==================== block 1
block_1/port_trees.png
Bar = 20 µm.
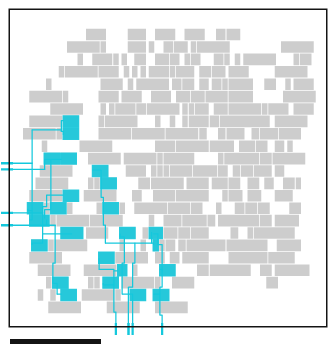
## config.mk

```make
export PLATFORM = sky130hd
export DESIGN_NAME = alu_cmd_ctrl
export DESIGN_NICKNAME = d
export VERILOG_FILES = /design/src/rtl/alu_ctrl_pkg.sv /design/src/rtl/alu_res_timer.sv /design/src/rtl/alu_cmd_ctrl.sv
export SDC_FILE = /design/constraint.sdc
export NUM_CORES = 1
export LEC_CHECK = 0
export ABC_CLOCK_PERIOD_IN_PS = 1600
export CAP_MARGIN = 20
export CORE_MARGIN = 2
export CORE_UTILIZATION = 45
export CTS_CLUSTER_SIZE = 10
export DETAILED_ROUTE_END_ITERATION = 10
export DONT_BUFFER_PORTS = 1
export GPL_TIMING_DRIVEN = 0
export HOLD_SLACK_MARGIN = 0.12
export PLACE_DENSITY_LB_ADDON = 0.15
export SETUP_SLACK_MARGIN = 0.3
export SYNTH_ARGS = -nofsm -noshare
export SYNTH_HDL_FRONTEND = slang
export SYNTH_SLANG_ARGS = --single-unit
```

## constraint.sdc

```tcl
create_clock -name clk -period 1.6 [get_ports clk]
set_clock_uncertainty 0.05 [all_clocks]
set_input_delay 0.4 -clock clk [delete_from_list [all_inputs] [get_ports clk]]
set_output_delay 0.4 -clock clk [all_outputs]
set_load 0.01 [all_outputs]
```

## src/rtl/alu_ctrl_pkg.sv

```systemverilog
// alu_ctrl_pkg
//   Shared definitions for the ALU command sequencer: FSM state encoding,
//   command opcodes, the divide function code and the default result timeout.
package alu_ctrl_pkg;

  localparam int         DATA_WIDTH_DEF    = 8;
  localparam int         RES_TIMEOUT_DEF   = 4;
  localparam logic [7:0] CMD_ALU_OPER_DEF  = 8'hCC;  // CC, A, B, FUNC
  localparam logic [7:0] CMD_ALU_NOPER_DEF = 8'hDD;  // DD, FUNC (reuse A/B)
  localparam logic [3:0] FUNC_DIV          = 4'b0011;

  typedef enum logic [2:0] {
    ST_IDLE,
    ST_GET_A,
    ST_GET_B,
    ST_GET_FUNC,
    ST_EXEC,
    ST_WAIT_RES,
    ST_TX_LO,
    ST_TX_HI
  } state_e;

endpackage

```

## src/rtl/alu_res_timer.sv

```systemverilog
// alu_res_timer
//   Loadable down-counter that bounds the wait for the ALU result.
//   Ports:
//     clk, reset   clock and synchronous active-high reset
//     load_i       load load_val_i (asserted in EXEC)
//     dec_i        count down one step (asserted in WAIT_RES)
//     load_val_i   reload value
//     expired_o    counter has reached zero
module alu_res_timer #(
  parameter int WIDTH = 2
) (
  input  logic             clk,
  input  logic             reset,
  input  logic             load_i,
  input  logic             dec_i,
  input  logic [WIDTH-1:0] load_val_i,
  output logic             expired_o
);

  logic [WIDTH-1:0] cnt_q;

  always_ff @(posedge clk) begin
    if (reset) begin
      cnt_q <= '0;
    end else if (load_i) begin
      cnt_q <= load_val_i;
    end else if (dec_i && (cnt_q != '0)) begin
      cnt_q <= cnt_q - 1'b1;
    end
  end

  assign expired_o = (cnt_q == '0);

endmodule

```

## src/rtl/alu_cmd_ctrl.sv

```systemverilog
// alu_cmd_ctrl
//   Byte-stream command sequencer for the 8-bit ALU. Parses CC/DD command
//   frames from RX, issues one ALU enable per command, captures the 16-bit
//   result and returns it low byte first on a valid/ready TX interface.
//   Optional macro ALU_DIV_ZERO_CHK_EN: a divide with B == 0 is not issued;
//   the result becomes 16'hFFFF and err_out pulses.
//   Ports:
//     clk, reset                 clock, synchronous active-high reset
//     rx_data_in/rx_valid_in     received byte and its one-cycle strobe
//     alu_a_out/b_out/func_out   operands and function to the ALU
//     alu_en_out                 one-cycle ALU enable
//     alu_data_in/alu_valid_in   ALU result and its valid
//     tx_data_out/valid/ready    result byte handshake towards TX
//     busy_out                   any state other than IDLE
//     err_out                    one-cycle error pulse
module alu_cmd_ctrl
  import alu_ctrl_pkg::*;
#(
  parameter int                  DATA_WIDTH    = DATA_WIDTH_DEF,
  parameter int                  RES_WIDTH     = 2 * DATA_WIDTH,
  parameter logic [DATA_WIDTH-1:0] CMD_ALU_OPER  = DATA_WIDTH'(CMD_ALU_OPER_DEF),
  parameter logic [DATA_WIDTH-1:0] CMD_ALU_NOPER = DATA_WIDTH'(CMD_ALU_NOPER_DEF),
  parameter int                  RES_TIMEOUT   = RES_TIMEOUT_DEF
) (
  input  logic                  clk,
  input  logic                  reset,
  input  logic [DATA_WIDTH-1:0] rx_data_in,
  input  logic                  rx_valid_in,
  output logic [DATA_WIDTH-1:0] alu_a_out,
  output logic [DATA_WIDTH-1:0] alu_b_out,
  output logic [3:0]            alu_func_out,
  output logic                  alu_en_out,
  input  logic [RES_WIDTH-1:0]  alu_data_in,
  input  logic                  alu_valid_in,
  output logic [DATA_WIDTH-1:0] tx_data_out,
  output logic                  tx_valid_out,
  input  logic                  tx_ready_in,
  output logic                  busy_out,
  output logic                  err_out
);

  // Timer counts RES_TIMEOUT-1 .. 0, giving RES_TIMEOUT cycles in WAIT_RES.
  localparam int TMR_W = (RES_TIMEOUT > 1) ? $clog2(RES_TIMEOUT) : 1;

  state_e                state_q, state_d;
  logic [DATA_WIDTH-1:0] a_q, a_d, b_q, b_d;
  logic [3:0]            func_q, func_d;
  logic [RES_WIDTH-1:0]  res_q, res_d;
  logic                  err_q, err_d;
  logic                  tmr_load, tmr_dec, tmr_expired;
  logic                  div_zero;

`ifdef ALU_DIV_ZERO_CHK_EN
  assign div_zero = (func_q == FUNC_DIV) && (b_q == '0);
`else
  assign div_zero = 1'b0;
`endif

  alu_res_timer #(
    .WIDTH (TMR_W)
  ) u_timer (
    .clk        (clk),
    .reset      (reset),
    .load_i     (tmr_load),
    .dec_i      (tmr_dec),
    .load_val_i (TMR_W'(RES_TIMEOUT - 1)),
    .expired_o  (tmr_expired)
  );

  always_ff @(posedge clk) begin
    if (reset) begin
      state_q <= ST_IDLE;
      a_q     <= '0;
      b_q     <= '0;
      func_q  <= '0;
      res_q   <= '0;
      err_q   <= 1'b0;
    end else begin
      state_q <= state_d;
      a_q     <= a_d;
      b_q     <= b_d;
      func_q  <= func_d;
      res_q   <= res_d;
      err_q   <= err_d;
    end
  end

  always_comb begin
    state_d  = state_q;
    a_d      = a_q;
    b_d      = b_q;
    func_d   = func_q;
    res_d    = res_q;
    err_d    = 1'b0;
    tmr_load = 1'b0;
    tmr_dec  = 1'b0;
    case (state_q)
      ST_IDLE: begin
        if (rx_valid_in) begin
          if (rx_data_in == CMD_ALU_OPER)       state_d = ST_GET_A;
          else if (rx_data_in == CMD_ALU_NOPER) state_d = ST_GET_FUNC;
          else                                  err_d   = 1'b1;
        end
      end
      ST_GET_A: begin
        if (rx_valid_in) begin
          a_d     = rx_data_in;
          state_d = ST_GET_B;
        end
      end
      ST_GET_B: begin
        if (rx_valid_in) begin
          b_d     = rx_data_in;
          state_d = ST_GET_FUNC;
        end
      end
      ST_GET_FUNC: begin
        if (rx_valid_in) begin
          func_d  = rx_data_in[3:0];
          state_d = ST_EXEC;
        end
      end
      // From here until back in IDLE any RX byte is dropped and flagged.
      ST_EXEC: begin
        err_d = rx_valid_in;
        if (div_zero) begin
          res_d   = '1;
          err_d   = 1'b1;
          state_d = ST_TX_LO;
        end else begin
          tmr_load = 1'b1;
          state_d  = ST_WAIT_RES;
        end
      end
      ST_WAIT_RES: begin
        err_d   = rx_valid_in;
        tmr_dec = 1'b1;
        // A result arriving in the final timer cycle still wins.
        if (alu_valid_in) begin
          res_d   = alu_data_in;
          state_d = ST_TX_LO;
        end else if (tmr_expired) begin
          res_d   = '0;
          err_d   = 1'b1;
          state_d = ST_TX_LO;
        end
      end
      ST_TX_LO: begin
        err_d = rx_valid_in;
        if (tx_ready_in) state_d = ST_TX_HI;
      end
      ST_TX_HI: begin
        err_d = rx_valid_in;
        if (tx_ready_in) state_d = ST_IDLE;
      end
      default: state_d = ST_IDLE;
    endcase
  end

  always_comb begin
    tx_data_out = '0;
    if (state_q == ST_TX_LO)      tx_data_out = res_q[DATA_WIDTH-1:0];
    else if (state_q == ST_TX_HI) tx_data_out = res_q[RES_WIDTH-1:DATA_WIDTH];
  end

  assign tx_valid_out = (state_q == ST_TX_LO) || (state_q == ST_TX_HI);
  assign alu_en_out   = (state_q == ST_EXEC) && !div_zero;
  assign alu_a_out    = a_q;
  assign alu_b_out    = b_q;
  assign alu_func_out = func_q;
  assign busy_out     = (state_q != ST_IDLE);
  assign err_out      = err_q;

endmodule
```

==> deck_impl_summary.md <==
Implementation Results

Power and ir drop
  • Net Sw Frac: 32.1%
  • Power consumed by combinational cells: 1020 µW

Clocking
  • Clock-pin slew of the registers on the worst-case setup and hold paths: 0.08 ns
  • CTS HTree Levels: 2
  • Count of hold buffers inserted by post-cts repair: 0

Worst setup path
  • Endpoint of the most critical register-to-register path: state_q[2]
  • CP peak stage delay: 0.38 ns
  • Critical path's top delay family: flip-flops
  • Cell depth of the worst setup path: 7

STA
  • Setup WS post-layout: -0.275 ns
  • Hold_ws: 0.196 ns
  • # setup viols final: 27

Yosys
  • Synth warnings: 0
  • Count of distinct cell types in the synthesized netlist: 41

Cells and area
  • Non-filler cells in the finished layout: 293

Status
  • Violations in the final reports: negative setup slack
  • Status: finished, violations left

Hold path
  • Type of the most critical hold path: in2reg

Drt
  • Iteration tally of the first detailed-router pass: 4
  • Number of nets with antenna violations after detailed routing: 0

Floorplan
  • Standard-cell rows: 23
## Picture notes: block_1/port_trees.png
Cyan shows rx_data_in, direction input, edge 4 bottom, 4 left, end cells 24, buffers 0, wire 244 µm.

## Yosys cell counts (all sizes together)
master   instances
o211ai           2
or2              1
nand3            1
o21a             1
mux2i           20
xnor2            1
ha               5
o41ai            1
a21oi            9
nor3b            1
a211oi           2
buf              9
inv              7
o311ai           1
nand2b           1
o221ai           1
nand2           11
a221oi           1
o221a            1
and4b            1
and2             2
o21ai            5
a31oi            2
nor2b            2
nand4            1
nand4bb          1
dfxtp           42
a2111oi          1
nor2            56
and4bb           1
and3             1
a31o             1
clkbuf           5
nor4             2
a22oi           16
## kinds of logic after synthesis
kind of cell	share of synthesized area, %
buffers and inverters	5.28
and+or+nand+nor	20.1
AOI/OAI and AO/OA	16.6
xor gates and xnor gates	0.456
DFF	43.8
muxes	10.4
adders and majority gates	3.26
## layer usage
| metal | GRT usage, % | wire length [µm] | vias up |
|---|---|---|---|
| met4 | 8.06 | 72 | 0 |
| li1 | - | - | 807 |
| met2 | 36.3 | 2560 | 53 |
| met3 | 8.87 | 349 | 6 |
| met1 | 26.4 | 2270 | 814 |
| met5 | 0 | 0 | - |
## what timing repair did
action	in CTS	in global routing
setup buffers	16	1
pin swaps	19	2
resized	53	17
endpoints found under the setup margin	53	53
gates cloned	3	0

==================== block 2
File: src/rtl/instr_fetch_decode.sv
// Fetch/decode sequencer for a 27-bit instruction ROM.
// The PC drives the ROM address and the returned word is captured into IR.
// IR is then split into op/flag/register/immediate fields, which are offered
// to the execute stage over a valid/ready handshake.
// Sequencing halts on a word with bit 0 clear, or after issuing the word at
// the top of the address space.
module instr_fetch_decode #(
   parameter logic [15:0] START_ADDR = 16'h0000,
   parameter int          COUNT_W    = 16
) (
   input  logic               clk,
   input  logic               rst,
   input  logic               start,
   input  logic               stop,
   output logic [15:0]        rom_addr,
   input  logic [26:0]        rom_data,
   output logic               issue_valid,
   input  logic               issue_ready,
   output logic [2:0]         op,
   output logic               op_flag,
   output logic [1:0]         src_a,
   output logic [1:0]         src_b,
   output logic [1:0]         dst,
   output logic [15:0]        imm,
   output logic               busy,
   output logic               halted,
   output logic [COUNT_W-1:0] instr_count
);

   typedef enum logic [2:0] {
      S_IDLE   = 3'd0,
      S_FETCH  = 3'd1,
      S_DECODE = 3'd2,
      S_ISSUE  = 3'd3,
      S_HALT   = 3'd4
   } state_t;

   localparam logic [COUNT_W-1:0] COUNT_MAX = {COUNT_W{1'b1}};
   localparam logic [COUNT_W-1:0] COUNT_ONE = {{(COUNT_W-1){1'b0}}, 1'b1};

   state_t               state_q, state_d;
   logic [15:0]          pc_q, pc_d;
   logic [26:0]          ir_q, ir_d;
   logic [2:0]           op_q, op_d;
   logic                 flag_q, flag_d;
   logic [1:0]           src_a_q, src_a_d;
   logic [1:0]           src_b_q, src_b_d;
   logic [1:0]           dst_q, dst_d;
   logic [15:0]          imm_q, imm_d;
   logic                 valid_q, valid_d;
   logic                 busy_q, busy_d;
   logic                 halted_q, halted_d;
   logic [COUNT_W-1:0]   count_q, count_d;
   logic                 go_s;
   logic                 handshake_s;

   // Saturating increment used for the issue counter.
   function automatic logic [COUNT_W-1:0] sat_inc(input logic [COUNT_W-1:0] v);
      if (v == COUNT_MAX) begin
         return v;
      end else begin
         return v + COUNT_ONE;
      end
   endfunction

   // Next-state, datapath and registered-output computation.
   always_comb begin
      state_d     = state_q;
      pc_d        = pc_q;
      ir_d        = ir_q;
      op_d        = op_q;
      flag_d      = flag_q;
      src_a_d     = src_a_q;
      src_b_d     = src_b_q;
      dst_d       = dst_q;
      imm_d       = imm_q;
      count_d     = count_q;
      go_s        = start && !stop;
      handshake_s = valid_q && issue_ready;

      case (state_q)
         S_IDLE, S_HALT: begin
            if (stop) begin
               state_d = S_IDLE;
            end else if (go_s) begin
               pc_d    = START_ADDR;
               count_d = '0;
               state_d = S_FETCH;
            end else begin
               state_d = state_q;
            end
         end
         S_FETCH: begin
            if (stop) begin
               state_d = S_IDLE;
            end else begin
               ir_d    = rom_data;
               state_d = S_DECODE;
            end
         end
         S_DECODE: begin
            if (stop) begin
               state_d = S_IDLE;
            end else if (ir_q[0] == 1'b0) begin
               state_d = S_HALT;
            end else begin
               op_d    = ir_q[26:24];
               flag_d  = ir_q[23];
               src_a_d = ir_q[22:21];
               src_b_d = ir_q[20:19];
               dst_d   = ir_q[18:17];
               imm_d   = ir_q[16:1];
               state_d = S_ISSUE;
            end
         end
         S_ISSUE: begin
            if (handshake_s) begin
               // A handshake coinciding with stop still completes and is counted;
               // the PC is held so sequencing can be inspected where it stopped.
               count_d = sat_inc(count_q);
               if (stop) begin
                  state_d = S_IDLE;
               end else if (pc_q == 16'hFFFF) begin
                  state_d = S_HALT;
               end else begin
                  pc_d    = pc_q + 16'd1;
                  state_d = S_FETCH;
               end
            end else if (stop) begin
               state_d = S_IDLE;
            end else begin
               state_d = S_ISSUE;
            end
         end
         default: begin
            state_d = S_IDLE;
         end
      endcase

      // Status outputs are registered so they track the state they describe.
      valid_d  = (state_d == S_ISSUE);
      busy_d   = (state_d == S_FETCH) || (state_d == S_DECODE) || (state_d == S_ISSUE);
      halted_d = (state_d == S_HALT);
   end

   // State and output registers with asynchronous reset.
   always_ff @(posedge clk or posedge rst) begin
      if (rst) begin
         state_q  <= S_IDLE;
         pc_q     <= START_ADDR;
         ir_q     <= 27'd0;
         op_q     <= 3'd0;
         flag_q   <= 1'b0;
         src_a_q  <= 2'd0;
         src_b_q  <= 2'd0;
         dst_q    <= 2'd0;
         imm_q    <= 16'd0;
         valid_q  <= 1'b0;
         busy_q   <= 1'b0;
         halted_q <= 1'b0;
         count_q  <= '0;
      end else begin
         state_q  <= state_d;
         pc_q     <= pc_d;
         ir_q     <= ir_d;
         op_q     <= op_d;
         flag_q   <= flag_d;
         src_a_q  <= src_a_d;
         src_b_q  <= src_b_d;
         dst_q    <= dst_d;
         imm_q    <= imm_d;
         valid_q  <= valid_d;
         busy_q   <= busy_d;
         halted_q <= halted_d;
         count_q  <= count_d;
      end
   end

   assign rom_addr    = pc_q;
   assign issue_valid = valid_q;
   assign op          = op_q;
   assign op_flag     = flag_q;
   assign src_a       = src_a_q;
   assign src_b       = src_b_q;
   assign dst         = dst_q;
   assign imm         = imm_q;
   assign busy        = busy_q;
   assign halted      = halted_q;
   assign instr_count = count_q;

endmodule

File: config.mk
export PLATFORM = sky130hd
export DESIGN_NAME = instr_fetch_decode
export DESIGN_NICKNAME = d
export VERILOG_FILES = /design/src/rtl/instr_fetch_decode.sv
export SDC_FILE = /design/constraint.sdc
export NUM_CORES = 1
export LEC_CHECK = 0
export CAP_MARGIN = 20
export CORE_MARGIN = 2
export CORE_UTILIZATION = 45
export DETAILED_ROUTE_END_ITERATION = 8
export GPL_ROUTABILITY_DRIVEN = 0
export GPL_TIMING_DRIVEN = 0
export PLACE_DENSITY_LB_ADDON = 0.2
export SLEW_MARGIN = 20
export SYNTH_ARGS = -nofsm -noshare
export SYNTH_HDL_FRONTEND = slang
export SYNTH_SLANG_ARGS = --single-unit
File: constraint.sdc
create_clock -name clk -period 3.2 [get_ports clk]
set_input_delay 0.48 -clock clk [delete_from_list [all_inputs] [get_ports clk]]
set_output_delay 0.48 -clock clk [all_outputs]
set_load 0.05 [all_outputs]
block_2/m2.png
Bar = 20 µm.
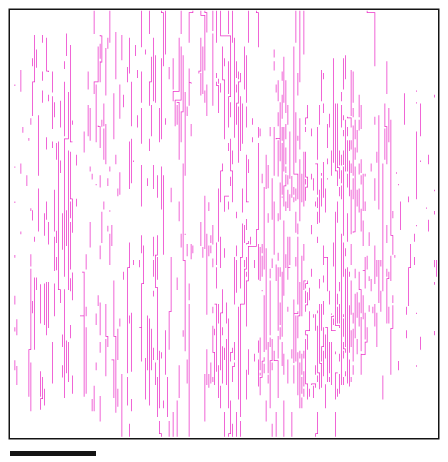
438 nets have wire on it. The layer holds 50% of the routed length.
final WL: 8920 µm
met2 capacity usage during global routing: 32.4%
number of vias after detailed routing: 3119

block_2/layers.png
Two of the layers only.
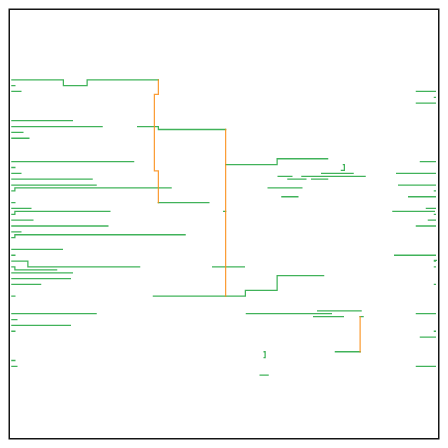
Orange shows M4, wire length 77.3 µm. Green shows M3, wire length 694 µm.

==> deck_impl_summary.md <==
Implementation Results

Status
  • Status: complete, no violations

Yosys
  • Top cells by area: dfrtp_1, mux2_2, xnor2_1
  • Primary flip-flop cell chosen by synthesis mapping: dfrtp_1
  • # Cells Yosys: 349
  • Count of distinct cell types in the synthesized netlist: 47

Cells and area
  • Clock buffer cells: 10
  • Number of logic gates: 233
  • Buffers, non-clock: 110
  • Flop count: 91
  • Relative area of clock buffers and inverters in the final design: 3.82%
  • Ratio of cells with drive above 1 in the final layout: 20.5%
  • Filler cell count: 744
  • Inverters: 8

Clocking
  • CTS Buffer Depth: 2
  • Number of post-CTS setup repair buffers: 0

Placement
  • Hpwl dp: 6470 µm
  • Total instance count after detailed placement: 550

GRT
  • Largest net degree at the start of global routing: 48
  • Initial antenna violation count: 0
  • Remaining global-route overflow: 0

STA
  • Transition time at the pin with the least slew margin: 0.582 ns
  • Post-layout minimum cycle time: 2.46 ns
  • Maximum clock frequency: 0.407 GHz

Run
  • Number of logged tool warnings: 26

Floorplan
  • TAP cells: 108
  • Chip height: 99.5 µm

Worst setup path
  • Crit path DAT: 2.70 ns
  • R2R Path Start: rom_addr[0]

Power and ir drop
  • P_leak: 0.00222 µW
-- logic make-up after synthesis --
logic type,Yosys count,share of synthesized area [%]
flops,91,55.5
fa+ha+maj,2,0.609
mux,55,15.1
compound gates,51,8.32
buf+inv,25,2.65
xor+xnor,14,2.99
simple gates,111,14.9
-- critical path: cells and delay by family --
kind / cells / cell delay (ns)
buffers and inverters: 2 / 0.91
muxes: 1 / 0.37
and+or+nand+nor: 3 / 0.92
-- cell usage after synthesis, drive strengths merged, types with 3 or more instances --
library cell and instances:
buf 9, a21oi 13, inv 8, nand4 7
nand2 19, a31oi 6, clkbuf 8, a2111oi 4
nand3 18, mux2 54, dfrtp 91, o21ai 15
and4 7, or2 3, nor2 26, xnor2 14
nor3 8, or3 3, or4 3, nor4 6
-- layer usage --
metal | global-route usage, % | vias to the layer above | routed length, µm
li1 | - | 1487 | -
met5 | 0 | - | 0
met1 | 22.6 | 1532 | 3680
met3 | 7.80 | 8 | 693
met2 | 32.4 | 92 | 4480
met4 | 4.32 | 0 | 77
-- report_power, final --
group          total (µW)  switching (µW)  internal (µW)
Sequential           1650             166           1480
Combinational        1480             874            604
Clock                 802             413            389

==================== block 3
block_3/port_trees.png
Bar = 20 µm.
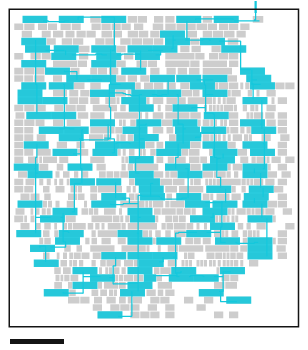
block_3/m2.png
Bar = 20 µm.
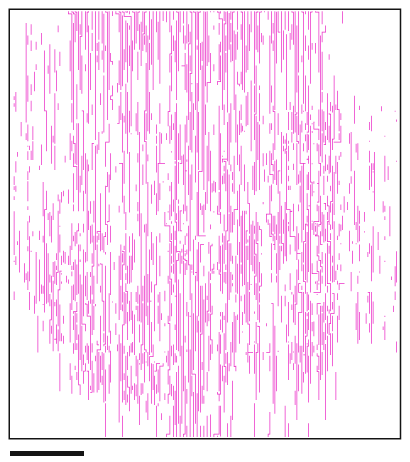
===== src/rtl/put_param_pkg.sv =====
// -----------------------------------------------------------------------------
// put_param_pkg
// Shared configuration for the put_param block. It holds the default regfile
// geometry, the command op codes, the FSM state encodings, the state-word
// field layout and a small helper for the saturating position increment.
// -----------------------------------------------------------------------------
package put_param_pkg;

    // Default regfile geometry
    localparam int PP_ADDR_W = 12;
    localparam int PP_DEPTH  = 4096;

    // Block enable code: the block only accepts commands while enabled
    localparam logic [2:0] EN_CODE = 3'b010;

    // Command op codes
    typedef enum logic [1:0] {
        OP_PUSH   = 2'b00,
        OP_UPDATE = 2'b01,
        OP_INIT   = 2'b10,
        OP_RSVD   = 2'b11
    } op_t;

    // FSM encodings
    typedef enum logic [1:0] {
        ST_IDLE      = 2'd0,
        ST_WR_CHILD  = 2'd1,
        ST_WR_PARENT = 2'd2,
        ST_WR_UPD    = 2'd3
    } state_t;

    // State word layout: {position, back_addr, over}
    localparam int POS_W    = 5;
    localparam int OVER_BIT = 0;
    localparam int BACK_LSB = 1;
    localparam int POS_LSB  = PP_ADDR_W + 1;

    localparam logic [POS_W-1:0] POS_MAX = '1;

    // Parent position: one step deeper, pinned at the largest encodable value
    function automatic logic [POS_W-1:0] pos_inc_sat(input logic [POS_W-1:0] pos);
        return (pos == POS_MAX) ? pos : pos + POS_W'(1);
    endfunction

endpackage


===== src/rtl/put_param.sv =====
// -----------------------------------------------------------------------------
// put_param
// Accepts PUSH / UPDATE / INIT commands and turns each one into a short burst
// of register-file write strobes towards two regfiles (InexRecur and state).
//
//   PUSH   : child written at the next free address, then the parent state
//            word is rewritten with position+1 (saturating).
//   UPDATE : one state-word write at the target address.
//   INIT   : root entry written at address 0, pointer restarts at 1.
//
// Ports
//   clk, rst_n                     clock / async active-low reset
//   en_put_param                   block enable (active when 3'b010)
//   cmd_valid_i / cmd_ready_o      command handshake
//   cmd_op_i, cmd_param_i,
//   cmd_addr_i, cmd_back_addr_i,
//   cmd_position_i, cmd_over_i     command fields, latched at acceptance
//   we_reg_InexRecur_o, w_reg_InexRecur_addr_o, w_reg_InexRecur_data_o
//                                  InexRecur write port (registered)
//   we_reg_state_o, w_reg_state_addr_o, w_reg_state_data_o
//                                  state write port (registered)
//   done_o                         one-cycle completion pulse
//   child_addr_o                   address of the last child written
//   wr_ptr_o, full_o, overflow_o   allocation status
// -----------------------------------------------------------------------------
module put_param
    import put_param_pkg::*;
#(
    parameter int ADDR_W = PP_ADDR_W,
    parameter int DEPTH  = PP_DEPTH
) (
    input  logic                    clk,
    input  logic                    rst_n,
    input  logic [2:0]              en_put_param,
    input  logic                    cmd_valid_i,
    output logic                    cmd_ready_o,
    input  logic [1:0]              cmd_op_i,
    input  logic [31:0]             cmd_param_i,
    input  logic [ADDR_W-1:0]       cmd_addr_i,
    input  logic [ADDR_W-1:0]       cmd_back_addr_i,
    input  logic [POS_W-1:0]        cmd_position_i,
    input  logic                    cmd_over_i,
    output logic                    we_reg_InexRecur_o,
    output logic [ADDR_W-1:0]       w_reg_InexRecur_addr_o,
    output logic [31:0]             w_reg_InexRecur_data_o,
    output logic                    we_reg_state_o,
    output logic [ADDR_W-1:0]       w_reg_state_addr_o,
    output logic [POS_W+ADDR_W:0]   w_reg_state_data_o,
    output logic                    done_o,
    output logic [ADDR_W-1:0]       child_addr_o,
    output logic [ADDR_W-1:0]       wr_ptr_o,
    output logic                    full_o,
    output logic                    overflow_o
);

    localparam int STATE_W = POS_W + ADDR_W + 1;
    localparam int CNT_W   = ADDR_W + 1;

    state_t state, next_state;

    // Command fields kept for the parent write, which happens after acceptance
    logic [ADDR_W-1:0] addr_q;
    logic [ADDR_W-1:0] back_q;
    logic [POS_W-1:0]  pos_q;
    logic              over_q;
    op_t               op_q;

    logic [CNT_W-1:0]  count;
    logic [ADDR_W-1:0] child_q;
    logic              overflow_q;

    // Registered write ports and their next values
    logic               inex_we_q,   inex_we_d;
    logic [ADDR_W-1:0]  inex_addr_q, inex_addr_d;
    logic [31:0]        inex_data_q, inex_data_d;
    logic               st_we_q,     st_we_d;
    logic [ADDR_W-1:0]  st_addr_q,   st_addr_d;
    logic [STATE_W-1:0] st_data_q,   st_data_d;
    logic               done_q,      done_d;

    op_t  op_in;
    logic full;
    logic accept;

    assign op_in  = op_t'(cmd_op_i);
    assign full   = (count == CNT_W'(DEPTH));
    assign accept = cmd_valid_i & cmd_ready_o;

    // Ready is gated by rst_n so that every output reads 0 while in reset
    assign cmd_ready_o = rst_n & (state == ST_IDLE) & (en_put_param == EN_CODE);

    // ------------------------------------------------------------------ FSM
    // NOTE: sequential state uses non-blocking (<=) so every flop samples the
    // pre-edge values; blocking (=) here would create order-dependent races.
    always_ff @(posedge clk or negedge rst_n) begin
        if (!rst_n) state <= ST_IDLE;
        else        state <= next_state;
    end

    // NOTE: each combinational block assigns defaults first so that no path
    // leaves a signal unassigned, which would otherwise infer a latch.
    always_comb begin
        next_state = state;
        unique case (state)
            ST_IDLE: begin
                if (accept) begin
                    unique case (op_in)
                        OP_INIT: next_state = ST_WR_CHILD;
                        OP_PUSH: next_state = full ? ST_WR_UPD : ST_WR_CHILD;
                        // UPDATE writes in WR_UPD; reserved ops and a PUSH
                        // while full also pass through it to emit done_o
                        default: next_state = ST_WR_UPD;
                    endcase
                end
            end
            ST_WR_CHILD:  next_state = (op_q == OP_PUSH) ? ST_WR_PARENT : ST_IDLE;
            ST_WR_PARENT: next_state = ST_IDLE;
            ST_WR_UPD:    next_state = ST_IDLE;
            default:      next_state = ST_IDLE;
        endcase
    end

    // Output values for the cycle spent in next_state. WR_CHILD and WR_UPD are
    // only entered from IDLE, so they read the live command fields and the
    // current count; WR_PARENT reads the fields latched at acceptance.
    always_comb begin
        inex_we_d   = 1'b0;
        inex_addr_d = inex_addr_q;
        inex_data_d = inex_data_q;
        st_we_d     = 1'b0;
        st_addr_d   = st_addr_q;
        st_data_d   = st_data_q;
        done_d      = 1'b0;
        unique case (next_state)
            ST_WR_CHILD: begin
                inex_we_d   = 1'b1;
                st_we_d     = 1'b1;
                inex_data_d = cmd_param_i;
                if (op_in == OP_INIT) begin
                    inex_addr_d = '0;
                    st_addr_d   = '0;
                    st_data_d   = '0;
                    done_d      = 1'b1;
                end else begin
                    inex_addr_d = count[ADDR_W-1:0];
                    st_addr_d   = count[ADDR_W-1:0];
                    st_data_d   = {POS_W'(0), cmd_addr_i, 1'b0};
                end
            end
            ST_WR_PARENT: begin
                st_we_d   = 1'b1;
                st_addr_d = addr_q;
                st_data_d = {pos_inc_sat(pos_q), back_q, over_q};
                done_d    = 1'b1;
            end
            ST_WR_UPD: begin
                done_d = 1'b1;
                if (op_in == OP_UPDATE) begin
                    st_we_d   = 1'b1;
                    st_addr_d = cmd_addr_i;
                    st_data_d = {cmd_position_i, cmd_back_addr_i, cmd_over_i};
                end
            end
            default: ;
        endcase
    end

    // ------------------------------------------------------------ datapath
    always_ff @(posedge clk or negedge rst_n) begin
        if (!rst_n) begin
            inex_we_q   <= 1'b0;
            inex_addr_q <= '0;
            inex_data_q <= '0;
            st_we_q     <= 1'b0;
            st_addr_q   <= '0;
            st_data_q   <= '0;
            done_q      <= 1'b0;
            addr_q      <= '0;
            back_q      <= '0;
            pos_q       <= '0;
            over_q      <= 1'b0;
            op_q        <= OP_PUSH;
            count       <= '0;
            child_q     <= '0;
            overflow_q  <= 1'b0;
        end else begin
            inex_we_q   <= inex_we_d;
            inex_addr_q <= inex_addr_d;
            inex_data_q <= inex_data_d;
            st_we_q     <= st_we_d;
            st_addr_q   <= st_addr_d;
            st_data_q   <= st_data_d;
            done_q      <= done_d;
            if (accept) begin
                addr_q <= cmd_addr_i;
                back_q <= cmd_back_addr_i;
                pos_q  <= cmd_position_i;
                over_q <= cmd_over_i;
                op_q   <= op_in;
                if (op_in == OP_INIT) begin
                    count      <= CNT_W'(1);
                    child_q    <= '0;
                    overflow_q <= 1'b0;
                end else if (op_in == OP_PUSH) begin
                    if (full) begin
                        overflow_q <= 1'b1;
                    end else begin
                        count   <= count + CNT_W'(1);
                        child_q <= count[ADDR_W-1:0];
                    end
                end
            end
        end
    end

    assign we_reg_InexRecur_o     = inex_we_q;
    assign w_reg_InexRecur_addr_o = inex_addr_q;
    assign w_reg_InexRecur_data_o = inex_data_q;
    assign we_reg_state_o         = st_we_q;
    assign w_reg_state_addr_o     = st_addr_q;
    assign w_reg_state_data_o     = st_data_q;
    assign done_o                 = done_q;
    assign child_addr_o           = child_q;
    assign wr_ptr_o               = count[ADDR_W-1:0];
    assign full_o                 = full;
    assign overflow_o             = overflow_q;

endmodule


===== config.mk =====
export PLATFORM = sky130hd
export DESIGN_NAME = put_param
export DESIGN_NICKNAME = d
export VERILOG_FILES = /design/src/rtl/put_param_pkg.sv /design/src/rtl/put_param.sv
export SDC_FILE = /design/constraint.sdc
export NUM_CORES = 1
export LEC_CHECK = 0
export CAP_MARGIN = 30
export CORE_ASPECT_RATIO = 1.1
export CORE_UTILIZATION = 52
export CTS_CLUSTER_DIAMETER = 120
export CTS_CLUSTER_SIZE = 8
export DETAILED_ROUTE_END_ITERATION = 6
export PLACE_DENSITY = 0.86
export SLEW_MARGIN = 20
export SYNTH_ARGS = -nofsm -noshare
export SYNTH_HDL_FRONTEND = slang
export SYNTH_SLANG_ARGS = --single-unit

===== constraint.sdc =====
create_clock -name clk -period 8.7 [get_ports clk]
set_clock_uncertainty 0.2 [all_clocks]
set_input_delay 1.74 -clock clk [delete_from_list [all_inputs] [get_ports clk]]
set_output_delay 1.74 -clock clk [all_outputs]
set_load 0.02 [all_outputs]

==> deck_impl_summary.md <==
Implementation Results

Cells and area
  • Dominant logic cell type in the layout: clkdlybuf4s50_1
  • Register Area: 3430 µm²

GRT
  • Grt peak-use layer: met2
  • Remaining global-route overflow: 0

Clocking
  • Root Buffer: clkbuf_16
  • Late-Pin Clk Latency: 0.41 ns

Placement
  • Placement-stage cell area: 7870 µm²

STA
  • Post-route clock period utilization: 67.8%
  • Setup WS post-layout: 2.80 ns

Worst setup path
  • Critical path, cell by cell: buf_6, and4bb_2, and3_1, inv_2, o21ai_1, ha_1, buf_4, nor3_1, buf_2, a222oi_1, o21ai_0
  • Critical path's top delay family: buffers and inverters
  • Type of destination of the critical path: flop

Status
  • Violations in the final reports: design-rule violations
  • Status: finished, violations left

Yosys
  • Count of distinct cell types in the synthesized netlist: 52

Power and ir drop
  • Internal cell power: 1440 µW

Floorplan
  • Standard-cell rows: 41
  • Chip height: 116 µm

Drt
  • Detailed-route DRC error count: 1
  • Final WL: 16600 µm
## Picture notes: block_3/port_trees.png
Cyan shows rst_n, direction input, edge top, end cells 138, buffers 2, wire 914 µm.
count of input and output buffers: 173
I/O pin cnt: 174

## Picture notes: block_3/m2.png
The layer holds 50% of the routed length. The layer carries 8370 µm of wire.

[synth_stat cells, types with 7 or more instances]
master | count | share of area (%)
o31ai_1 | 16 | 1.9
nor2_1 | 17 | 1.0
a22oi_1 | 18 | 2.2
ha_1 | 9 | 1.8
nand2_1 | 91 | 5.5
mux2_2 | 54 | 9.8
a21oi_1 | 14 | 1.1
o21ai_0 | 29 | 2.3
clkbuf_1 | 18 | 1.1
buf_4 | 14 | 1.7
and2_2 | 7 | 0.85
nand3_1 | 16 | 1.3
inv_1 | 8 | 0.49
a222oi_1 | 10 | 1.6
a31oi_1 | 14 | 1.4
buf_1 | 10 | 0.61
mux2_4 | 8 | 1.9
dfrtp_1 | 137 | 55
[how the worst max path moves through the flow]
stage / startpoint / end
after floorplan: en_put_param[2] / w_reg_state_data_o[10]
after global placement: rst_n / w_reg_state_addr_o[3]
after global routing: rst_n / w_reg_state_data_o[6]
after detailed placement: rst_n / w_reg_state_data_o[8]
final: rst_n / w_reg_state_data_o[8]
after CTS: rst_n / w_reg_state_data_o[0]
[cell families after synthesis]
family	share of synthesized area (%)
mux	11.9
buf+inv	4.92
flops	55.5
fa+ha+maj	1.82
simple gates	14.0
xor+xnor	0.284
compound gates	11.5

==================== block 4
## config.mk

```make
export PLATFORM = sky130hd
export DESIGN_NAME = bus_arbiter
export DESIGN_NICKNAME = d
export VERILOG_FILES = /design/src/rtl/bus_arbiter_pkg.sv /design/src/rtl/bus_arbiter.sv
export SDC_FILE = /design/constraint.sdc
export NUM_CORES = 1
export LEC_CHECK = 0
export ABC_AREA = 1
export CORE_UTILIZATION = 33
export DETAILED_ROUTE_END_ITERATION = 6
export PLACE_DENSITY = 0.81
export SYNTH_ARGS = -nofsm -noshare
export SYNTH_HDL_FRONTEND = slang
export SYNTH_SLANG_ARGS = --single-unit
```

## constraint.sdc

```tcl
create_clock -name clk -period 3.5 [get_ports clk]
set_clock_uncertainty 0.2 [all_clocks]
set_input_delay 0.525 -clock clk [delete_from_list [all_inputs] [get_ports clk]]
set_output_delay 0.525 -clock clk [all_outputs]
set_load 0.05 [all_outputs]
```

## src/rtl/bus_arbiter_pkg.sv

```systemverilog
// bus_arbiter_pkg
//  Shared types for the instruction/data memory bus arbiter.
//  Contents:
//    MEM_RUN_W / WAIT_CNT_W  widths of the starvation and timeout counters
//    arb_state_e             bus ownership state (idle, fetch owns, data owns)
//    grant_e                 arbitration decision for the current cycle
//    pick_grant()            priority rule: data first, fetch wins once the
//                            data port has used up its run allowance
package bus_arbiter_pkg;

  // The run counter must reach 15 and the wait counter must reach 255.
  localparam int MEM_RUN_W  = 4;
  localparam int WAIT_CNT_W = 8;

  typedef logic [MEM_RUN_W-1:0]  mem_run_t;
  typedef logic [WAIT_CNT_W-1:0] wait_cnt_t;

  typedef enum logic [1:0] {
    ARB_IDLE    = 2'b00,
    ARB_OWN_IF  = 2'b01,
    ARB_OWN_MEM = 2'b10
  } arb_state_e;

  typedef enum logic [1:0] {
    GRANT_NONE = 2'b00,
    GRANT_IF   = 2'b01,
    GRANT_MEM  = 2'b10
  } grant_e;

  // The data port normally wins, but once it has taken its full run of
  // grants while fetch was waiting, fetch gets the next slot.
  function automatic grant_e pick_grant(input logic if_cand,
                                        input logic mem_cand,
                                        input logic run_full);
    grant_e g;
    g = GRANT_NONE;
    if (if_cand && (run_full || !mem_cand)) begin
      g = GRANT_IF;
    end else if (mem_cand) begin
      g = GRANT_MEM;
    end
    return g;
  endfunction

endpackage

```

## src/rtl/bus_arbiter.sv

```systemverilog
// bus_arbiter
//  Shares one external memory bus between the instruction-fetch port and
//  the data (mem stage) port. A granted transaction is held on the bus until
//  bus_ack_i (or a timeout abort), and the result is forwarded
//  combinationally to the owning port.
//  Ports:
//    clk, rst                 clock, asynchronous active-high reset
//    if_req_i/if_addr_i       fetch request and address
//    if_rdata_o/if_ack_o      fetched word and 1-cycle completion pulse
//    mem_req_i/we/sel/addr/wdata  data request (load/store)
//    mem_rdata_o/mem_ack_o    load data and 1-cycle completion pulse
//    bus_req_o/we/sel/addr/wdata  registered bus cycle towards memory
//    bus_rdata_i/bus_ack_i    memory response
//    stallreq_if_o/stallreq_mem_o  stall requests towards the pipeline ctrl
//    bus_err_o                1-cycle pulse when a transfer is aborted
module bus_arbiter
  import bus_arbiter_pkg::*;
#(
  parameter int ADDR_W      = 32,
  parameter int DATA_W      = 32,
  parameter int MAX_MEM_RUN = 4,
  parameter int TIMEOUT     = 15
) (
  input  logic                clk,
  input  logic                rst,
  input  logic                if_req_i,
  input  logic [ADDR_W-1:0]   if_addr_i,
  output logic [DATA_W-1:0]   if_rdata_o,
  output logic                if_ack_o,
  input  logic                mem_req_i,
  input  logic                mem_we_i,
  input  logic [DATA_W/8-1:0] mem_sel_i,
  input  logic [ADDR_W-1:0]   mem_addr_i,
  input  logic [DATA_W-1:0]   mem_wdata_i,
  output logic [DATA_W-1:0]   mem_rdata_o,
  output logic                mem_ack_o,
  output logic                bus_req_o,
  output logic                bus_we_o,
  output logic [DATA_W/8-1:0] bus_sel_o,
  output logic [ADDR_W-1:0]   bus_addr_o,
  output logic [DATA_W-1:0]   bus_wdata_o,
  input  logic [DATA_W-1:0]   bus_rdata_i,
  input  logic                bus_ack_i,
  output logic                stallreq_if_o,
  output logic                stallreq_mem_o,
  output logic                bus_err_o
);

  localparam mem_run_t  RUN_LIMIT  = mem_run_t'(MAX_MEM_RUN);
  localparam wait_cnt_t WAIT_LIMIT = wait_cnt_t'(TIMEOUT);

  arb_state_e            r_state;
  arb_state_e            w_state_next;
  grant_e                w_grant;

  logic [ADDR_W-1:0]     r_bus_addr;
  logic                  r_bus_we;
  logic [DATA_W/8-1:0]   r_bus_sel;
  logic [DATA_W-1:0]     r_bus_wdata;
  mem_run_t              r_mem_run;
  wait_cnt_t             r_wait_cnt;

  logic                  w_owned;
  logic                  w_timeout;
  logic                  w_done;
  logic                  w_if_done;
  logic                  w_mem_done;
  logic                  w_arb_en;
  logic                  w_if_cand;
  logic                  w_mem_cand;
  logic                  w_run_full;

  // A transfer ends either on the memory's ack or when the wait limit is
  // reached without one; a real ack in the limit cycle still counts as a
  // normal completion rather than an abort.
  assign w_owned    = (r_state != ARB_IDLE);
  assign w_timeout  = w_owned && !bus_ack_i && (r_wait_cnt == WAIT_LIMIT);
  assign w_done     = w_owned && (bus_ack_i || (r_wait_cnt == WAIT_LIMIT));
  assign w_if_done  = w_done && (r_state == ARB_OWN_IF);
  assign w_mem_done = w_done && (r_state == ARB_OWN_MEM);

  // Arbitration runs when idle and in the completion cycle, so a waiting
  // port is granted back-to-back. The port being acked this cycle still has
  // its request raised for the finished transfer and must not be regranted.
  assign w_arb_en   = !w_owned || w_done;
  assign w_if_cand  = if_req_i && !w_if_done;
  assign w_mem_cand = mem_req_i && !w_mem_done;
  assign w_run_full = (r_mem_run == RUN_LIMIT);
  assign w_grant    = w_arb_en ? pick_grant(w_if_cand, w_mem_cand, w_run_full)
                               : GRANT_NONE;

  // State register: reset abandons any transfer in flight.
  always_ff @(posedge clk or posedge rst) begin
    if (rst) begin
      r_state <= ARB_IDLE;
    end else begin
      r_state <= w_state_next;
    end
  end

  // Next state: a grant always wins over returning to idle, which is what
  // gives gap-free back-to-back transfers.
  always_comb begin
    w_state_next = r_state;
    case (w_grant)
      GRANT_IF:  w_state_next = ARB_OWN_IF;
      GRANT_MEM: w_state_next = ARB_OWN_MEM;
      default: begin
        if (w_done) begin
          w_state_next = ARB_IDLE;
        end
      end
    endcase
  end

  // Outputs: completion is forwarded in the same cycle as bus_ack_i. On an
  // abort the owner still gets its ack so the pipeline unstalls, but with
  // zero data because the bus returned nothing.
  always_comb begin
    if_ack_o    = w_if_done;
    mem_ack_o   = w_mem_done;
    if_rdata_o  = '0;
    mem_rdata_o = '0;
    bus_err_o   = w_timeout;
    if (w_if_done && bus_ack_i) begin
      if_rdata_o = bus_rdata_i;
    end
    if (w_mem_done && bus_ack_i) begin
      mem_rdata_o = bus_rdata_i;
    end
    stallreq_if_o  = if_req_i && !w_if_done;
    stallreq_mem_o = mem_req_i && !w_mem_done;
  end

  // Bus request/address/data registers: captured only at grant so the bus
  // stays stable for the whole transfer even if the port inputs move.
  // Fetches are always full-word reads.
  always_ff @(posedge clk or posedge rst) begin
    if (rst) begin
      r_bus_addr  <= '0;
      r_bus_we    <= 1'b0;
      r_bus_sel   <= '0;
      r_bus_wdata <= '0;
    end else begin
      case (w_grant)
        GRANT_IF: begin
          r_bus_addr  <= if_addr_i;
          r_bus_we    <= 1'b0;
          r_bus_sel   <= '1;
          r_bus_wdata <= '0;
        end
        GRANT_MEM: begin
          r_bus_addr  <= mem_addr_i;
          r_bus_we    <= mem_we_i;
          r_bus_sel   <= mem_sel_i;
          r_bus_wdata <= mem_wdata_i;
        end
        default: begin
          if (w_done) begin
            r_bus_addr  <= '0;
            r_bus_we    <= 1'b0;
            r_bus_sel   <= '0;
            r_bus_wdata <= '0;
          end
        end
      endcase
    end
  end

  // Wait counter: counts owned cycles without an ack; restarts on every
  // grant and after every completion.
  always_ff @(posedge clk or posedge rst) begin
    if (rst) begin
      r_wait_cnt <= '0;
    end else if ((w_grant != GRANT_NONE) || w_done) begin
      r_wait_cnt <= '0;
    end else if (w_owned) begin
      r_wait_cnt <= r_wait_cnt + wait_cnt_t'(1);
    end
  end

  // Data-run counter: number of data grants handed out while fetch was
  // waiting. Cleared as soon as fetch is served or stops asking.
  always_ff @(posedge clk or posedge rst) begin
    if (rst) begin
      r_mem_run <= '0;
    end else if (!if_req_i || (w_grant == GRANT_IF)) begin
      r_mem_run <= '0;
    end else if ((w_grant == GRANT_MEM) && !w_run_full) begin
      r_mem_run <= r_mem_run + mem_run_t'(1);
    end
  end

  assign bus_req_o   = w_owned;
  assign bus_we_o    = r_bus_we;
  assign bus_sel_o   = r_bus_sel;
  assign bus_addr_o  = r_bus_addr;
  assign bus_wdata_o = r_bus_wdata;

endmodule

```

block_4/ff_map.png
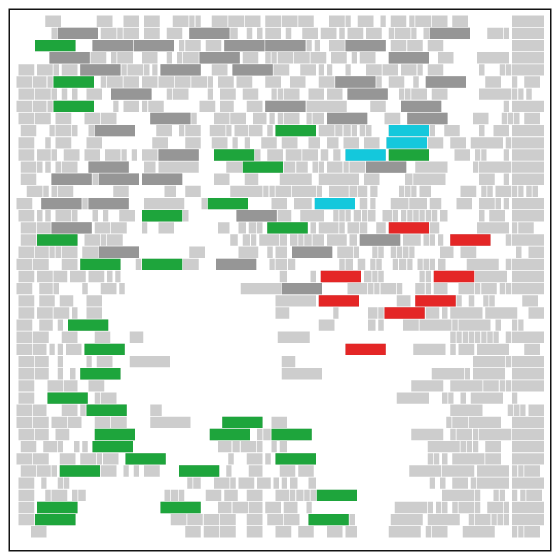
Red shows r_wait_cnt, placed flops 8, where right middle. Cyan shows bus_sel_o, placed flops 4. Green shows bus_addr_o, placed flops 32.

==> deck_impl_summary.md <==
Implementation Results

Status
  • Status: complete, no violations

GRT
  • Initial antenna violation count: 0
  • M3 GR Usage: 5.33%

Worst setup path
  • Critical path required time: 2.77 ns
  • Critical path, cell by cell: ha_1, nand3_2, or2_2, nor3_1, clkdlybuf4s50_1
  • CP max-delay cell: clkdlybuf4s50_1
  • Critical path's top delay family: buffers and inverters
  • CP peak stage delay: 0.86 ns
  • Setup slack of the worst register-to-register path: 0.70 ns
  • Number of cells traversed by the worst register-to-register path: 12
  • Crit path DAT: 2.36 ns

STA
  • Setup repair after global routing missed its margin: no
  • Maximum clock frequency: 0.324 GHz
  • # setup viols final: 0
  • Final TNS setup: 0 ns

Hold path
  • Type of the most critical hold path: reg2reg
  • Hold-critical path endpoint: bus_addr_o[11]

Drt
  • Drt wl/cell: 14.7 µm
  • Met2 WL post-DR: 7700 µm
  • Detailed-route DRC error count: 0
  • Wire length the detailed router placed on met1: 5960 µm
  • Iteration tally of the first detailed-router pass: 4

Clocking
  • Root Buffer: clkbuf_16
  • Number of post-CTS setup repair buffers: 0
  • Clock-pin slew of the registers on the worst-case setup and hold paths: 0.06 ns
  • Late-Pin Clk Latency: 0.33 ns
  • CTS Buffer Depth: 2

Yosys
  • Top comb family, area: simple AND/OR/NAND/NOR gates
  • Synth Area in Simple Gates: 36.1%
  • Primary flip-flop cell chosen by synthesis mapping: dfrtp_1
  • Post-synthesis share of cell area spent on full adders, half adders and majority gates: 2.15%
  • Area share of the leading cell type in the synthesized netlist: 44.6%
  • Number of flip-flops and latches in the synthesized netlist: 83
  • Mapped Cells: 561
  • Yosys Chip Area: 4660 µm²

Cells and area
  • Inverters: 49
  • Multi-input gate share of total cell area: 26.0%
  • Portion of the layout cell area used by non-clock buffers: 41.7%
  • Sequential share of cell area: 24.3%
  • Number of logic gates: 393
  • Clock buffer cells: 10

Floorplan
  • Die X-Extent: 121 µm
  • Effective utilization at floorplan: 33.7%
block_4/layers.png
Two of the layers only.
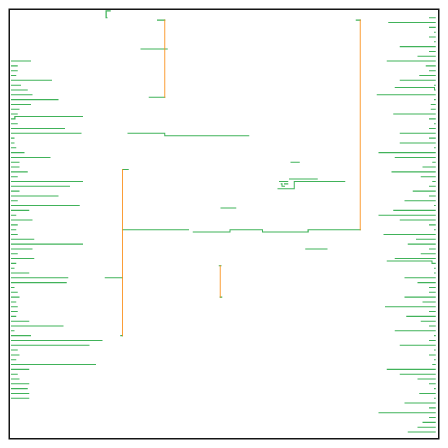
Orange shows M4, wire length 137 µm. Green shows M3, wire length 1080 µm.
number of vias after detailed routing: 4715
GRT Util Overall: 20.4%

-- cell usage in the layout (no fill, tap or decap), types with 4 or more instances in the layout --
cell type	count
a21oi_1	4
a22o_1	32
buf_12	69
buf_4	11
clkbuf_16	9
clkdlybuf4s50_1	209
dfrtp_1	83
ha_1	6
inv_1	47
nand2_1	160
nand3_1	20
nand3_2	61
nor2_1	78
o21ai_0	8
-- registers in the layout (all words and copies together) (netlist names) --
| signal | cells |
|---|---|
| bus_addr_o | 32 |
| bus_wdata_o | 32 |
| r_wait_cnt | 8 |
| bus_sel_o | 4 |
| r_mem_run | 4 |
| r_state | 2 |
| bus_we_o | 1 |
-- metrics by stage --
stage	std cells	hold WS [ns]	power [µW]	area, µm²	setup WS, ns
2_1_floorplan	561	0.303	4840	4660	0.155
3_3_place_gp	994	0.280	6660	8260	0.424
3_5_place_dp	994	0.288	6720	8260	0.336
4_1_cts	1010	0.301	7630	8540	0.396
5_1_grt	1010	0.324	7940	8540	0.276
6_report	1010	0.299	7560	8540	0.418
-- where the power goes --
part	leakage [µW]	switching [µW]	internal, µW
Sequential	0.00110	308	1380
Combinational	0.00275	3240	1740
Clock	0.000126	405	488

==================== block 5
block_5/port_trees.png
Bar = 20 µm.
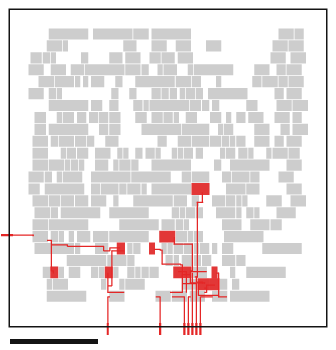
block_5/placed.png
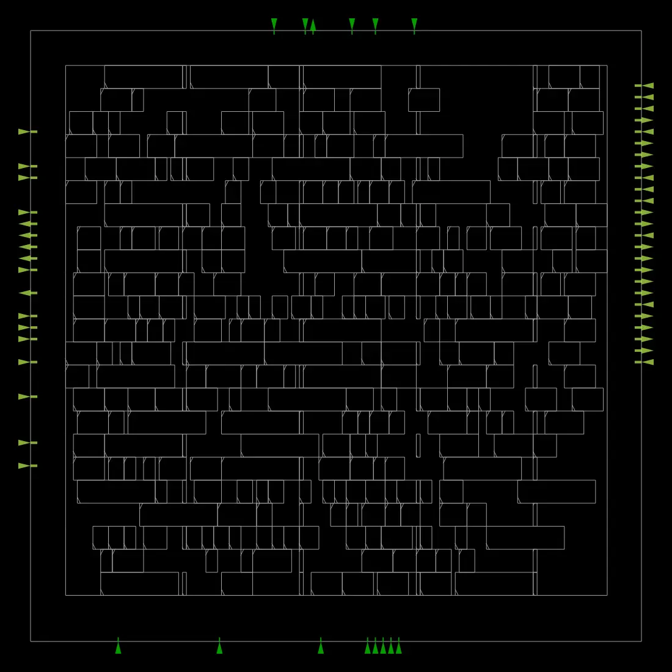
block_5/m2.png
Bar = 20 µm.
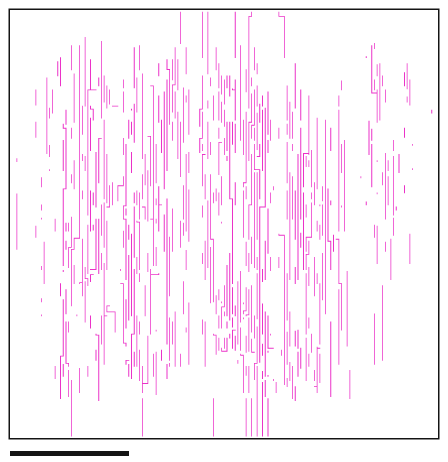
$ cat src/rtl/mem_dma_if.sv
// rtl/mem_dma_if.sv - RAM port bundle between the block-copy engine and the memory
// Purpose: groups the clocked RAM port (enable, write strobe, address, write data)
//          and the registered read data returned by the RAM.
// Ports (signals):
//   en     RAM enable, driven by the master
//   write  write strobe, driven by the master
//   adr    RAM address, driven by the master
//   wdata  write data, driven by the master
//   rdata  registered read data, driven by the RAM (valid the cycle after a read)
// Modports: master (copy engine side), slave (RAM side).
interface mem_dma_if #(
  parameter int WIDTH         = 8,
  parameter int RAM_ADDR_BITS = 8
);
  logic                     en;
  logic                     write;
  logic [RAM_ADDR_BITS-1:0] adr;
  logic [WIDTH-1:0]         wdata;
  logic [WIDTH-1:0]         rdata;

  modport master (output en, output write, output adr, output wdata, input rdata);
  modport slave  (input en, input write, input adr, input wdata, output rdata);
endinterface

$ cat src/rtl/mem_dma.sv
// rtl/mem_dma.sv - block-copy bus master for the 8-bit memory system
// Purpose: on an accepted start, copies len words from src to dst, one read and
//          one write per word (2 cycles/word), aborting with err if either
//          address falls in the memory-mapped IO window (top two bits = 2'b11).
// Ports:
//   clk    system clock, rising edge
//   reset  asynchronous, active-low reset
//   start  request pulse, only sampled in IDLE
//   src    first source address, captured on accepted start
//   dst    first destination address, captured on accepted start
//   len    word count, captured on accepted start (0 = no memory access)
//   busy   high while reading or writing
//   done   one-cycle pulse when a transfer finishes or aborts
//   err    last transfer aborted on the IO window; cleared by the next start
//   mem    RAM port (master modport)
module mem_dma #(
  parameter int WIDTH         = 8,
  parameter int RAM_ADDR_BITS = 8
) (
  input  logic                     clk,
  input  logic                     reset,
  input  logic                     start,
  input  logic [RAM_ADDR_BITS-1:0] src,
  input  logic [RAM_ADDR_BITS-1:0] dst,
  input  logic [RAM_ADDR_BITS-1:0] len,
  output logic                     busy,
  output logic                     done,
  output logic                     err,
  mem_dma_if.master                mem
);

  typedef enum logic [1:0] {IDLE, RD, WR, DONE} state_t;

  localparam logic [RAM_ADDR_BITS-1:0] ADR_ONE = {{(RAM_ADDR_BITS-1){1'b0}}, 1'b1};

  state_t                   state;
  state_t                   state_next;
  logic [RAM_ADDR_BITS-1:0] sa;
  logic [RAM_ADDR_BITS-1:0] da;
  logic [RAM_ADDR_BITS-1:0] cnt;
  logic                     err_q;

  function automatic logic in_io(input logic [RAM_ADDR_BITS-1:0] a);
    return a[RAM_ADDR_BITS-1:RAM_ADDR_BITS-2] == 2'b11;
  endfunction

  always_ff @(posedge clk or negedge reset) begin
    if (!reset) begin
      state <= IDLE;
      sa    <= '0;
      da    <= '0;
      cnt   <= '0;
      err_q <= 1'b0;
    end else begin
      state <= state_next;
      case (state)
        IDLE: begin
          if (start) begin
            sa    <= src;
            da    <= dst;
            cnt   <= len;
            err_q <= 1'b0;
          end
        end
        RD: begin
          if (in_io(sa)) err_q <= 1'b1;
        end
        WR: begin
          // The read word is simply dropped on a destination abort.
          if (in_io(da)) begin
            err_q <= 1'b1;
          end else begin
            sa  <= sa + ADR_ONE;
            da  <= da + ADR_ONE;
            cnt <= cnt - ADR_ONE;
          end
        end
        default: ;
      endcase
    end
  end

  always_comb begin
    state_next = state;
    mem.en     = 1'b0;
    mem.write  = 1'b0;
    mem.adr    = '0;
    mem.wdata  = '0;
    case (state)
      IDLE: begin
        if (start) state_next = (len == '0) ? DONE : RD;
      end
      RD: begin
        if (in_io(sa)) begin
          state_next = DONE;
        end else begin
          mem.en     = 1'b1;
          mem.adr    = sa;
          state_next = WR;
        end
      end
      WR: begin
        if (in_io(da)) begin
          state_next = DONE;
        end else begin
          mem.en     = 1'b1;
          mem.write  = 1'b1;
          mem.adr    = da;
          // RAM read data from the previous cycle flows straight to the write port.
          mem.wdata  = mem.rdata;
          state_next = (cnt == ADR_ONE) ? DONE : RD;
        end
      end
      DONE: state_next = IDLE;
      default: state_next = IDLE;
    endcase
  end

  assign busy = (state == RD) || (state == WR);
  assign done = (state == DONE);
  assign err  = err_q;

endmodule

$ cat src/flat_wrapper.sv
// flat-port wrapper written by rule: the top's interface ports become plain ports
module mem_dma_flat 
#(
  parameter int WIDTH         = 8,
  parameter int RAM_ADDR_BITS = 8
)
  (clk, reset, start, src, dst, len, busy, done, err, mem_en, mem_write, mem_adr, mem_wdata, mem_rdata);
  mem_dma_if #(.WIDTH(WIDTH), .RAM_ADDR_BITS(RAM_ADDR_BITS)) mem_i ();
  input  logic clk;
  input  logic reset;
  input  logic start;
  input  logic [RAM_ADDR_BITS-1:0] src;
  input  logic [RAM_ADDR_BITS-1:0] dst;
  input  logic [RAM_ADDR_BITS-1:0] len;
  output logic busy;
  output logic done;
  output logic err;
  output wire logic [$bits(mem_i.en)-1:0] mem_en;
  output wire logic [$bits(mem_i.write)-1:0] mem_write;
  output wire logic [$bits(mem_i.adr)-1:0] mem_adr;
  output wire logic [$bits(mem_i.wdata)-1:0] mem_wdata;
  input wire logic [$bits(mem_i.rdata)-1:0] mem_rdata;
  assign mem_en = mem_i.en;
  assign mem_write = mem_i.write;
  assign mem_adr = mem_i.adr;
  assign mem_wdata = mem_i.wdata;
  assign mem_i.rdata = mem_rdata;
  mem_dma #(.WIDTH(WIDTH), .RAM_ADDR_BITS(RAM_ADDR_BITS)) u_core (.clk(clk), .reset(reset), .start(start), .src(src), .dst(dst), .len(len), .busy(busy), .done(done), .err(err), .mem(mem_i));
endmodule
$ cat config.mk
export PLATFORM = sky130hd
export DESIGN_NAME = mem_dma_flat
export DESIGN_NICKNAME = d
export VERILOG_FILES = /design/src/rtl/mem_dma_if.sv /design/src/rtl/mem_dma.sv /design/src/flat_wrapper.sv
export SDC_FILE = /design/constraint.sdc
export NUM_CORES = 1
export LEC_CHECK = 0
export CAP_MARGIN = 25
export CORE_MARGIN = 4
export CORE_UTILIZATION = 50
export CTS_BUF_LIST = sky130_fd_sc_hd__clkbuf_16
export DETAILED_ROUTE_END_ITERATION = 16
export PLACE_DENSITY = 0.82
export SYNTH_ARGS = -nofsm -noshare
export SYNTH_HDL_FRONTEND = slang
export SYNTH_SLANG_ARGS = --single-unit
$ cat constraint.sdc
create_clock -name clk -period 6.4 [get_ports clk]
set_input_delay 1.6 -clock clk [delete_from_list [all_inputs] [get_ports clk]]
set_output_delay 1.6 -clock clk [all_outputs]
set_load 0.1 [all_outputs]
==> deck_impl_summary.md <==
Implementation Results

Yosys
  • Number of flip-flops and latches in the synthesized netlist: 27
  • Yosys Chip Area: 2060 µm²
  • Area fraction in compound gates: 20.0%
  • Syn_area_per_cell: 8.29 µm²
  • Post-synthesis share of cell area spent on full adders, half adders and majority gates: 5.48%
  • Mapped Cells: 248

Clocking
  • Root Buffer: clkbuf_16
  • Clock-pin slew of the registers on the worst-case setup and hold paths: 0.07 ns

Run
  • Maximum capacitance violations: 0

Worst setup path
  • R2R Path Start: u_core.state[0]
  • Crit path buffers/inverters: 3
  • Critical path, cell by cell: inv_1, ha_1, buf_4, a21boi_2, and2_1, clkdlybuf4s50_1

Status
  • Status: complete, no violations

Floorplan
  • Standard-cell rows: 23
  • Effective utilization at floorplan: 51.4%

GRT
  • Vias in the first global route: 1846
  • Largest net degree at the start of global routing: 50
About block_5/port_trees.png:
Red shows len, direction input, edge 7 bottom, 1 left, end cells 11, buffers 8, wire 208 µm.
I/O pin cnt: 56
count of input and output buffers: 55

About block_5/placed.png:
non-filler cells in the finished layout: 341
fraction of the core area covered by cells at the end of the flow: 66.2%

About block_5/m2.png:
The wires run mostly vertical. 264 nets have wire on it. The layer holds 46% of the routed length. The layer carries 2450 µm of wire.
number of vias after detailed routing: 2025
final WL: 5310 µm
met2 capacity usage during global routing: 33.7%

## flip-flops by register name, indices dropped and copies added (netlist names)
signal,cells
u_core.da,8
u_core.state,2
u_core.cnt,8
u_core.sa,8
u_core.err,1
## where the power goes
part,switching [µW],leakage [µW],internal (µW)
Sequential,115,0.000324,250
Clock,63.6,0.0000371,85.2
Combinational,607,0.000708,291
Total,785,0.00107,627
## final cells by class
type	count	area, µm²
clock buffers	3	75.1
multi-input cells	192	1240
fillers	348	1350
inverters	11	41.3
well taps	50	62.6
repair buffers	57	548
clock inverters	1	7.51
flip-flops and latches	27	676
## cell usage after synthesis (all sizes together), types with 8 or more instances
cell type,count
ha,9
o21ai,15
inv,11
dfrtp,27
nor2,14
buf,11
and2,10
nand2,31
nor2b,8
nand3,15
## metrics by stage
step	setup WS [ns]	util, %	power (µW)	cells	hold slack, ns
after detailed placement	1.50	64.1	1260	337	0.501
after global placement	1.50	64.1	1240	337	0.492
after floorplan	1.73	-	1080	248	0.473
after global routing	1.14	66.2	1510	341	0.541
final	1.36	66.2	1410	341	0.521
after CTS	1.35	66.2	1410	341	0.517

==================== block 6
$ cat src/rtl/jqpart2_argmin.sv
// Second winner-take-all stage: reduces 64 group winners to the global minimum-cost
// disparity through a registered 4:1 tree (64->16->4->1), with line position tracking.
module jqpart2_argmin #(
  parameter int IMG_W  = 640,
  parameter int COST_W = 7
) (
  input  logic                     clk,
  input  logic                     rst,
  input  logic                     clken,
  input  logic                     en_in,
  input  logic [64*(COST_W+2)-1:0] cost_in,
  output logic [7:0]               disp_out,
  output logic [COST_W-1:0]        cost_out,
  output logic                     valid_out,
  output logic [9:0]               col_out,
  output logic                     eol
);

  localparam int unsigned EW       = COST_W + 2;
  localparam logic [9:0]  LAST_COL = 10'(IMG_W - 1);

  typedef struct packed {
    logic [COST_W-1:0] cost;
    logic [7:0]        disp;
  } cand_t;

  // Callers pass candidates in ascending disparity order, so strict less-than
  // leaves the lower disparity in place on equal cost.
  function automatic cand_t min4(input cand_t c0, input cand_t c1,
                                 input cand_t c2, input cand_t c3);
    cand_t best;
    best = c0;
    if (c1.cost < best.cost) best = c1;
    if (c2.cost < best.cost) best = c2;
    if (c3.cost < best.cost) best = c3;
    return best;
  endfunction

  cand_t w_ent [64];
  cand_t w_s1  [16];
  cand_t w_s2  [4];
  cand_t w_s3;

  cand_t r_s1  [16];
  cand_t r_s2  [4];
  logic [7:0]        r_disp;
  logic [COST_W-1:0] r_cost;
  logic              r_v1, r_v2, r_v3;
  logic [9:0]        r_col, r_col_nxt;
  logic              r_eol;

  always_comb begin
    for (int unsigned g = 0; g < 64; g++) begin
      w_ent[g].cost = cost_in[g*EW+2 +: COST_W];
      w_ent[g].disp = {6'(g), cost_in[g*EW +: 2]};
    end
  end

  always_comb begin
    for (int unsigned k = 0; k < 16; k++)
      w_s1[k] = min4(w_ent[4*k], w_ent[4*k+1], w_ent[4*k+2], w_ent[4*k+3]);
  end

  always_comb begin
    for (int unsigned m = 0; m < 4; m++)
      w_s2[m] = min4(r_s1[4*m], r_s1[4*m+1], r_s1[4*m+2], r_s1[4*m+3]);
  end

  assign w_s3 = min4(r_s2[0], r_s2[1], r_s2[2], r_s2[3]);

  // r_col_nxt is the column the next emerging valid pixel will take; r_col is
  // only updated when a valid pixel actually loads into the output stage.
  always_ff @(posedge clk) begin
    if (rst) begin
      for (int unsigned k = 0; k < 16; k++) r_s1[k] <= '0;
      for (int unsigned m = 0; m < 4; m++)  r_s2[m] <= '0;
      r_disp    <= '0;
      r_cost    <= '0;
      r_v1      <= 1'b0;
      r_v2      <= 1'b0;
      r_v3      <= 1'b0;
      r_col     <= '0;
      r_col_nxt <= '0;
      r_eol     <= 1'b0;
    end else if (clken) begin
      r_s1   <= w_s1;
      r_s2   <= w_s2;
      r_disp <= w_s3.disp;
      r_cost <= w_s3.cost;
      r_v1   <= en_in;
      r_v2   <= r_v1;
      r_v3   <= r_v2;
      r_eol  <= r_v2 && (r_col_nxt == LAST_COL);
      if (r_v2) begin
        r_col     <= r_col_nxt;
        r_col_nxt <= (r_col_nxt == LAST_COL) ? '0 : r_col_nxt + 10'd1;
      end
    end
  end

  assign disp_out  = r_disp;
  assign cost_out  = r_cost;
  assign valid_out = r_v3;
  assign col_out   = r_col;
  assign eol       = r_eol;

endmodule

$ cat config.mk
export PLATFORM = sky130hd
export DESIGN_NAME = jqpart2_argmin
export DESIGN_NICKNAME = d
export VERILOG_FILES = /design/src/rtl/jqpart2_argmin.sv
export SDC_FILE = /design/constraint.sdc
export NUM_CORES = 1
export LEC_CHECK = 0
export CAP_MARGIN = 30
export CORE_MARGIN = 3
export CORE_UTILIZATION = 36
export DETAILED_ROUTE_END_ITERATION = 8
export SYNTH_ARGS = -nofsm -noshare
export SYNTH_HDL_FRONTEND = slang
export SYNTH_SLANG_ARGS = --single-unit
$ cat constraint.sdc
create_clock -name clk -period 6.6 [get_ports clk]
set_input_delay 1.65 -clock clk [delete_from_list [all_inputs] [get_ports clk]]
set_output_delay 1.65 -clock clk [all_outputs]
set_load 0.02 [all_outputs]
block_6/port_trees.png
Bar = 100 µm.
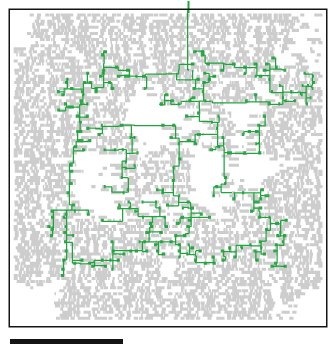
Green shows rst, direction input, edge top, end cells 261, buffers 4, wire 2690 µm.

block_6/m2.png
Bar = 100 µm.
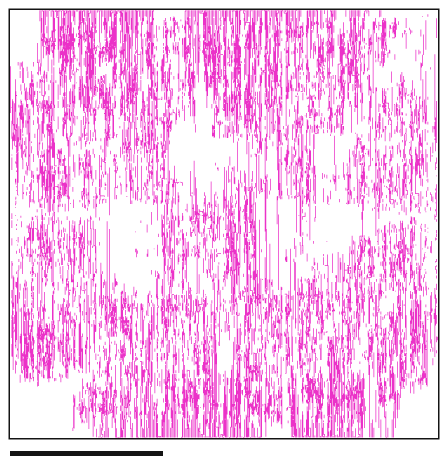
The layer holds 49% of the routed length. 4572 nets have wire on it. The wires run mostly vertical.
number of vias after detailed routing: 29100
final WL: 93600 µm
met2 capacity usage during global routing: 40.5%

block_6/placed.png
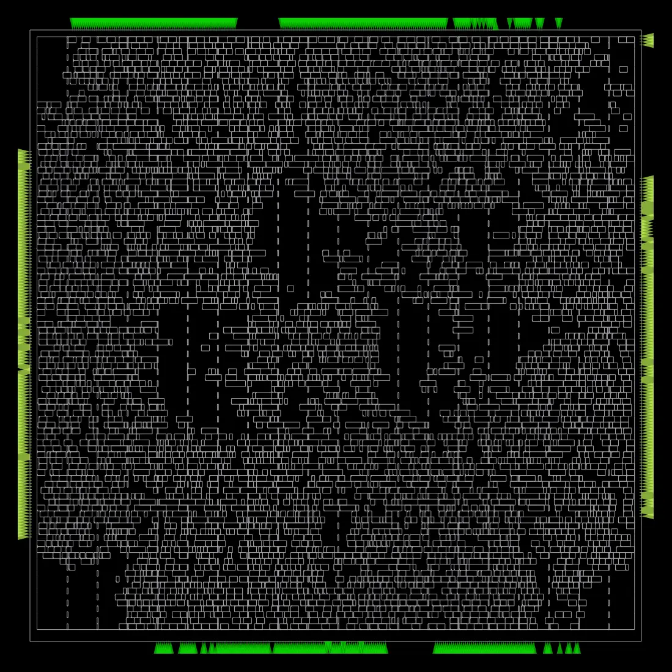
standard-cell rows: 100
TAP cells: 969
fraction of the core area covered by cells at the end of the flow: 52.9%
sequential share of cell area: 13.7%

worst max-delay path by stage:
stage | startpoint | end | cells past startpoint
after floorplan | cost_in[78] | r_s1[207] | 25
after global placement | cost_in[6] | r_s1[237] | 24
after detailed placement | cost_in[6] | r_s1[237] | 24
after CTS | cost_in[6] | r_s1[237] | 24
after global routing | cost_in[42] | r_s1[222] | 24
final | cost_in[222] | r_s1[147] | 24
timing repair:
item                       4_1_cts  5_1_grt
buffers inserted                 0       27
resized                          0      102
setup endpoints to repair        0      149
Yosys cell counts (all sizes together), types with 30 or more instances:
library cell  instances  area, µm²
a211oi              138       1100
a21o                 78        586
a21oi               162        826
a22o                 30        263
a311oi               41        377
a31oi                72        480
and3                 47        294
buf                  41        201
clkbuf              117        439
dfxtp               271       5430
ha                  340       4250
inv                 294       1100
mux2                 41        462
mux2i               270       2710
nand2               277       1040
nand2b               45        282
nand3                90        450
nand4                67        419
nor2                351       1320
nor2b                53        332
nor3                 61        305
o211ai               62        465
o21a                 76        571
o21ai               207       1040
o311a                31        310
o31ai                37        278
worst min-delay path, stage by stage (launching register included):
cell,delay [ns]
dfxtp_1,0.31
nand2_1,0.05
nand2_1,0.04
==> deck_impl_summary.md <==
Implementation Results

Cells and area
  • Synth-to-Final Area Change: 45.4%
  • Filler cell count: 7207
  • Flip-flop count of the largest register, all copies and words added: 177

Clocking
  • Clock-pin slew of the registers on the worst-case setup and hold paths: 0.06 ns
  • Root Buffer: clkbuf_16

Yosys
  • Post-synthesis share of cell area spent on full adders, half adders and majority gates: 15.7%
  • Top comb family, area: AND-OR/OR-AND gates
  • Number of nets in the synthesized netlist: 4427
  • Yosys Chip Area: 27100 µm²
  • Number of flip-flops and latches in the synthesized netlist: 271
  • Number of synthesized flops with an enable pin: 0
  • Mapped Area: 27100 µm²

GRT
  • Vias in the first global route: 28300
  • Grt peak-use layer: met2
  • Remaining global-route overflow: 0
  • Global-route wire length before repair: 146000 µm

Worst setup path
  • Endpoint of the most critical register-to-register path: r_s2[57]
  • Crit path buffers/inverters: 2
  • Startpoint type of the worst setup path: input port
  • Critical path required time: 7.08 ns

Power and ir drop
  • Internal cell power: 5400 µW
  • Switching power of the nets: 3790 µW
  • Seq group: 2050 µW

Drt
  • Iter 0 DRT Violations: 1116
  • Wire length the detailed router placed on met1: 41600 µm

Floorplan
  • Chip height: 281 µm

STA
  • Post-Route Skew: 0.0113 ns

Status
  • Status: complete, no violations

==================== block 7
block_7/m2.png
Bar = 50 µm.
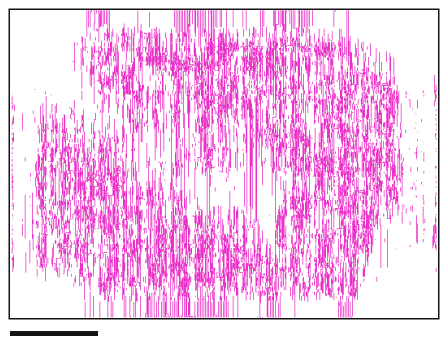
block_7/ff_map.png
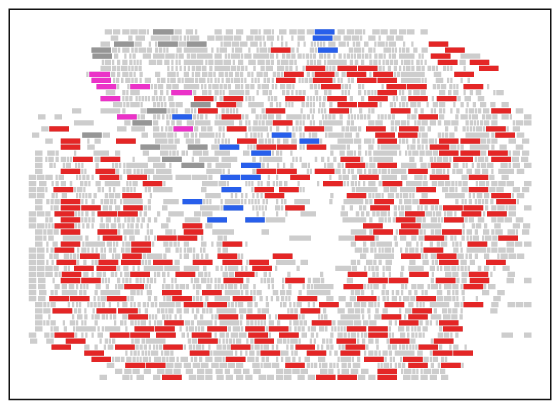
<file path="src/rtl/rx_dec_pkg.sv">
// Shared types and constants for the USB4 receive lane decoder.
package rx_dec_pkg;

    typedef enum logic [1:0] {
        GEN4 = 2'd0,
        GEN3 = 2'd1,
        GEN2 = 2'd2
    } gen_speed_e;

    typedef enum logic {
        HUNT   = 1'b0,
        LOCKED = 1'b1
    } lock_state_e;

    typedef enum logic {
        IDLE  = 1'b0,
        SHIFT = 1'b1
    } ser_state_e;

    localparam logic [1:0] HDR2_DATA = 2'b01;
    localparam logic [1:0] HDR2_OS   = 2'b10;
    localparam logic [3:0] HDR3_DATA = 4'b0101;
    localparam logic [3:0] HDR3_OS   = 4'b1010;

    localparam int BYTES_GEN2 = 8;
    localparam int BYTES_GEN3 = 16;

    localparam logic [3:0] OS_DSEL = 4'd8;

    function automatic logic [3:0] last_idx(input logic [1:0] gen);
        return (gen == GEN2) ? 4'(BYTES_GEN2 - 1) : 4'(BYTES_GEN3 - 1);
    endfunction

endpackage

</file>
<file path="src/rtl/rx_lock_fsm.sv">
// Per-lane block-lock tracker, advanced once per accepted block.
// state  | meaning
// HUNT   | counting down consecutive valid headers until lock
// LOCKED | counting down consecutive invalid headers until lock is lost
module rx_lock_fsm
    import rx_dec_pkg::*;
#(
    parameter int LOCK_CNT   = 4,
    parameter int ERR_THRESH = 8
) (
    input  logic clk,
    input  logic rst_n,
    input  logic clr,
    input  logic hdr_strobe,
    input  logic hdr_ok,
    input  logic gen4,
    output logic block_lock
);

    localparam logic [3:0] LOCK_LD = 4'(LOCK_CNT);
    localparam logic [3:0] ERR_LD  = 4'(ERR_THRESH);

    lock_state_e state_q;
    logic [3:0]  cnt_q;

    always_ff @(posedge clk or negedge rst_n) begin
        if (!rst_n) begin
            state_q <= HUNT;
            cnt_q   <= LOCK_LD;
        end else if (clr) begin
            state_q <= HUNT;
            cnt_q   <= LOCK_LD;
        end else if (hdr_strobe) begin
            case (state_q)
                HUNT: begin
                    if (gen4) begin
                        state_q <= LOCKED;
                        cnt_q   <= ERR_LD;
                    end else if (!hdr_ok) begin
                        cnt_q <= LOCK_LD;
                    end else if (cnt_q == 4'd1) begin
                        state_q <= LOCKED;
                        cnt_q   <= ERR_LD;
                    end else begin
                        cnt_q <= cnt_q - 4'd1;
                    end
                end
                LOCKED: begin
                    // Gen4 blocks carry no header, so lock is never lost there
                    if (gen4 || hdr_ok) begin
                        cnt_q <= ERR_LD;
                    end else if (cnt_q == 4'd1) begin
                        state_q <= HUNT;
                        cnt_q   <= LOCK_LD;
                    end else begin
                        cnt_q <= cnt_q - 4'd1;
                    end
                end
            endcase
        end
    end

    assign block_lock = (state_q == LOCKED);

endmodule

</file>
<file path="src/rtl/rx_lane_decoder.sv">
// Multi-lane sync-header strip/check, byte serialiser and lock tracking.
// state | meaning
// IDLE  | no block held; ready for a new block
// SHIFT | emitting one byte per lane per cycle from the latched block
module rx_lane_decoder
    import rx_dec_pkg::*;
#(
    parameter int NUM_LANES  = 2,
    parameter int LOCK_CNT   = 4,
    parameter int ERR_THRESH = 8
) (
    input  logic                     enc_clk,
    input  logic                     rst,
    input  logic                     enable_dec,
    input  logic [1:0]               gen_speed,
    input  logic [3:0]               d_sel,
    input  logic                     blk_valid,
    output logic                     blk_ready,
    input  logic [NUM_LANES*132-1:0] lane_rx_enc,
    output logic [NUM_LANES*8-1:0]   lane_rx,
    output logic                     byte_valid,
    output logic [3:0]               byte_idx,
    output logic                     data_os,
    output logic [NUM_LANES-1:0]     sync_err,
    output logic [NUM_LANES-1:0]     block_lock,
    output logic                     enable_deskew
);

    logic                   dis;
    logic                   accept;
    logic                   last;
    logic [3:0]             idx_nxt;
    logic                   os_in;
    logic [NUM_LANES-1:0]   hdr_ok;
    logic [127:0]           pay_in [NUM_LANES];

    ser_state_e             state_q;
    logic [1:0]             gen_q;
    logic [3:0]             idx_q;
    logic                   byte_valid_q;
    logic                   blk_ready_q;
    logic                   data_os_q;
    logic                   enable_deskew_q;
    logic [NUM_LANES-1:0]   sync_err_q;
    logic [NUM_LANES*8-1:0] lane_rx_q;
    logic [127:0]           pay_q [NUM_LANES];

    always_comb begin
        dis     = !enable_dec || (gen_speed == 2'b11);
        accept  = !dis && blk_valid && blk_ready_q;
        last    = (idx_q == last_idx(gen_q));
        idx_nxt = idx_q + 4'd1;
        hdr_ok  = '0;
        for (int l = 0; l < NUM_LANES; l++) begin
            pay_in[l] = '0;
            case (gen_speed)
                GEN2: begin
                    pay_in[l] = {64'b0, lane_rx_enc[l*132+2 +: 64]};
                    hdr_ok[l] = (lane_rx_enc[l*132 +: 2] == HDR2_DATA) ||
                                (lane_rx_enc[l*132 +: 2] == HDR2_OS);
                end
                GEN3: begin
                    pay_in[l] = lane_rx_enc[l*132+4 +: 128];
                    hdr_ok[l] = (lane_rx_enc[l*132 +: 4] == HDR3_DATA) ||
                                (lane_rx_enc[l*132 +: 4] == HDR3_OS);
                end
                default: begin
                    pay_in[l] = lane_rx_enc[l*132 +: 128];
                    hdr_ok[l] = 1'b1;
                end
            endcase
        end
        // Block type follows lane 0; an unrecognised header keeps the last type
        os_in = data_os_q;
        case (gen_speed)
            GEN2: begin
                if (lane_rx_enc[1:0] == HDR2_OS)
                    os_in = 1'b1;
                else if (lane_rx_enc[1:0] == HDR2_DATA)
                    os_in = 1'b0;
            end
            GEN3: begin
                if (lane_rx_enc[3:0] == HDR3_OS)
                    os_in = 1'b1;
                else if (lane_rx_enc[3:0] == HDR3_DATA)
                    os_in = 1'b0;
            end
            default: os_in = (d_sel == OS_DSEL);
        endcase
    end

    always_ff @(posedge enc_clk or negedge rst) begin
        if (!rst) begin
            state_q         <= IDLE;
            gen_q           <= GEN2;
            idx_q           <= '0;
            byte_valid_q    <= 1'b0;
            blk_ready_q     <= 1'b0;
            data_os_q       <= 1'b0;
            enable_deskew_q <= 1'b0;
            sync_err_q      <= '0;
            lane_rx_q       <= '0;
            for (int l = 0; l < NUM_LANES; l++) pay_q[l] <= '0;
        end else if (dis) begin
            state_q         <= IDLE;
            idx_q           <= '0;
            byte_valid_q    <= 1'b0;
            blk_ready_q     <= 1'b0;
            enable_deskew_q <= 1'b0;
            sync_err_q      <= '0;
            lane_rx_q       <= '0;
        end else begin
            sync_err_q      <= '0;
            enable_deskew_q <= &block_lock;
            if (accept) begin
                state_q      <= SHIFT;
                gen_q        <= gen_speed;
                idx_q        <= '0;
                byte_valid_q <= 1'b1;
                blk_ready_q  <= 1'b0;
                data_os_q    <= os_in;
                sync_err_q   <= ~hdr_ok;
                for (int l = 0; l < NUM_LANES; l++) begin
                    pay_q[l]           <= pay_in[l];
                    lane_rx_q[l*8 +: 8] <= pay_in[l][7:0];
                end
            end else if (state_q == SHIFT && !last) begin
                idx_q       <= idx_nxt;
                blk_ready_q <= (idx_nxt == last_idx(gen_q));
                for (int l = 0; l < NUM_LANES; l++)
                    lane_rx_q[l*8 +: 8] <= pay_q[l][{idx_nxt, 3'b000} +: 8];
            end else begin
                state_q      <= IDLE;
                byte_valid_q <= 1'b0;
                blk_ready_q  <= 1'b1;
            end
        end
    end

    for (genvar g = 0; g < NUM_LANES; g++) begin : g_lock
        rx_lock_fsm #(
            .LOCK_CNT   (LOCK_CNT),
            .ERR_THRESH (ERR_THRESH)
        ) u_lock (
            .clk        (enc_clk),
            .rst_n      (rst),
            .clr        (dis),
            .hdr_strobe (accept),
            .hdr_ok     (hdr_ok[g]),
            .gen4       (gen_speed == GEN4),
            .block_lock (block_lock[g])
        );
    end

    assign blk_ready     = blk_ready_q;
    assign lane_rx       = lane_rx_q;
    assign byte_valid    = byte_valid_q;
    assign byte_idx      = idx_q;
    assign data_os       = data_os_q;
    assign sync_err      = sync_err_q;
    assign enable_deskew = enable_deskew_q;

endmodule

</file>
<file path="config.mk">
export PLATFORM = sky130hd
export DESIGN_NAME = rx_lane_decoder
export DESIGN_NICKNAME = d
export VERILOG_FILES = /design/src/rtl/rx_dec_pkg.sv /design/src/rtl/rx_lock_fsm.sv /design/src/rtl/rx_lane_decoder.sv
export SDC_FILE = /design/constraint.sdc
export NUM_CORES = 1
export LEC_CHECK = 0
export ABC_AREA = 1
export CORE_ASPECT_RATIO = 0.7
export CORE_MARGIN = 8
export CORE_UTILIZATION = 49
export DETAILED_ROUTE_END_ITERATION = 10
export PLACE_DENSITY = 0.85
export SLEW_MARGIN = 40
export SYNTH_ARGS = -nofsm -noshare
export SYNTH_HDL_FRONTEND = slang
export SYNTH_SLANG_ARGS = --single-unit
</file>
<file path="constraint.sdc">
create_clock -name enc_clk -period 2.1 [get_ports enc_clk]
set_clock_uncertainty 0.05 [all_clocks]
set_input_delay 0.42 -clock enc_clk [delete_from_list [all_inputs] [get_ports enc_clk]]
set_output_delay 0.42 -clock enc_clk [all_outputs]
set_load 0.02 [all_outputs]
</file>
==> deck_impl_summary.md <==
Implementation Results

Floorplan
  • Floorplan die area: 42300 µm²

Cells and area
  • Flip-flop count of the largest register, all copies and words added: 256
  • Most frequent logic cells in the routed design: nand2_1, inv_1, dfrtp_1, clkdlybuf4s50_1, nand3_1

GRT
  • Fraction of met1 tracks used by global routing: 39.2%
  • Initial antenna violation count: 7
  • Largest net degree at the start of global routing: 65

Worst setup path
  • End point of the critical path: lane_rx[3]
  • CP dominant cell by count: nand2_1
  • Type of the worst setup path: reg2reg
  • Cell depth of the worst setup path: 12

Drt
  • Iteration tally of the first detailed-router pass: 8
  • Wire length the detailed router placed on met1: 26000 µm
  • Iter 0 DRT Violations: 2851

Status
  • Status: complete, no violations

Clocking
  • Number of post-CTS setup repair buffers: 0
  • TritonCTS buffer count: 34

STA
  • Final TNS setup: 0 ns
  • Final Max-Slew Violation Tally: 0
  • Setup repair after global routing missed its margin: yes

Hold path
  • Type of the most critical hold path: in2async

Run
  • Number of logged tool warnings: 35
  • Maximum capacitance violations: 0

Yosys
  • # Cells Yosys: 2343
  • Post-synthesis share of cell area spent on full adders, half adders and majority gates: 0.997%

Placement
  • Placement-stage cell area: 21900 µm²
About block_7/m2.png:
The wires run mostly vertical. The layer carries 28.0 mm of wire. 2470 nets have wire on it. The longest straight run is 71.1 µm.
final WL: 64000 µm
met2 capacity usage during global routing: 43.3%
number of vias after detailed routing: 18900

About block_7/ff_map.png:
Magenta shows g_lock.u_lock.cnt_q, placed flops 8, where top left. Red shows pay_q, placed flops 256, where spread over the die. Blue shows lane_rx, placed flops 16.
Register Area: 7360 µm²
Seq group: 7550 µW
fraction of the core area covered by cells at the end of the flow: 65.4%

==> cells by family (layout without fill, tap and decap cells) <==
group,Yosys count,after routing
AND/OR/NAND/NOR,843,843
AND-OR/OR-AND,658,658
buffers and inverters,527,824
flip-flops,294,294
adder cells (fa/ha/maj),14,14
XOR/XNOR,7,7
other,0,1
==> synthesized netlist by cell type, drive strengths merged, types with 2 or more instances <==
| cell type | number | area (µm²) |
|---|---|---|
| dfrtp | 291 | 7280 |
| xor2 | 5 | 58.8 |
| nor2 | 55 | 228 |
| o21ai | 102 | 510 |
| xnor2 | 2 | 17.5 |
| clkbuf | 93 | 379 |
| dfstp | 3 | 78.8 |
| o22ai | 39 | 244 |
| a22oi | 210 | 1580 |
| a21oi | 214 | 1070 |
| nand3 | 250 | 1280 |
| inv | 333 | 1250 |
| o211ai | 2 | 15.0 |
| buf | 101 | 568 |
| a32oi | 82 | 718 |
| ha | 14 | 175 |
| o221ai | 8 | 70.1 |
| nand2 | 533 | 2010 |

==================== block 8
[src/rtl/uart_rx.sv]
// 16x-oversampled UART receiver: start-bit validation at mid-bit, centre sampling of
// each data bit, stop-bit check, and break suppression after a framing error.
module uart_rx #(
    parameter int DATA_BITS  = 8,
    parameter int OVERSAMPLE = 16
) (
    input  logic                 clk,
    input  logic                 reset,
    input  logic                 BCLK,
    input  logic                 rx,
    output logic [DATA_BITS-1:0] data,
    output logic                 rx_done,
    output logic                 frame_err,
    output logic                 rx_busy
);

    localparam int TW = (OVERSAMPLE > 1) ? $clog2(OVERSAMPLE) : 1;
    localparam int BW = (DATA_BITS > 1) ? $clog2(DATA_BITS) : 1;

    localparam logic [TW-1:0] TICK_MID  = TW'(OVERSAMPLE / 2 - 1);
    localparam logic [TW-1:0] TICK_LAST = TW'(OVERSAMPLE - 1);
    localparam logic [BW-1:0] BIT_LAST  = BW'(DATA_BITS - 1);

    typedef enum logic [2:0] {
        IDLE,
        START,
        DATA,
        STOP,
        WAIT_HIGH
    } state_t;

    state_t                 state_q;
    logic [TW-1:0]          tick_q;
    logic [BW-1:0]          bit_q;
    logic [DATA_BITS-1:0]   shift_q;
    logic [DATA_BITS-1:0]   data_q;
    logic                   rx_meta_q;
    logic                   rx_s_q;
    logic                   rx_done_q;
    logic                   frame_err_q;
    logic                   rx_busy_q;

    // Two-flop synchroniser, idles high so reset does not look like a start edge.
    always_ff @(posedge clk) begin
        if (reset) begin
            rx_meta_q <= 1'b1;
            rx_s_q    <= 1'b1;
        end else begin
            rx_meta_q <= rx;
            rx_s_q    <= rx_meta_q;
        end
    end

    always_ff @(posedge clk) begin
        if (reset) begin
            state_q     <= IDLE;
            tick_q      <= '0;
            bit_q       <= '0;
            data_q      <= '0;
            rx_done_q   <= 1'b0;
            frame_err_q <= 1'b0;
            rx_busy_q   <= 1'b0;
        end else begin
            rx_done_q   <= 1'b0;
            frame_err_q <= 1'b0;
            case (state_q)
                IDLE: begin
                    if (!rx_s_q) begin
                        state_q   <= START;
                        tick_q    <= '0;
                        rx_busy_q <= 1'b1;
                    end
                end
                START: begin
                    if (BCLK) begin
                        if (tick_q == TICK_MID) begin
                            if (!rx_s_q) begin
                                state_q <= DATA;
                                tick_q  <= '0;
                                bit_q   <= '0;
                            end else begin
                                state_q   <= IDLE;
                                rx_busy_q <= 1'b0;
                            end
                        end else begin
                            tick_q <= tick_q + 1'b1;
                        end
                    end
                end
                DATA: begin
                    if (BCLK) begin
                        if (tick_q == TICK_LAST) begin
                            shift_q <= {rx_s_q, shift_q[DATA_BITS-1:1]};
                            tick_q  <= '0;
                            bit_q   <= bit_q + 1'b1;
                            if (bit_q == BIT_LAST) begin
                                state_q <= STOP;
                            end
                        end else begin
                            tick_q <= tick_q + 1'b1;
                        end
                    end
                end
                STOP: begin
                    // Leaving at mid-stop-bit lets a zero-gap next start edge be caught.
                    if (BCLK) begin
                        if (tick_q == TICK_LAST) begin
                            tick_q <= '0;
                            if (rx_s_q) begin
                                data_q    <= shift_q;
                                rx_done_q <= 1'b1;
                                state_q   <= IDLE;
                                rx_busy_q <= 1'b0;
                            end else begin
                                frame_err_q <= 1'b1;
                                state_q     <= WAIT_HIGH;
                            end
                        end else begin
                            tick_q <= tick_q + 1'b1;
                        end
                    end
                end
                WAIT_HIGH: begin
                    if (rx_s_q) begin
                        state_q   <= IDLE;
                        rx_busy_q <= 1'b0;
                    end
                end
                default: begin
                    state_q   <= IDLE;
                    rx_busy_q <= 1'b0;
                end
            endcase
        end
    end

    assign data      = data_q;
    assign rx_done   = rx_done_q;
    assign frame_err = frame_err_q;
    assign rx_busy   = rx_busy_q;

endmodule
[config.mk]
export PLATFORM = sky130hd
export DESIGN_NAME = uart_rx
export DESIGN_NICKNAME = d
export VERILOG_FILES = /design/src/rtl/uart_rx.sv
export SDC_FILE = /design/constraint.sdc
export NUM_CORES = 1
export LEC_CHECK = 0
export CORE_MARGIN = 2
export CORE_UTILIZATION = 40
export CTS_CLUSTER_SIZE = 28
export DETAILED_ROUTE_END_ITERATION = 12
export PLACE_DENSITY_LB_ADDON = 0.05
export SYNTH_ARGS = -nofsm -noshare
export SYNTH_HDL_FRONTEND = slang
export SYNTH_SLANG_ARGS = --single-unit
[constraint.sdc]
create_clock -name clk -period 3.5 [get_ports clk]
set_input_delay 0.7 -clock clk [delete_from_list [all_inputs] [get_ports clk]]
set_output_delay 0.7 -clock clk [all_outputs]
set_load 0.005 [all_outputs]
block_8/m2.png
Bar = 20 µm.
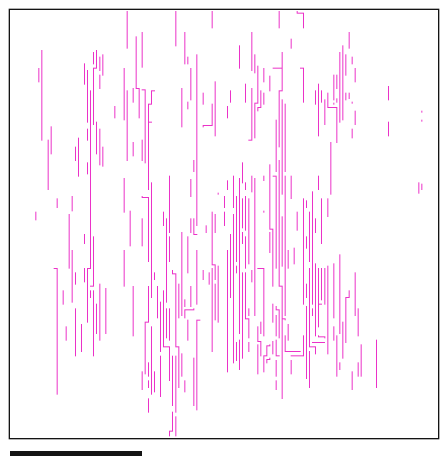
The longest straight run is 26.9 µm. The wires run mostly vertical. The layer holds 45% of the routed length.
met2 capacity usage during global routing: 25.3%
number of vias after detailed routing: 1232

block_8/ff_map.png
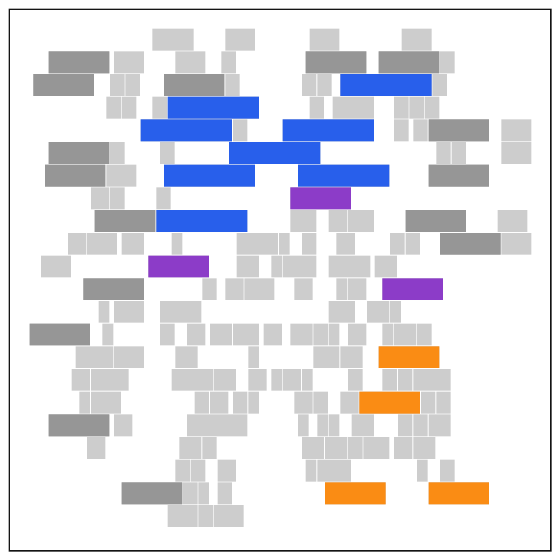
Blue shows shift_q, placed flops 8, where top middle. Orange shows tick_q, placed flops 4, where bottom right. Purple shows state_q, placed flops 3.
Another 16 sequential cells are not colored.

block_8/layers.png
Two of the layers only.
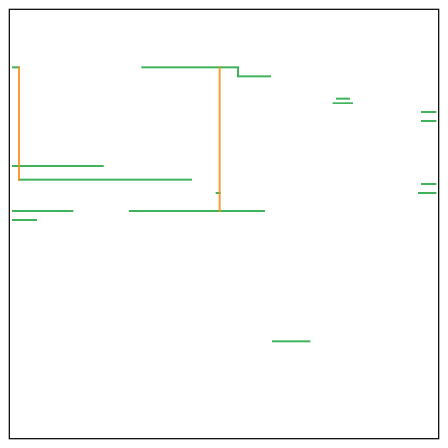
Orange shows M4, wire length 38.8 µm. Green shows M3, wire length 113 µm.
final WL: 3180 µm
drt wl/cell: 14.5 µm

==> deck_impl_summary.md <==
Implementation Results

Status
  • Status: complete, no violations

Cells and area
  • Flop count: 31
  • Multi-input gate share of total cell area: 41.6%
  • Filler cell count: 369

Worst setup path
  • Crit path DAT: 2.49 ns

Drt
  • Number of nets with antenna violations after detailed routing: 0
  • Average via count per standard cell: 5.60
  • Met2 WL post-DR: 1440 µm

GRT
  • GRT Util Overall: 16.7%
  • Initial antenna violation count: 0
  • Remaining global-route overflow: 0
  • M3 GR Usage: 5.21%

Run
  • Number of logged tool warnings: 26

Floorplan
  • Floorplan die area: 4190 µm²
  • Die X-Extent: 64.8 µm
  • Standard-cell rows: 22

Yosys
  • # Cells Yosys: 160
  • Primary flip-flop cell chosen by synthesis mapping: dfxtp_1

Power and ir drop
  • Internal cell power: 526 µW
  • Switching power of the nets: 170 µW
[kinds of logic after synthesis]
logic type      after synthesis
flops                        31
fa+ha+maj                     3
mux                           3
buf+inv                      15
xor+xnor                      1
compound gates               49
simple gates                 58
[how the worst min path moves through the flow]
stage          startpoint     end  slack, ns  cells after the start
2_1_floorplan   rx_meta_q  rx_s_q       0.39                      1
3_3_place_gp    rx_meta_q  rx_s_q       0.39                      1
3_5_place_dp    rx_meta_q  rx_s_q       0.40                      1
4_1_cts         rx_meta_q  rx_s_q       0.41                      1
5_1_grt         rx_meta_q  rx_s_q       0.43                      1
6_report        rx_meta_q  rx_s_q       0.41                      1
[state kept, by name (all words and copies together), names as in the netlist]
register and flops:
frame_err 1, bit_q 3, data 8, rx_busy 1
rx_meta_q 1, state_q 3, tick_q 4, shift_q 8
rx_s_q 1, rx_done 1
[through the flow]
stage	utilization (%)	power, µW	cell area (µm²)	setup WS [ns]
floorplan	-	426	1480	1.68
global placement	45.6	441	1640	1.07
detailed placement	45.6	442	1640	0.962
CTS	47.7	704	1720	1.27
global route	47.7	727	1720	1.11
finish	47.7	695	1720	1.21

==================== block 9
block_9/layers.png
Two of the layers only.
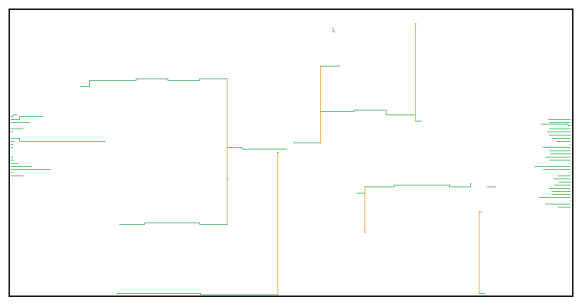
block_9/m2.png
Bar = 50 µm.
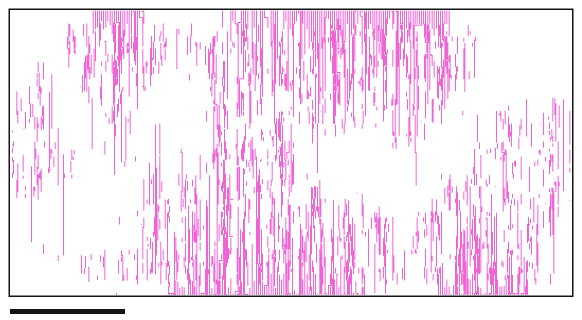
==> config.mk <==
export PLATFORM = sky130hd
export DESIGN_NAME = sram_arbiter
export DESIGN_NICKNAME = d
export VERILOG_FILES = /design/src/rtl/sram_arb_pkg.sv /design/src/rtl/sram_arb_pick.sv /design/src/rtl/sram_arbiter.sv
export SDC_FILE = /design/constraint.sdc
export NUM_CORES = 1
export LEC_CHECK = 0
export CAP_MARGIN = 20
export CELL_PAD_IN_SITES_DETAIL_PLACEMENT = 1
export CELL_PAD_IN_SITES_GLOBAL_PLACEMENT = 2
export CORE_ASPECT_RATIO = 0.5
export CORE_MARGIN = 2
export CORE_UTILIZATION = 21
export CTS_CLUSTER_DIAMETER = 40
export DETAILED_ROUTE_END_ITERATION = 8
export PLACE_DENSITY = 0.76
export SLEW_MARGIN = 20
export SYNTH_ARGS = -nofsm -noshare
export SYNTH_HDL_FRONTEND = slang
export SYNTH_HIERARCHICAL = 1
export SYNTH_SLANG_ARGS = --single-unit
export TNS_END_PERCENT = 1
==> constraint.sdc <==
create_clock -name clk -period 1.5 [get_ports clk]
set_input_delay 0.225 -clock clk [delete_from_list [all_inputs] [get_ports clk]]
set_output_delay 0.225 -clock clk [all_outputs]
set_load 0.01 [all_outputs]
==> src/rtl/sram_arb_pkg.sv <==
// Shared types and requester ids for the SRAM port arbiter.
package sram_arb_pkg;

    typedef enum logic [1:0] {
        IDLE   = 2'd0,
        ACCESS = 2'd1,
        DONE   = 2'd2
    } state_t;

    localparam logic REQ_CPU = 1'b0;
    localparam logic REQ_DMA = 1'b1;

endpackage

==> src/rtl/sram_arb_pick.sv <==
// Two-way request picker: round-robin by default, fixed CPU priority
// when SRAM_ARB_CPU_PRIORITY_EN is defined.
module sram_arb_pick
    import sram_arb_pkg::*;
(
    input  logic cpu_req,
    input  logic dma_req,
    input  logic last_grant,
    output logic grant_valid,
    output logic grant_id
);

    // Choose the winner among the currently asserted requests.
    always_comb begin
        grant_valid = cpu_req | dma_req;
        grant_id    = REQ_CPU;
`ifdef SRAM_ARB_CPU_PRIORITY_EN
        if (cpu_req) begin
            grant_id = REQ_CPU;
        end else if (dma_req) begin
            grant_id = REQ_DMA;
        end else begin
            grant_id = REQ_CPU;
        end
`else
        // On a tie the requester that did not win last time goes next.
        if (cpu_req && dma_req) begin
            grant_id = ~last_grant;
        end else if (dma_req) begin
            grant_id = REQ_DMA;
        end else begin
            grant_id = REQ_CPU;
        end
`endif
    end

endmodule

==> src/rtl/sram_arbiter.sv <==
// Shares one SRAM port between the CPU data stage and a DMA master.
// Build option SRAM_ARB_CPU_PRIORITY_EN switches ties to fixed CPU priority.
module sram_arbiter
    import sram_arb_pkg::*;
#(
    parameter int DATA_W      = 32,
    parameter int ADDR_W      = 32,
    parameter int WAIT_STATES = 1
) (
    input  logic              clk,
    input  logic              rst,
    input  logic              cpu_req,
    input  logic              cpu_we,
    input  logic [ADDR_W-1:0] cpu_addr,
    input  logic [DATA_W-1:0] cpu_wdata,
    output logic [DATA_W-1:0] cpu_rdata,
    output logic              cpu_ack,
    output logic              cpu_stall,
    input  logic              dma_req,
    input  logic              dma_we,
    input  logic [ADDR_W-1:0] dma_addr,
    input  logic [DATA_W-1:0] dma_wdata,
    output logic [DATA_W-1:0] dma_rdata,
    output logic              dma_ack,
    output logic [ADDR_W-1:0] sramA,
    output logic              sramWe,
    output logic              sramRe,
    output logic [DATA_W-1:0] sram_wdata,
    output logic              sram_drive,
    input  logic [DATA_W-1:0] sram_rdata
);

    localparam int CNT_W = (WAIT_STATES > 0) ? $clog2(WAIT_STATES + 1) : 1;
    localparam logic [CNT_W-1:0] WS_INIT = CNT_W'(WAIT_STATES);

    state_t            state_r;
    logic [CNT_W-1:0]  wait_cnt_r;
    logic              id_r;
    logic              last_grant_r;
    logic              grant_valid_s;
    logic              grant_id_s;
    logic              sel_we_s;
    logic [ADDR_W-1:0] sel_addr_s;
    logic [DATA_W-1:0] sel_wdata_s;

    sram_arb_pick u_pick (
        .cpu_req     (cpu_req),
        .dma_req     (dma_req),
        .last_grant  (last_grant_r),
        .grant_valid (grant_valid_s),
        .grant_id    (grant_id_s)
    );

    // Route the winning requester's fields toward the latch registers.
    always_comb begin
        if (grant_id_s == REQ_DMA) begin
            sel_we_s    = dma_we;
            sel_addr_s  = dma_addr;
            sel_wdata_s = dma_wdata;
        end else begin
            sel_we_s    = cpu_we;
            sel_addr_s  = cpu_addr;
            sel_wdata_s = cpu_wdata;
        end
    end

    assign cpu_stall = cpu_req & ~cpu_ack;

    // Access sequencer; SRAM controls and acks are registered here.
    always_ff @(posedge clk) begin
        if (rst) begin
            state_r      <= IDLE;
            wait_cnt_r   <= '0;
            id_r         <= REQ_CPU;
            last_grant_r <= REQ_DMA;
            sramA        <= '0;
            sramWe       <= 1'b0;
            sramRe       <= 1'b0;
            sram_drive   <= 1'b0;
            sram_wdata   <= '0;
            cpu_ack      <= 1'b0;
            dma_ack      <= 1'b0;
            cpu_rdata    <= '0;
            dma_rdata    <= '0;
        end else begin
            case (state_r)
                IDLE: begin
                    cpu_ack <= 1'b0;
                    dma_ack <= 1'b0;
                    if (grant_valid_s) begin
                        id_r         <= grant_id_s;
                        last_grant_r <= grant_id_s;
                        sramA        <= sel_addr_s;
                        sramWe       <= sel_we_s;
                        sramRe       <= ~sel_we_s;
                        sram_drive   <= sel_we_s;
                        sram_wdata   <= sel_wdata_s;
                        wait_cnt_r   <= WS_INIT;
                        state_r      <= ACCESS;
                    end else begin
                        state_r <= IDLE;
                    end
                end
                ACCESS: begin
                    if (wait_cnt_r != '0) begin
                        wait_cnt_r <= wait_cnt_r - CNT_W'(1);
                    end else begin
                        // sramRe doubles as the latched "this is a read" flag.
                        if (sramRe) begin
                            if (id_r == REQ_CPU) begin
                                cpu_rdata <= sram_rdata;
                            end else begin
                                dma_rdata <= sram_rdata;
                            end
                        end
                        if (id_r == REQ_CPU) begin
                            cpu_ack <= 1'b1;
                        end else begin
                            dma_ack <= 1'b1;
                        end
                        sramWe     <= 1'b0;
                        sramRe     <= 1'b0;
                        sram_drive <= 1'b0;
                        state_r    <= DONE;
                    end
                end
                DONE: begin
                    cpu_ack <= 1'b0;
                    dma_ack <= 1'b0;
                    state_r <= IDLE;
                end
                default: begin
                    sramWe     <= 1'b0;
                    sramRe     <= 1'b0;
                    sram_drive <= 1'b0;
                    cpu_ack    <= 1'b0;
                    dma_ack    <= 1'b0;
                    state_r    <= IDLE;
                end
            endcase
        end
    end

endmodule

==> deck_impl_summary.md <==
Implementation Results

Power and ir drop
  • Total design power: 10600 µW
  • Power group with the largest share: clock
  • Sequential cell fraction of total power: 38.1%

Drt
  • Drt wl/cell: 16.3 µm

Hold path
  • Startpoint of the most critical hold path: rst
  • Hold Path Stages: 3

Cells and area
  • Post-route standard cell area excluding fillers: 10100 µm²
  • Filler cell count: 3170
  • Fraction of the core area covered by cells at the end of the flow: 36.1%

STA
  • Number of hold violations in the final report: 0

Yosys
  • Share of synthesized area occupied by flip-flops and latches: 45.3%
  • Library cell with the largest summed area after synthesis: dfxtp_1

Worst setup path
  • Critical path required time: 1.80 ns
  • Crit path DAT: 1.72 ns
  • Type of destination of the critical path: flop

Run
  • Maximum capacitance violations: 0

Status
  • Status: complete, no violations
About block_9/layers.png:
Orange shows M4, wire length 256 µm. Green shows M3, wire length 687 µm.

About block_9/m2.png:
The layer carries 11700 µm of wire. The wires run mostly vertical. The layer holds 56% of the routed length. The longest straight run is 65.3 µm.

[cells by family (layout without fill, tap and decap cells)]
family / after synthesis / after routing / share of synthesized area, %
simple gates: 186 / 186 / 16.4
flops: 137 / 137 / 45.3
buf+inv: 49 / 364 / 4.53
compound gates: 70 / 70 / 11.9
mux: 132 / 132 / 21.9
[cell usage after synthesis, types with 2 or more instances]
cell	number
nand2b_1	98
buf_4	5
nand2_1	4
a21oi_1	2
a211oi_1	24
nor2b_1	5
nor3_1	4
o21a_1	2
buf_2	26
and3_1	2
buf_6	5
dfxtp_1	137
mux2i_1	131
nor2_1	67
a211oi_2	40
clkbuf_1	12
nand3_1	2
[worst reg2reg max path: stages (launching register included)]
cell and delay, ns:
dfxtp_1 0.33, a21boi_4 0.17, buf_12 0.17, buf_12 0.20, mux2i_1 0.31, a211oi_2 0.11
[cell type report]
cell class | count | share of cell area [%]
repair buffers | 332 | 31.8
multi-input cells | 388 | 30.2
clock buffers | 21 | 4.65
flip-flops and latches | 137 | 27.1
well taps | 382 | 4.72
clock inverters | 11 | 1.43
[registers in the layout, summed over array words and instances, names as in the netlist, 2 cells and up]
name / cells
dma_rdata: 32
sram_wdata: 32
sramA: 32
state_r: 2
cpu_rdata: 32

==================== block 10
block_10/ff_map.png
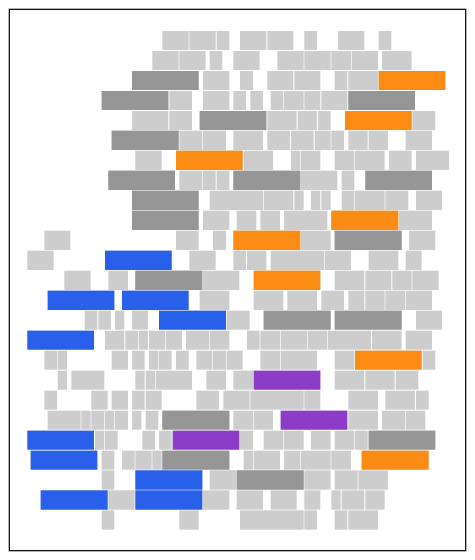
### config.mk
export PLATFORM = sky130hd
export DESIGN_NAME = gcd_job_issuer_flat
export DESIGN_NICKNAME = d
export VERILOG_FILES = /design/src/rtl/gcd_job_issuer_if.sv /design/src/rtl/gcd_job_issuer.sv /design/src/flat_wrapper.sv
export SDC_FILE = /design/constraint.sdc
export NUM_CORES = 1
export LEC_CHECK = 0
export CAP_MARGIN = 20
export CORE_ASPECT_RATIO = 1.2
export CORE_MARGIN = 2
export CORE_UTILIZATION = 48
export CTS_CLUSTER_SIZE = 30
export DETAILED_ROUTE_END_ITERATION = 7
export MAX_ROUTING_LAYER = met4
export PLACE_DENSITY = 0.86
export SYNTH_ARGS = -nofsm -noshare
export SYNTH_HDL_FRONTEND = slang
export SYNTH_SLANG_ARGS = --single-unit
### constraint.sdc
create_clock -name clk -period 2 [get_ports clk]
set_input_delay 0.4 -clock clk [delete_from_list [all_inputs] [get_ports clk]]
set_output_delay 0.4 -clock clk [all_outputs]
set_load 0.01 [all_outputs]
### src/rtl/gcd_job_issuer_if.sv
// Operand stream, result stream and GCD core bus seen by the job issuer.
// The issuer uses the slave modport; the stream source/sink and core use master.
interface gcd_job_issuer_if #(
  parameter int WIDTH = 8
);
  logic             in_valid;
  logic             in_ready;
  logic [WIDTH-1:0] in_a;
  logic [WIDTH-1:0] in_b;
  logic             out_valid;
  logic             out_ready;
  logic [WIDTH-1:0] out_gcd;
  logic             out_err;
  logic             core_start;
  logic             core_clear;
  logic [WIDTH-1:0] core_data;
  logic             core_done;
  logic [WIDTH-1:0] core_result;

  modport master (
    output in_valid, in_a, in_b, out_ready, core_done, core_result,
    input  in_ready, out_valid, out_gcd, out_err, core_start, core_clear, core_data
  );

  modport slave (
    input  in_valid, in_a, in_b, out_ready, core_done, core_result,
    output in_ready, out_valid, out_gcd, out_err, core_start, core_clear, core_data
  );
endinterface

### src/rtl/gcd_job_issuer.sv
// Sequences one GCD job at a time through a start/done subtractive core,
// resolving zero operands locally and aborting jobs that never finish.
module gcd_job_issuer #(
  parameter int WIDTH   = 8,
  parameter int TIMEOUT = 1023,
  parameter int CW      = 10
) (
  input  logic             clk,
  input  logic             reset_n,
  gcd_job_issuer_if.slave  bus,
  output logic             busy
);

  typedef enum logic [2:0] {
    IDLE   = 3'd0,
    START  = 3'd1,
    FEED_A = 3'd2,
    FEED_B = 3'd3,
    WAIT   = 3'd4,
    CLEAR  = 3'd5
  } state_t;

  state_t           state_reg;
  logic [WIDTH-1:0] op_a_reg;
  logic [WIDTH-1:0] op_b_reg;
  logic [WIDTH-1:0] out_gcd_reg;
  logic             out_err_reg;
  logic             out_valid_reg;
  logic [CW-1:0]    count_reg;

  logic accept;
  logic drain;
  logic zero_op;

  // Accept only when the output slot is free or drains on this same edge.
  assign drain   = out_valid_reg && bus.out_ready;
  assign accept  = bus.in_valid && bus.in_ready;
  assign zero_op = (bus.in_a == '0) || (bus.in_b == '0);

  assign bus.in_ready  = (state_reg == IDLE) && (!out_valid_reg || bus.out_ready);
  assign bus.out_valid = out_valid_reg;
  assign bus.out_gcd   = out_gcd_reg;
  assign bus.out_err   = out_err_reg;
  assign busy          = (state_reg != IDLE);

  // Core controls decode from state only, so upstream/downstream inputs never reach them.
  assign bus.core_start = (state_reg == START);
  assign bus.core_clear = !reset_n || (state_reg == CLEAR);

  always_comb begin
    bus.core_data = '0;
    case (state_reg)
      START, FEED_A: bus.core_data = op_a_reg;
      FEED_B:        bus.core_data = op_b_reg;
      default:       bus.core_data = '0;
    endcase
  end

  always_ff @(posedge clk or negedge reset_n) begin
    if (!reset_n) begin
      state_reg     <= IDLE;
      op_a_reg      <= '0;
      op_b_reg      <= '0;
      out_gcd_reg   <= '0;
      out_err_reg   <= 1'b0;
      out_valid_reg <= 1'b0;
      count_reg     <= '0;
    end else begin
      if (drain) begin
        out_valid_reg <= 1'b0;
      end

      case (state_reg)
        IDLE: begin
          if (accept) begin
            op_a_reg <= bus.in_a;
            op_b_reg <= bus.in_b;
            if (zero_op) begin
              // The core never terminates on a zero operand; answer directly.
              out_gcd_reg   <= bus.in_a | bus.in_b;
              out_err_reg   <= 1'b0;
              out_valid_reg <= 1'b1;
            end else begin
              state_reg <= START;
            end
          end
        end
        START:  state_reg <= FEED_A;
        FEED_A: state_reg <= FEED_B;
        FEED_B: begin
          count_reg <= '0;
          state_reg <= WAIT;
        end
        WAIT: begin
          count_reg <= count_reg + 1'b1;
          if (bus.core_done) begin
            out_gcd_reg   <= bus.core_result;
            out_err_reg   <= 1'b0;
            out_valid_reg <= 1'b1;
            state_reg     <= CLEAR;
          end else if (count_reg == CW'(TIMEOUT - 1)) begin
            out_gcd_reg   <= '0;
            out_err_reg   <= 1'b1;
            out_valid_reg <= 1'b1;
            state_reg     <= CLEAR;
          end
        end
        CLEAR:   state_reg <= IDLE;
        default: state_reg <= IDLE;
      endcase
    end
  end

endmodule

### src/flat_wrapper.sv
// flat-port wrapper written by rule: the top's interface ports become plain ports
module gcd_job_issuer_flat 
#(
  parameter int WIDTH   = 8,
  parameter int TIMEOUT = 1023,
  parameter int CW      = 10
)
  (clk, reset_n, busy, bus_in_valid, bus_in_a, bus_in_b, bus_out_ready, bus_core_done, bus_core_result, bus_in_ready, bus_out_valid, bus_out_gcd, bus_out_err, bus_core_start, bus_core_clear, bus_core_data);
  gcd_job_issuer_if #(.WIDTH(WIDTH)) bus_i ();
  input  logic clk;
  input  logic reset_n;
  output logic busy;
  input wire logic [$bits(bus_i.in_valid)-1:0] bus_in_valid;
  input wire logic [$bits(bus_i.in_a)-1:0] bus_in_a;
  input wire logic [$bits(bus_i.in_b)-1:0] bus_in_b;
  input wire logic [$bits(bus_i.out_ready)-1:0] bus_out_ready;
  input wire logic [$bits(bus_i.core_done)-1:0] bus_core_done;
  input wire logic [$bits(bus_i.core_result)-1:0] bus_core_result;
  output wire logic [$bits(bus_i.in_ready)-1:0] bus_in_ready;
  output wire logic [$bits(bus_i.out_valid)-1:0] bus_out_valid;
  output wire logic [$bits(bus_i.out_gcd)-1:0] bus_out_gcd;
  output wire logic [$bits(bus_i.out_err)-1:0] bus_out_err;
  output wire logic [$bits(bus_i.core_start)-1:0] bus_core_start;
  output wire logic [$bits(bus_i.core_clear)-1:0] bus_core_clear;
  output wire logic [$bits(bus_i.core_data)-1:0] bus_core_data;
  assign bus_i.in_valid = bus_in_valid;
  assign bus_i.in_a = bus_in_a;
  assign bus_i.in_b = bus_in_b;
  assign bus_i.out_ready = bus_out_ready;
  assign bus_i.core_done = bus_core_done;
  assign bus_i.core_result = bus_core_result;
  assign bus_in_ready = bus_i.in_ready;
  assign bus_out_valid = bus_i.out_valid;
  assign bus_out_gcd = bus_i.out_gcd;
  assign bus_out_err = bus_i.out_err;
  assign bus_core_start = bus_i.core_start;
  assign bus_core_clear = bus_i.core_clear;
  assign bus_core_data = bus_i.core_data;
  gcd_job_issuer #(.WIDTH(WIDTH), .TIMEOUT(TIMEOUT), .CW(CW)) u_core (.clk(clk), .reset_n(reset_n), .bus(bus_i), .busy(busy));
endmodule
==> deck_impl_summary.md <==
Implementation Results

Power and ir drop
  • Clock share of power: 13.4%
  • P_leak: 0.00120 µW
  • Total design power: 3590 µW
  • Power of the clock network: 480 µW

Cells and area
  • Flip-flop count of the largest register, all copies and words added: 10
  • Post-route standard cell area excluding fillers: 2740 µm²
  • Number of nets in the layout: 279

Floorplan
  • Chip height: 73.5 µm
  • Effective utilization at floorplan: 49.4%
  • Die X-Extent: 61.9 µm
  • Core Box Area: 3910 µm²

STA
  • Transition time at the pin with the least slew margin: 0.474 ns
  • Post-Route Skew: 0.00885 ns
  • Final TNS setup: 0 ns
  • Final Max-Slew Violation Tally: 0
  • Post-route clock period utilization: 97.2%
  • Hold_ws: 0.185 ns

Yosys
  • Mux share: 9.84%
  • Synth Area in Simple Gates: 17.5%
  • Post-synthesis share of cell area spent on full adders, half adders and majority gates: 1.29%
  • Area fraction in compound gates: 17.3%
  • # Cells Yosys: 172

Drt
  • Iteration tally of the first detailed-router pass: 4
  • Detailed-route DRC error count: 0
  • Number of vias after detailed routing: 1670
  • Final WL: 4930 µm

Worst setup path
  • Type of destination of the critical path: output port
  • Number of cells traversed by the worst register-to-register path: 7
  • Worst setup path startpoint: u_core.state_reg[0]
  • Startpoint type of the worst setup path: flop
  • Worst Path Max Fanout: 6
  • Setup slack of the worst register-to-register path: 0.23 ns
  • R2R Path Start: u_core.state_reg[0]

Status
  • Status: complete, no violations

Placement
  • Placement-stage cell area: 2640 µm²

GRT
  • Vias in the first global route: 1729
  • Largest net degree at the start of global routing: 40
  • Remaining global-route overflow: 0

Run
  • Number of logged tool warnings: 29
  • Maximum capacitance violations: 0

Clocking
  • Late-Pin Clk Latency: 0.29 ns
  • Root Buffer: clkbuf_8
Notes on block_10/ff_map.png above:
Orange shows u_core.op_b_reg, placed flops 8. Purple shows u_core.state_reg, placed flops 3. Blue shows u_core.count_reg, placed flops 10.

==> cells in the mapped netlist, types with 3 or more instances <==
master and count:
dfrtp_1 39, mux2_2 16, nand2_1 15, o21ai_0 11, a21oi_1 10, nor3_1 10, a22o_1 8, o2bb2ai_1 8
nand3_1 4, nor4_1 4, and3_1 3, nand4_1 3, nor2_2 3
==> area by class of cell <==
class                      count  area [µm²]  share of cell area [%]
multi-input combinational    124         925                    33.8
sequential                    39         976                    35.6
clock buffer                   6        72.6                    2.65
timing repair buffer          76         691                    25.2
tap                           54        67.6                    2.47
inverter                       2        7.51                   0.274
==> cells by family after synthesis <==
family | Yosys count
adders and majority gates | 2
xor gates and xnor gates | 1
buffers and inverters | 9
DFF | 39
and+or+nand+nor | 56
AOI/OAI and AO/OA | 48
muxes | 17
==> timing repair <==
item | in CTS | in global routing
endpoints found under the setup margin | 12 | 10
resized | 15 | 21
buffers inserted | 3 | 0
hold buffers | 0 | 0
cloned | 0 | 0
endpoints found under the hold margin | 0 | 0
==> per-layer routing <==
| layer | routed length, µm | share of wire [%] |
|---|---|---|
| met5 | 0 | 0 |
| met4 | 163 | 3.3 |
| met3 | 172 | 3.5 |
| met2 | 2630 | 53 |
| met1 | 1960 | 40 |

==================== block 11
block_11/port_trees.png
Bar = 100 µm.
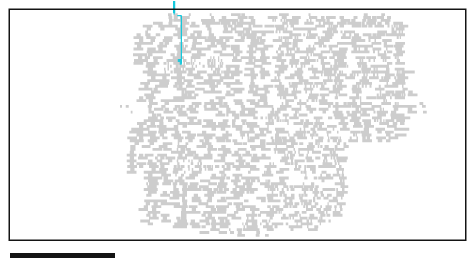
block_11/layers.png
Two of the layers only.
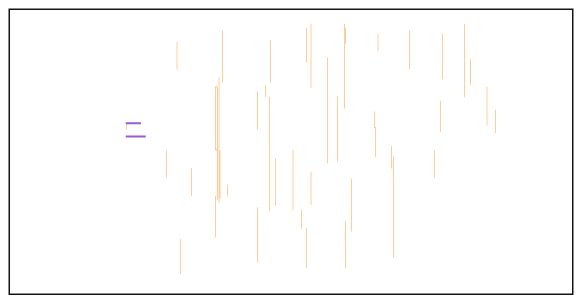
==> config.mk <==
export PLATFORM = sky130hd
export DESIGN_NAME = poly_eval_mem
export DESIGN_NICKNAME = d
export VERILOG_FILES = /design/src/rtl/poly_eval_mem.sv
export SDC_FILE = /design/constraint.sdc
export NUM_CORES = 1
export LEC_CHECK = 0
export CAP_MARGIN = 10
export CORE_ASPECT_RATIO = 0.5
export CORE_MARGIN = 2
export CORE_UTILIZATION = 25
export CTS_BUF_LIST = sky130_fd_sc_hd__clkbuf_2 sky130_fd_sc_hd__clkbuf_4 sky130_fd_sc_hd__clkbuf_8
export DETAILED_ROUTE_END_ITERATION = 7
export GPL_TIMING_DRIVEN = 1
export PLACE_DENSITY_LB_ADDON = 0.3
export SETUP_SLACK_MARGIN = 0.05
export SLEW_MARGIN = 10
export SYNTH_ARGS = -nofsm -noshare
export SYNTH_HDL_FRONTEND = slang
export SYNTH_SLANG_ARGS = --single-unit
==> constraint.sdc <==
create_clock -name CLK -period 43.6 [get_ports CLK]
set_clock_uncertainty 0.2 [all_clocks]
set_input_delay 8.72 -clock CLK [delete_from_list [all_inputs] [get_ports CLK]]
set_output_delay 8.72 -clock CLK [all_outputs]
set_load 0.005 [all_outputs]
==> src/rtl/poly_eval_mem.sv <==
// poly_eval_mem: Horner p(x)/p'(x) evaluator with coefficient store and sign-magnitude result RAM.
// Optional derivative mode enabled by defining DERIV_EN.
module poly_eval_mem #(
  parameter int ADDR_W = 4,
  parameter int DEG    = 3,
  parameter int COEF_W = 4,
  parameter int ARG_W  = 3,
  parameter int RES_W  = 10
) (
  input  logic                       CLK,
  input  logic                       RST,
  input  logic                       coef_we,
  input  logic [ADDR_W-1:0]          coef_addr,
  input  logic [$clog2(DEG+1)-1:0]   coef_idx,
  input  logic [COEF_W-1:0]          coef_data,
  input  logic                       start,
  input  logic [ADDR_W-1:0]          addr,
  input  logic                       op,
  input  logic [ARG_W-1:0]           arg,
  output logic                       busy,
  output logic                       done,
  output logic                       ovf,
  input  logic                       rd_en,
  input  logic [ADDR_W-1:0]          rd_addr,
  output logic [RES_W-1:0]           rd_data
);
  localparam int DEPTH = 2**ADDR_W;
  localparam int KW = $clog2(DEG+1);
  localparam int AW = RES_W+ARG_W+COEF_W+2;
  localparam int MW = RES_W-1;
  localparam logic signed [AW-1:0] MAXV = AW'(2**(RES_W-1)-1);
  typedef enum logic [1:0] {IDLE, STEP, WRITE} state_t;
  state_t state, state_n;
  logic signed [COEF_W-1:0] coef [DEPTH][DEG+1];
  logic [RES_W-1:0] ram [DEPTH];
  logic [ADDR_W-1:0] addr_r;
  logic signed [ARG_W-1:0] arg_r;
  logic [KW-1:0] k;
  logic signed [AW-1:0] acc, nxt, term;
  logic signed [COEF_W-1:0] c;
  logic sat, sat_step, last;
  logic [MW-1:0] mag;
  assign c = coef[addr_r][k];
`ifdef DERIV_EN
  localparam int PW = KW+COEF_W+1;
  logic op_r;
  logic signed [PW-1:0] kc;
  assign kc = PW'($signed({1'b0, k})) * PW'(c);
  assign term = op_r ? AW'(kc) : AW'(c);
  assign last = op_r ? (k == KW'(1)) : (k == '0);
`else
  logic unused_op;
  assign unused_op = op;
  assign term = AW'(c);
  assign last = (k == '0);
`endif
  assign nxt = acc * AW'(arg_r) + term;
  assign sat_step = (nxt > MAXV) || (nxt < -MAXV);
  assign mag = sat ? '1 : (acc[AW-1] ? MW'(-acc) : acc[MW-1:0]);
  assign busy = (state != IDLE);
  always_ff @(posedge CLK or posedge RST)
    if (RST) state <= IDLE;
    else state <= state_n;
  always_comb begin
    state_n = state;
    if (state == IDLE && start) state_n = STEP;
    else if (state == STEP && (sat_step || last)) state_n = WRITE;
    else if (state == WRITE) state_n = IDLE;
  end
  always_ff @(posedge CLK or posedge RST) begin
    if (RST) begin
      for (int i = 0; i < DEPTH; i++) begin
        ram[i] <= '0;
        for (int j = 0; j <= DEG; j++) coef[i][j] <= '0;
      end
      rd_data <= '0;
      done <= 1'b0;
      ovf <= 1'b0;
      sat <= 1'b0;
      acc <= '0;
      k <= '0;
      addr_r <= '0;
      arg_r <= '0;
`ifdef DERIV_EN
      op_r <= 1'b0;
`endif
    end else begin
      done <= 1'b0;
      if (rd_en) rd_data <= ram[rd_addr];
      for (int j = 0; j <= DEG; j++)
        if (coef_we && state == IDLE && coef_idx == KW'(j)) coef[coef_addr][j] <= coef_data;
      if (state == IDLE && start) begin
        addr_r <= addr;
        arg_r <= arg;
`ifdef DERIV_EN
        op_r <= op;
`endif
        acc <= '0;
        k <= KW'(DEG);
        sat <= 1'b0;
      end
      if (state == STEP) begin
        acc <= nxt;
        k <= k - 1'b1;
        sat <= sat_step;
      end
      // overflowed accumulator keeps its sign; magnitude is forced to all ones
      if (state == WRITE) begin
        ram[addr_r] <= {acc[AW-1], mag};
        done <= 1'b1;
        ovf <= sat;
      end
    end
  end
endmodule

==> deck_impl_summary.md <==
Implementation Results

Status
  • Status: complete, no violations

Yosys
  • Area fraction in compound gates: 5.75%
  • Mapped Area: 22900 µm²
  • Count of distinct cell types in the synthesized netlist: 63
  • # Cells Yosys: 1810

Hold path
  • Hold Path Stages: 2

Worst setup path
  • Type of the worst setup path: in2async
  • Endpoint of the most critical register-to-register path: state[1]

Cells and area
  • Fraction of the core area covered by cells at the end of the flow: 28.7%
  • Non-filler cells in the finished layout: 3079
  • Ant diodes: 1
  • Ratio of cells with drive above 1 in the final layout: 30.7%

Placement
  • Final Wtd Congestion: 0.741

Power and ir drop
  • Net Sw Frac: 37.7%
  • Worst supply voltage drop on vdd: 0.0345 mV

Drt
  • Number of nets with antenna violations after detailed routing: 0
  • Average via count per standard cell: 4.57

Run
  • Number of logged tool warnings: 29

STA
  • Setup repair after global routing missed its margin: no
  • Final Max-Slew Violation Tally: 0
  • Hold_ws: 0.275 ns
Notes on block_11/port_trees.png above:
Cyan shows coef_we, direction input, edge top, end cells 2, buffers 1, wire 55.1 µm.

Notes on block_11/layers.png above:
Purple shows M5, wire length 23.9 µm. Orange shows M4, wire length 1530 µm.
number of vias after detailed routing: 14100
GRT Util Overall: 12.2%
drt wl/cell: 18.1 µm
final WL: 55800 µm

==> critical path, stage by stage <==
cell and delay, ns:
clkdlybuf4s50_1 0.49, inv_8 0.61, buf_4 0.75, buf_4 0.88
==> synthesized netlist by cell type, types with 2 or more instances <==
cell	count	area [µm²]
dfrtp_1	459	11500
mux2_2	282	3180
nand2_1	209	785
nor2_1	127	477
mux4_2	123	2770
o21ai_0	112	561
clkbuf_1	86	323
a21oi_1	67	335
inv_1	43	161
ha_1	37	463
fa_1	34	681
nand3_1	25	125
xnor2_1	19	166
buf_2	17	85.1
nand2b_1	17	106
and2_1	16	100
buf_1	16	60.1
nor2b_1	12	75.1
nor3_1	12	60.1
xor2_1	9	78.8
a22o_1	6	52.6
mux2i_1	6	60.1
o31ai_1	6	45.0
and3_1	5	31.3
a31oi_1	4	25.0
buf_6	4	45.0
a21o_1	3	22.5
a311oi_1	3	26.3
mux4_1	3	78.8
nand4_1	3	18.8
nor3b_1	3	22.5
nor4_1	3	18.8
a211o_1	2	17.5
a211oi_1	2	15.0
nand3b_1	2	15.0
o21a_1	2	15.0
o21bai_1	2	15.0
o221ai_1	2	17.5
o31a_1	2	17.5
or3_1	2	12.5


==> notes/layouts.md <==
Pictures saved along the way, in no particular order.

Wires at chosen ports, followed through buffers.
panel A
Bar = 50 µm.
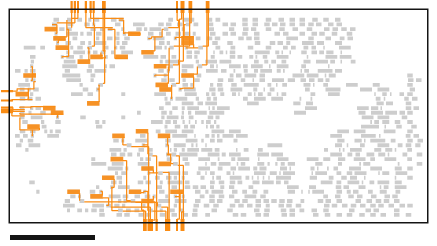
panel B
Bar = 20 µm.
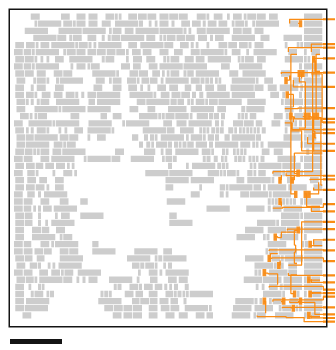
panel C
Bar = 20 µm.
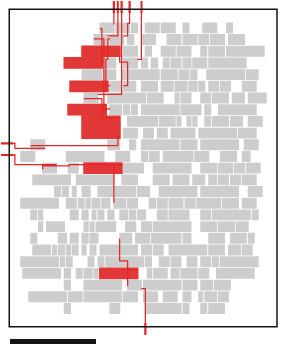
panel D
Bar = 20 µm.
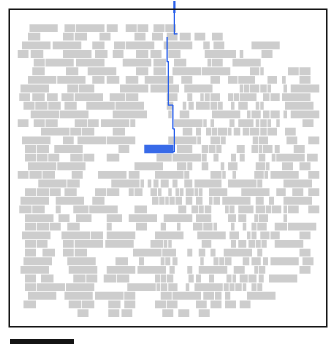
panel E
Bar = 50 µm.
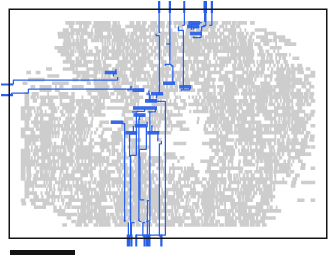
panel F
Bar = 20 µm.
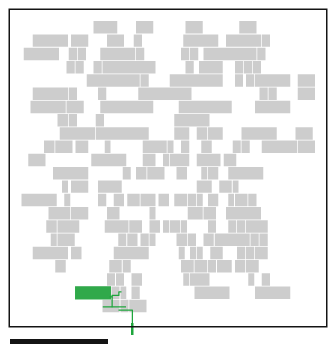
Panel A is block 9.
Panel F is block 8.
Panel C is block 10.
Panel E is block 7.
Panel D is block 2.
Panel B is block 4.
Of these, largest die: panel E
Of these, most cells: panel E

Key to panel E:
Blue shows lane_rx, direction output, edge 8 bottom, 6 top, 2 left, end cells 16, buffers 16, wire 1360 µm.


==> notes/layouts.md <==
Pictures saved along the way, in no particular order.

Placement view.
(a)
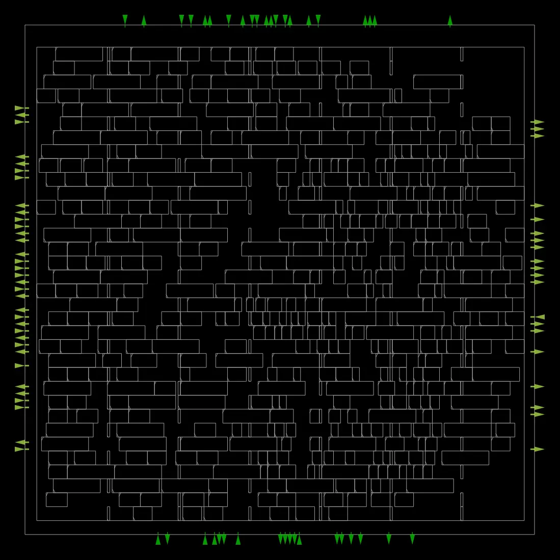
(b)
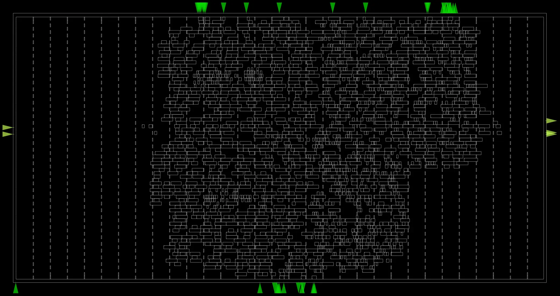
(c)
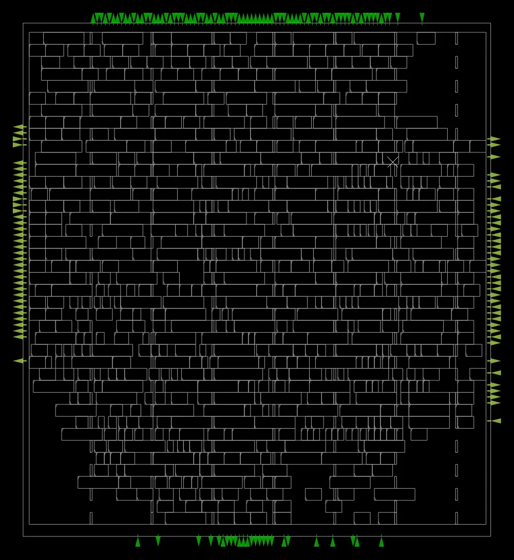
(d)
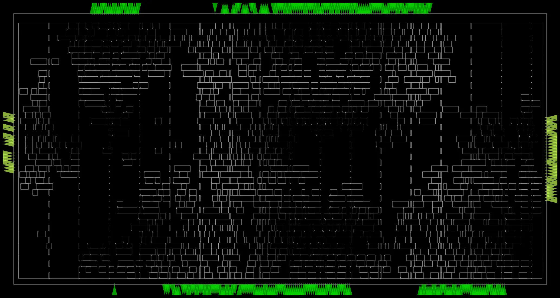
(e)
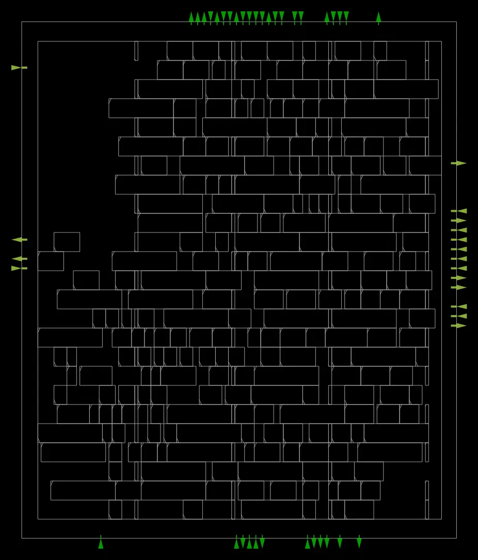
(f)
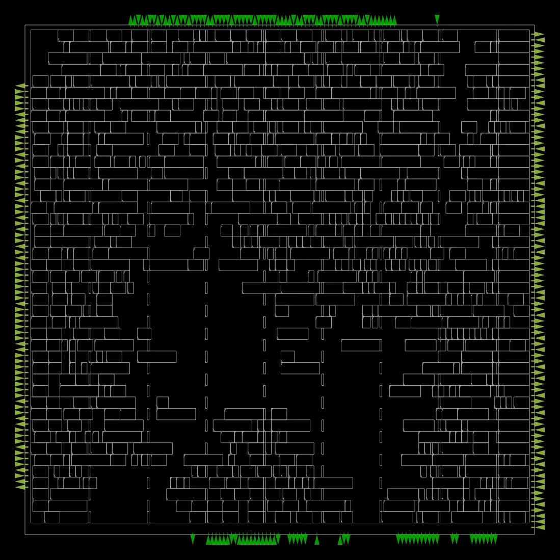
For block 11, see (b).
For block 3, see (c).
For block 4, see (f).
For block 9, see (d).
For block 10, see (e).
For block 2, see (a).
The one with the most cells is (b).
The one with the most sequential cells is (b).

Power is estimated from default activity; no workload was simulated.
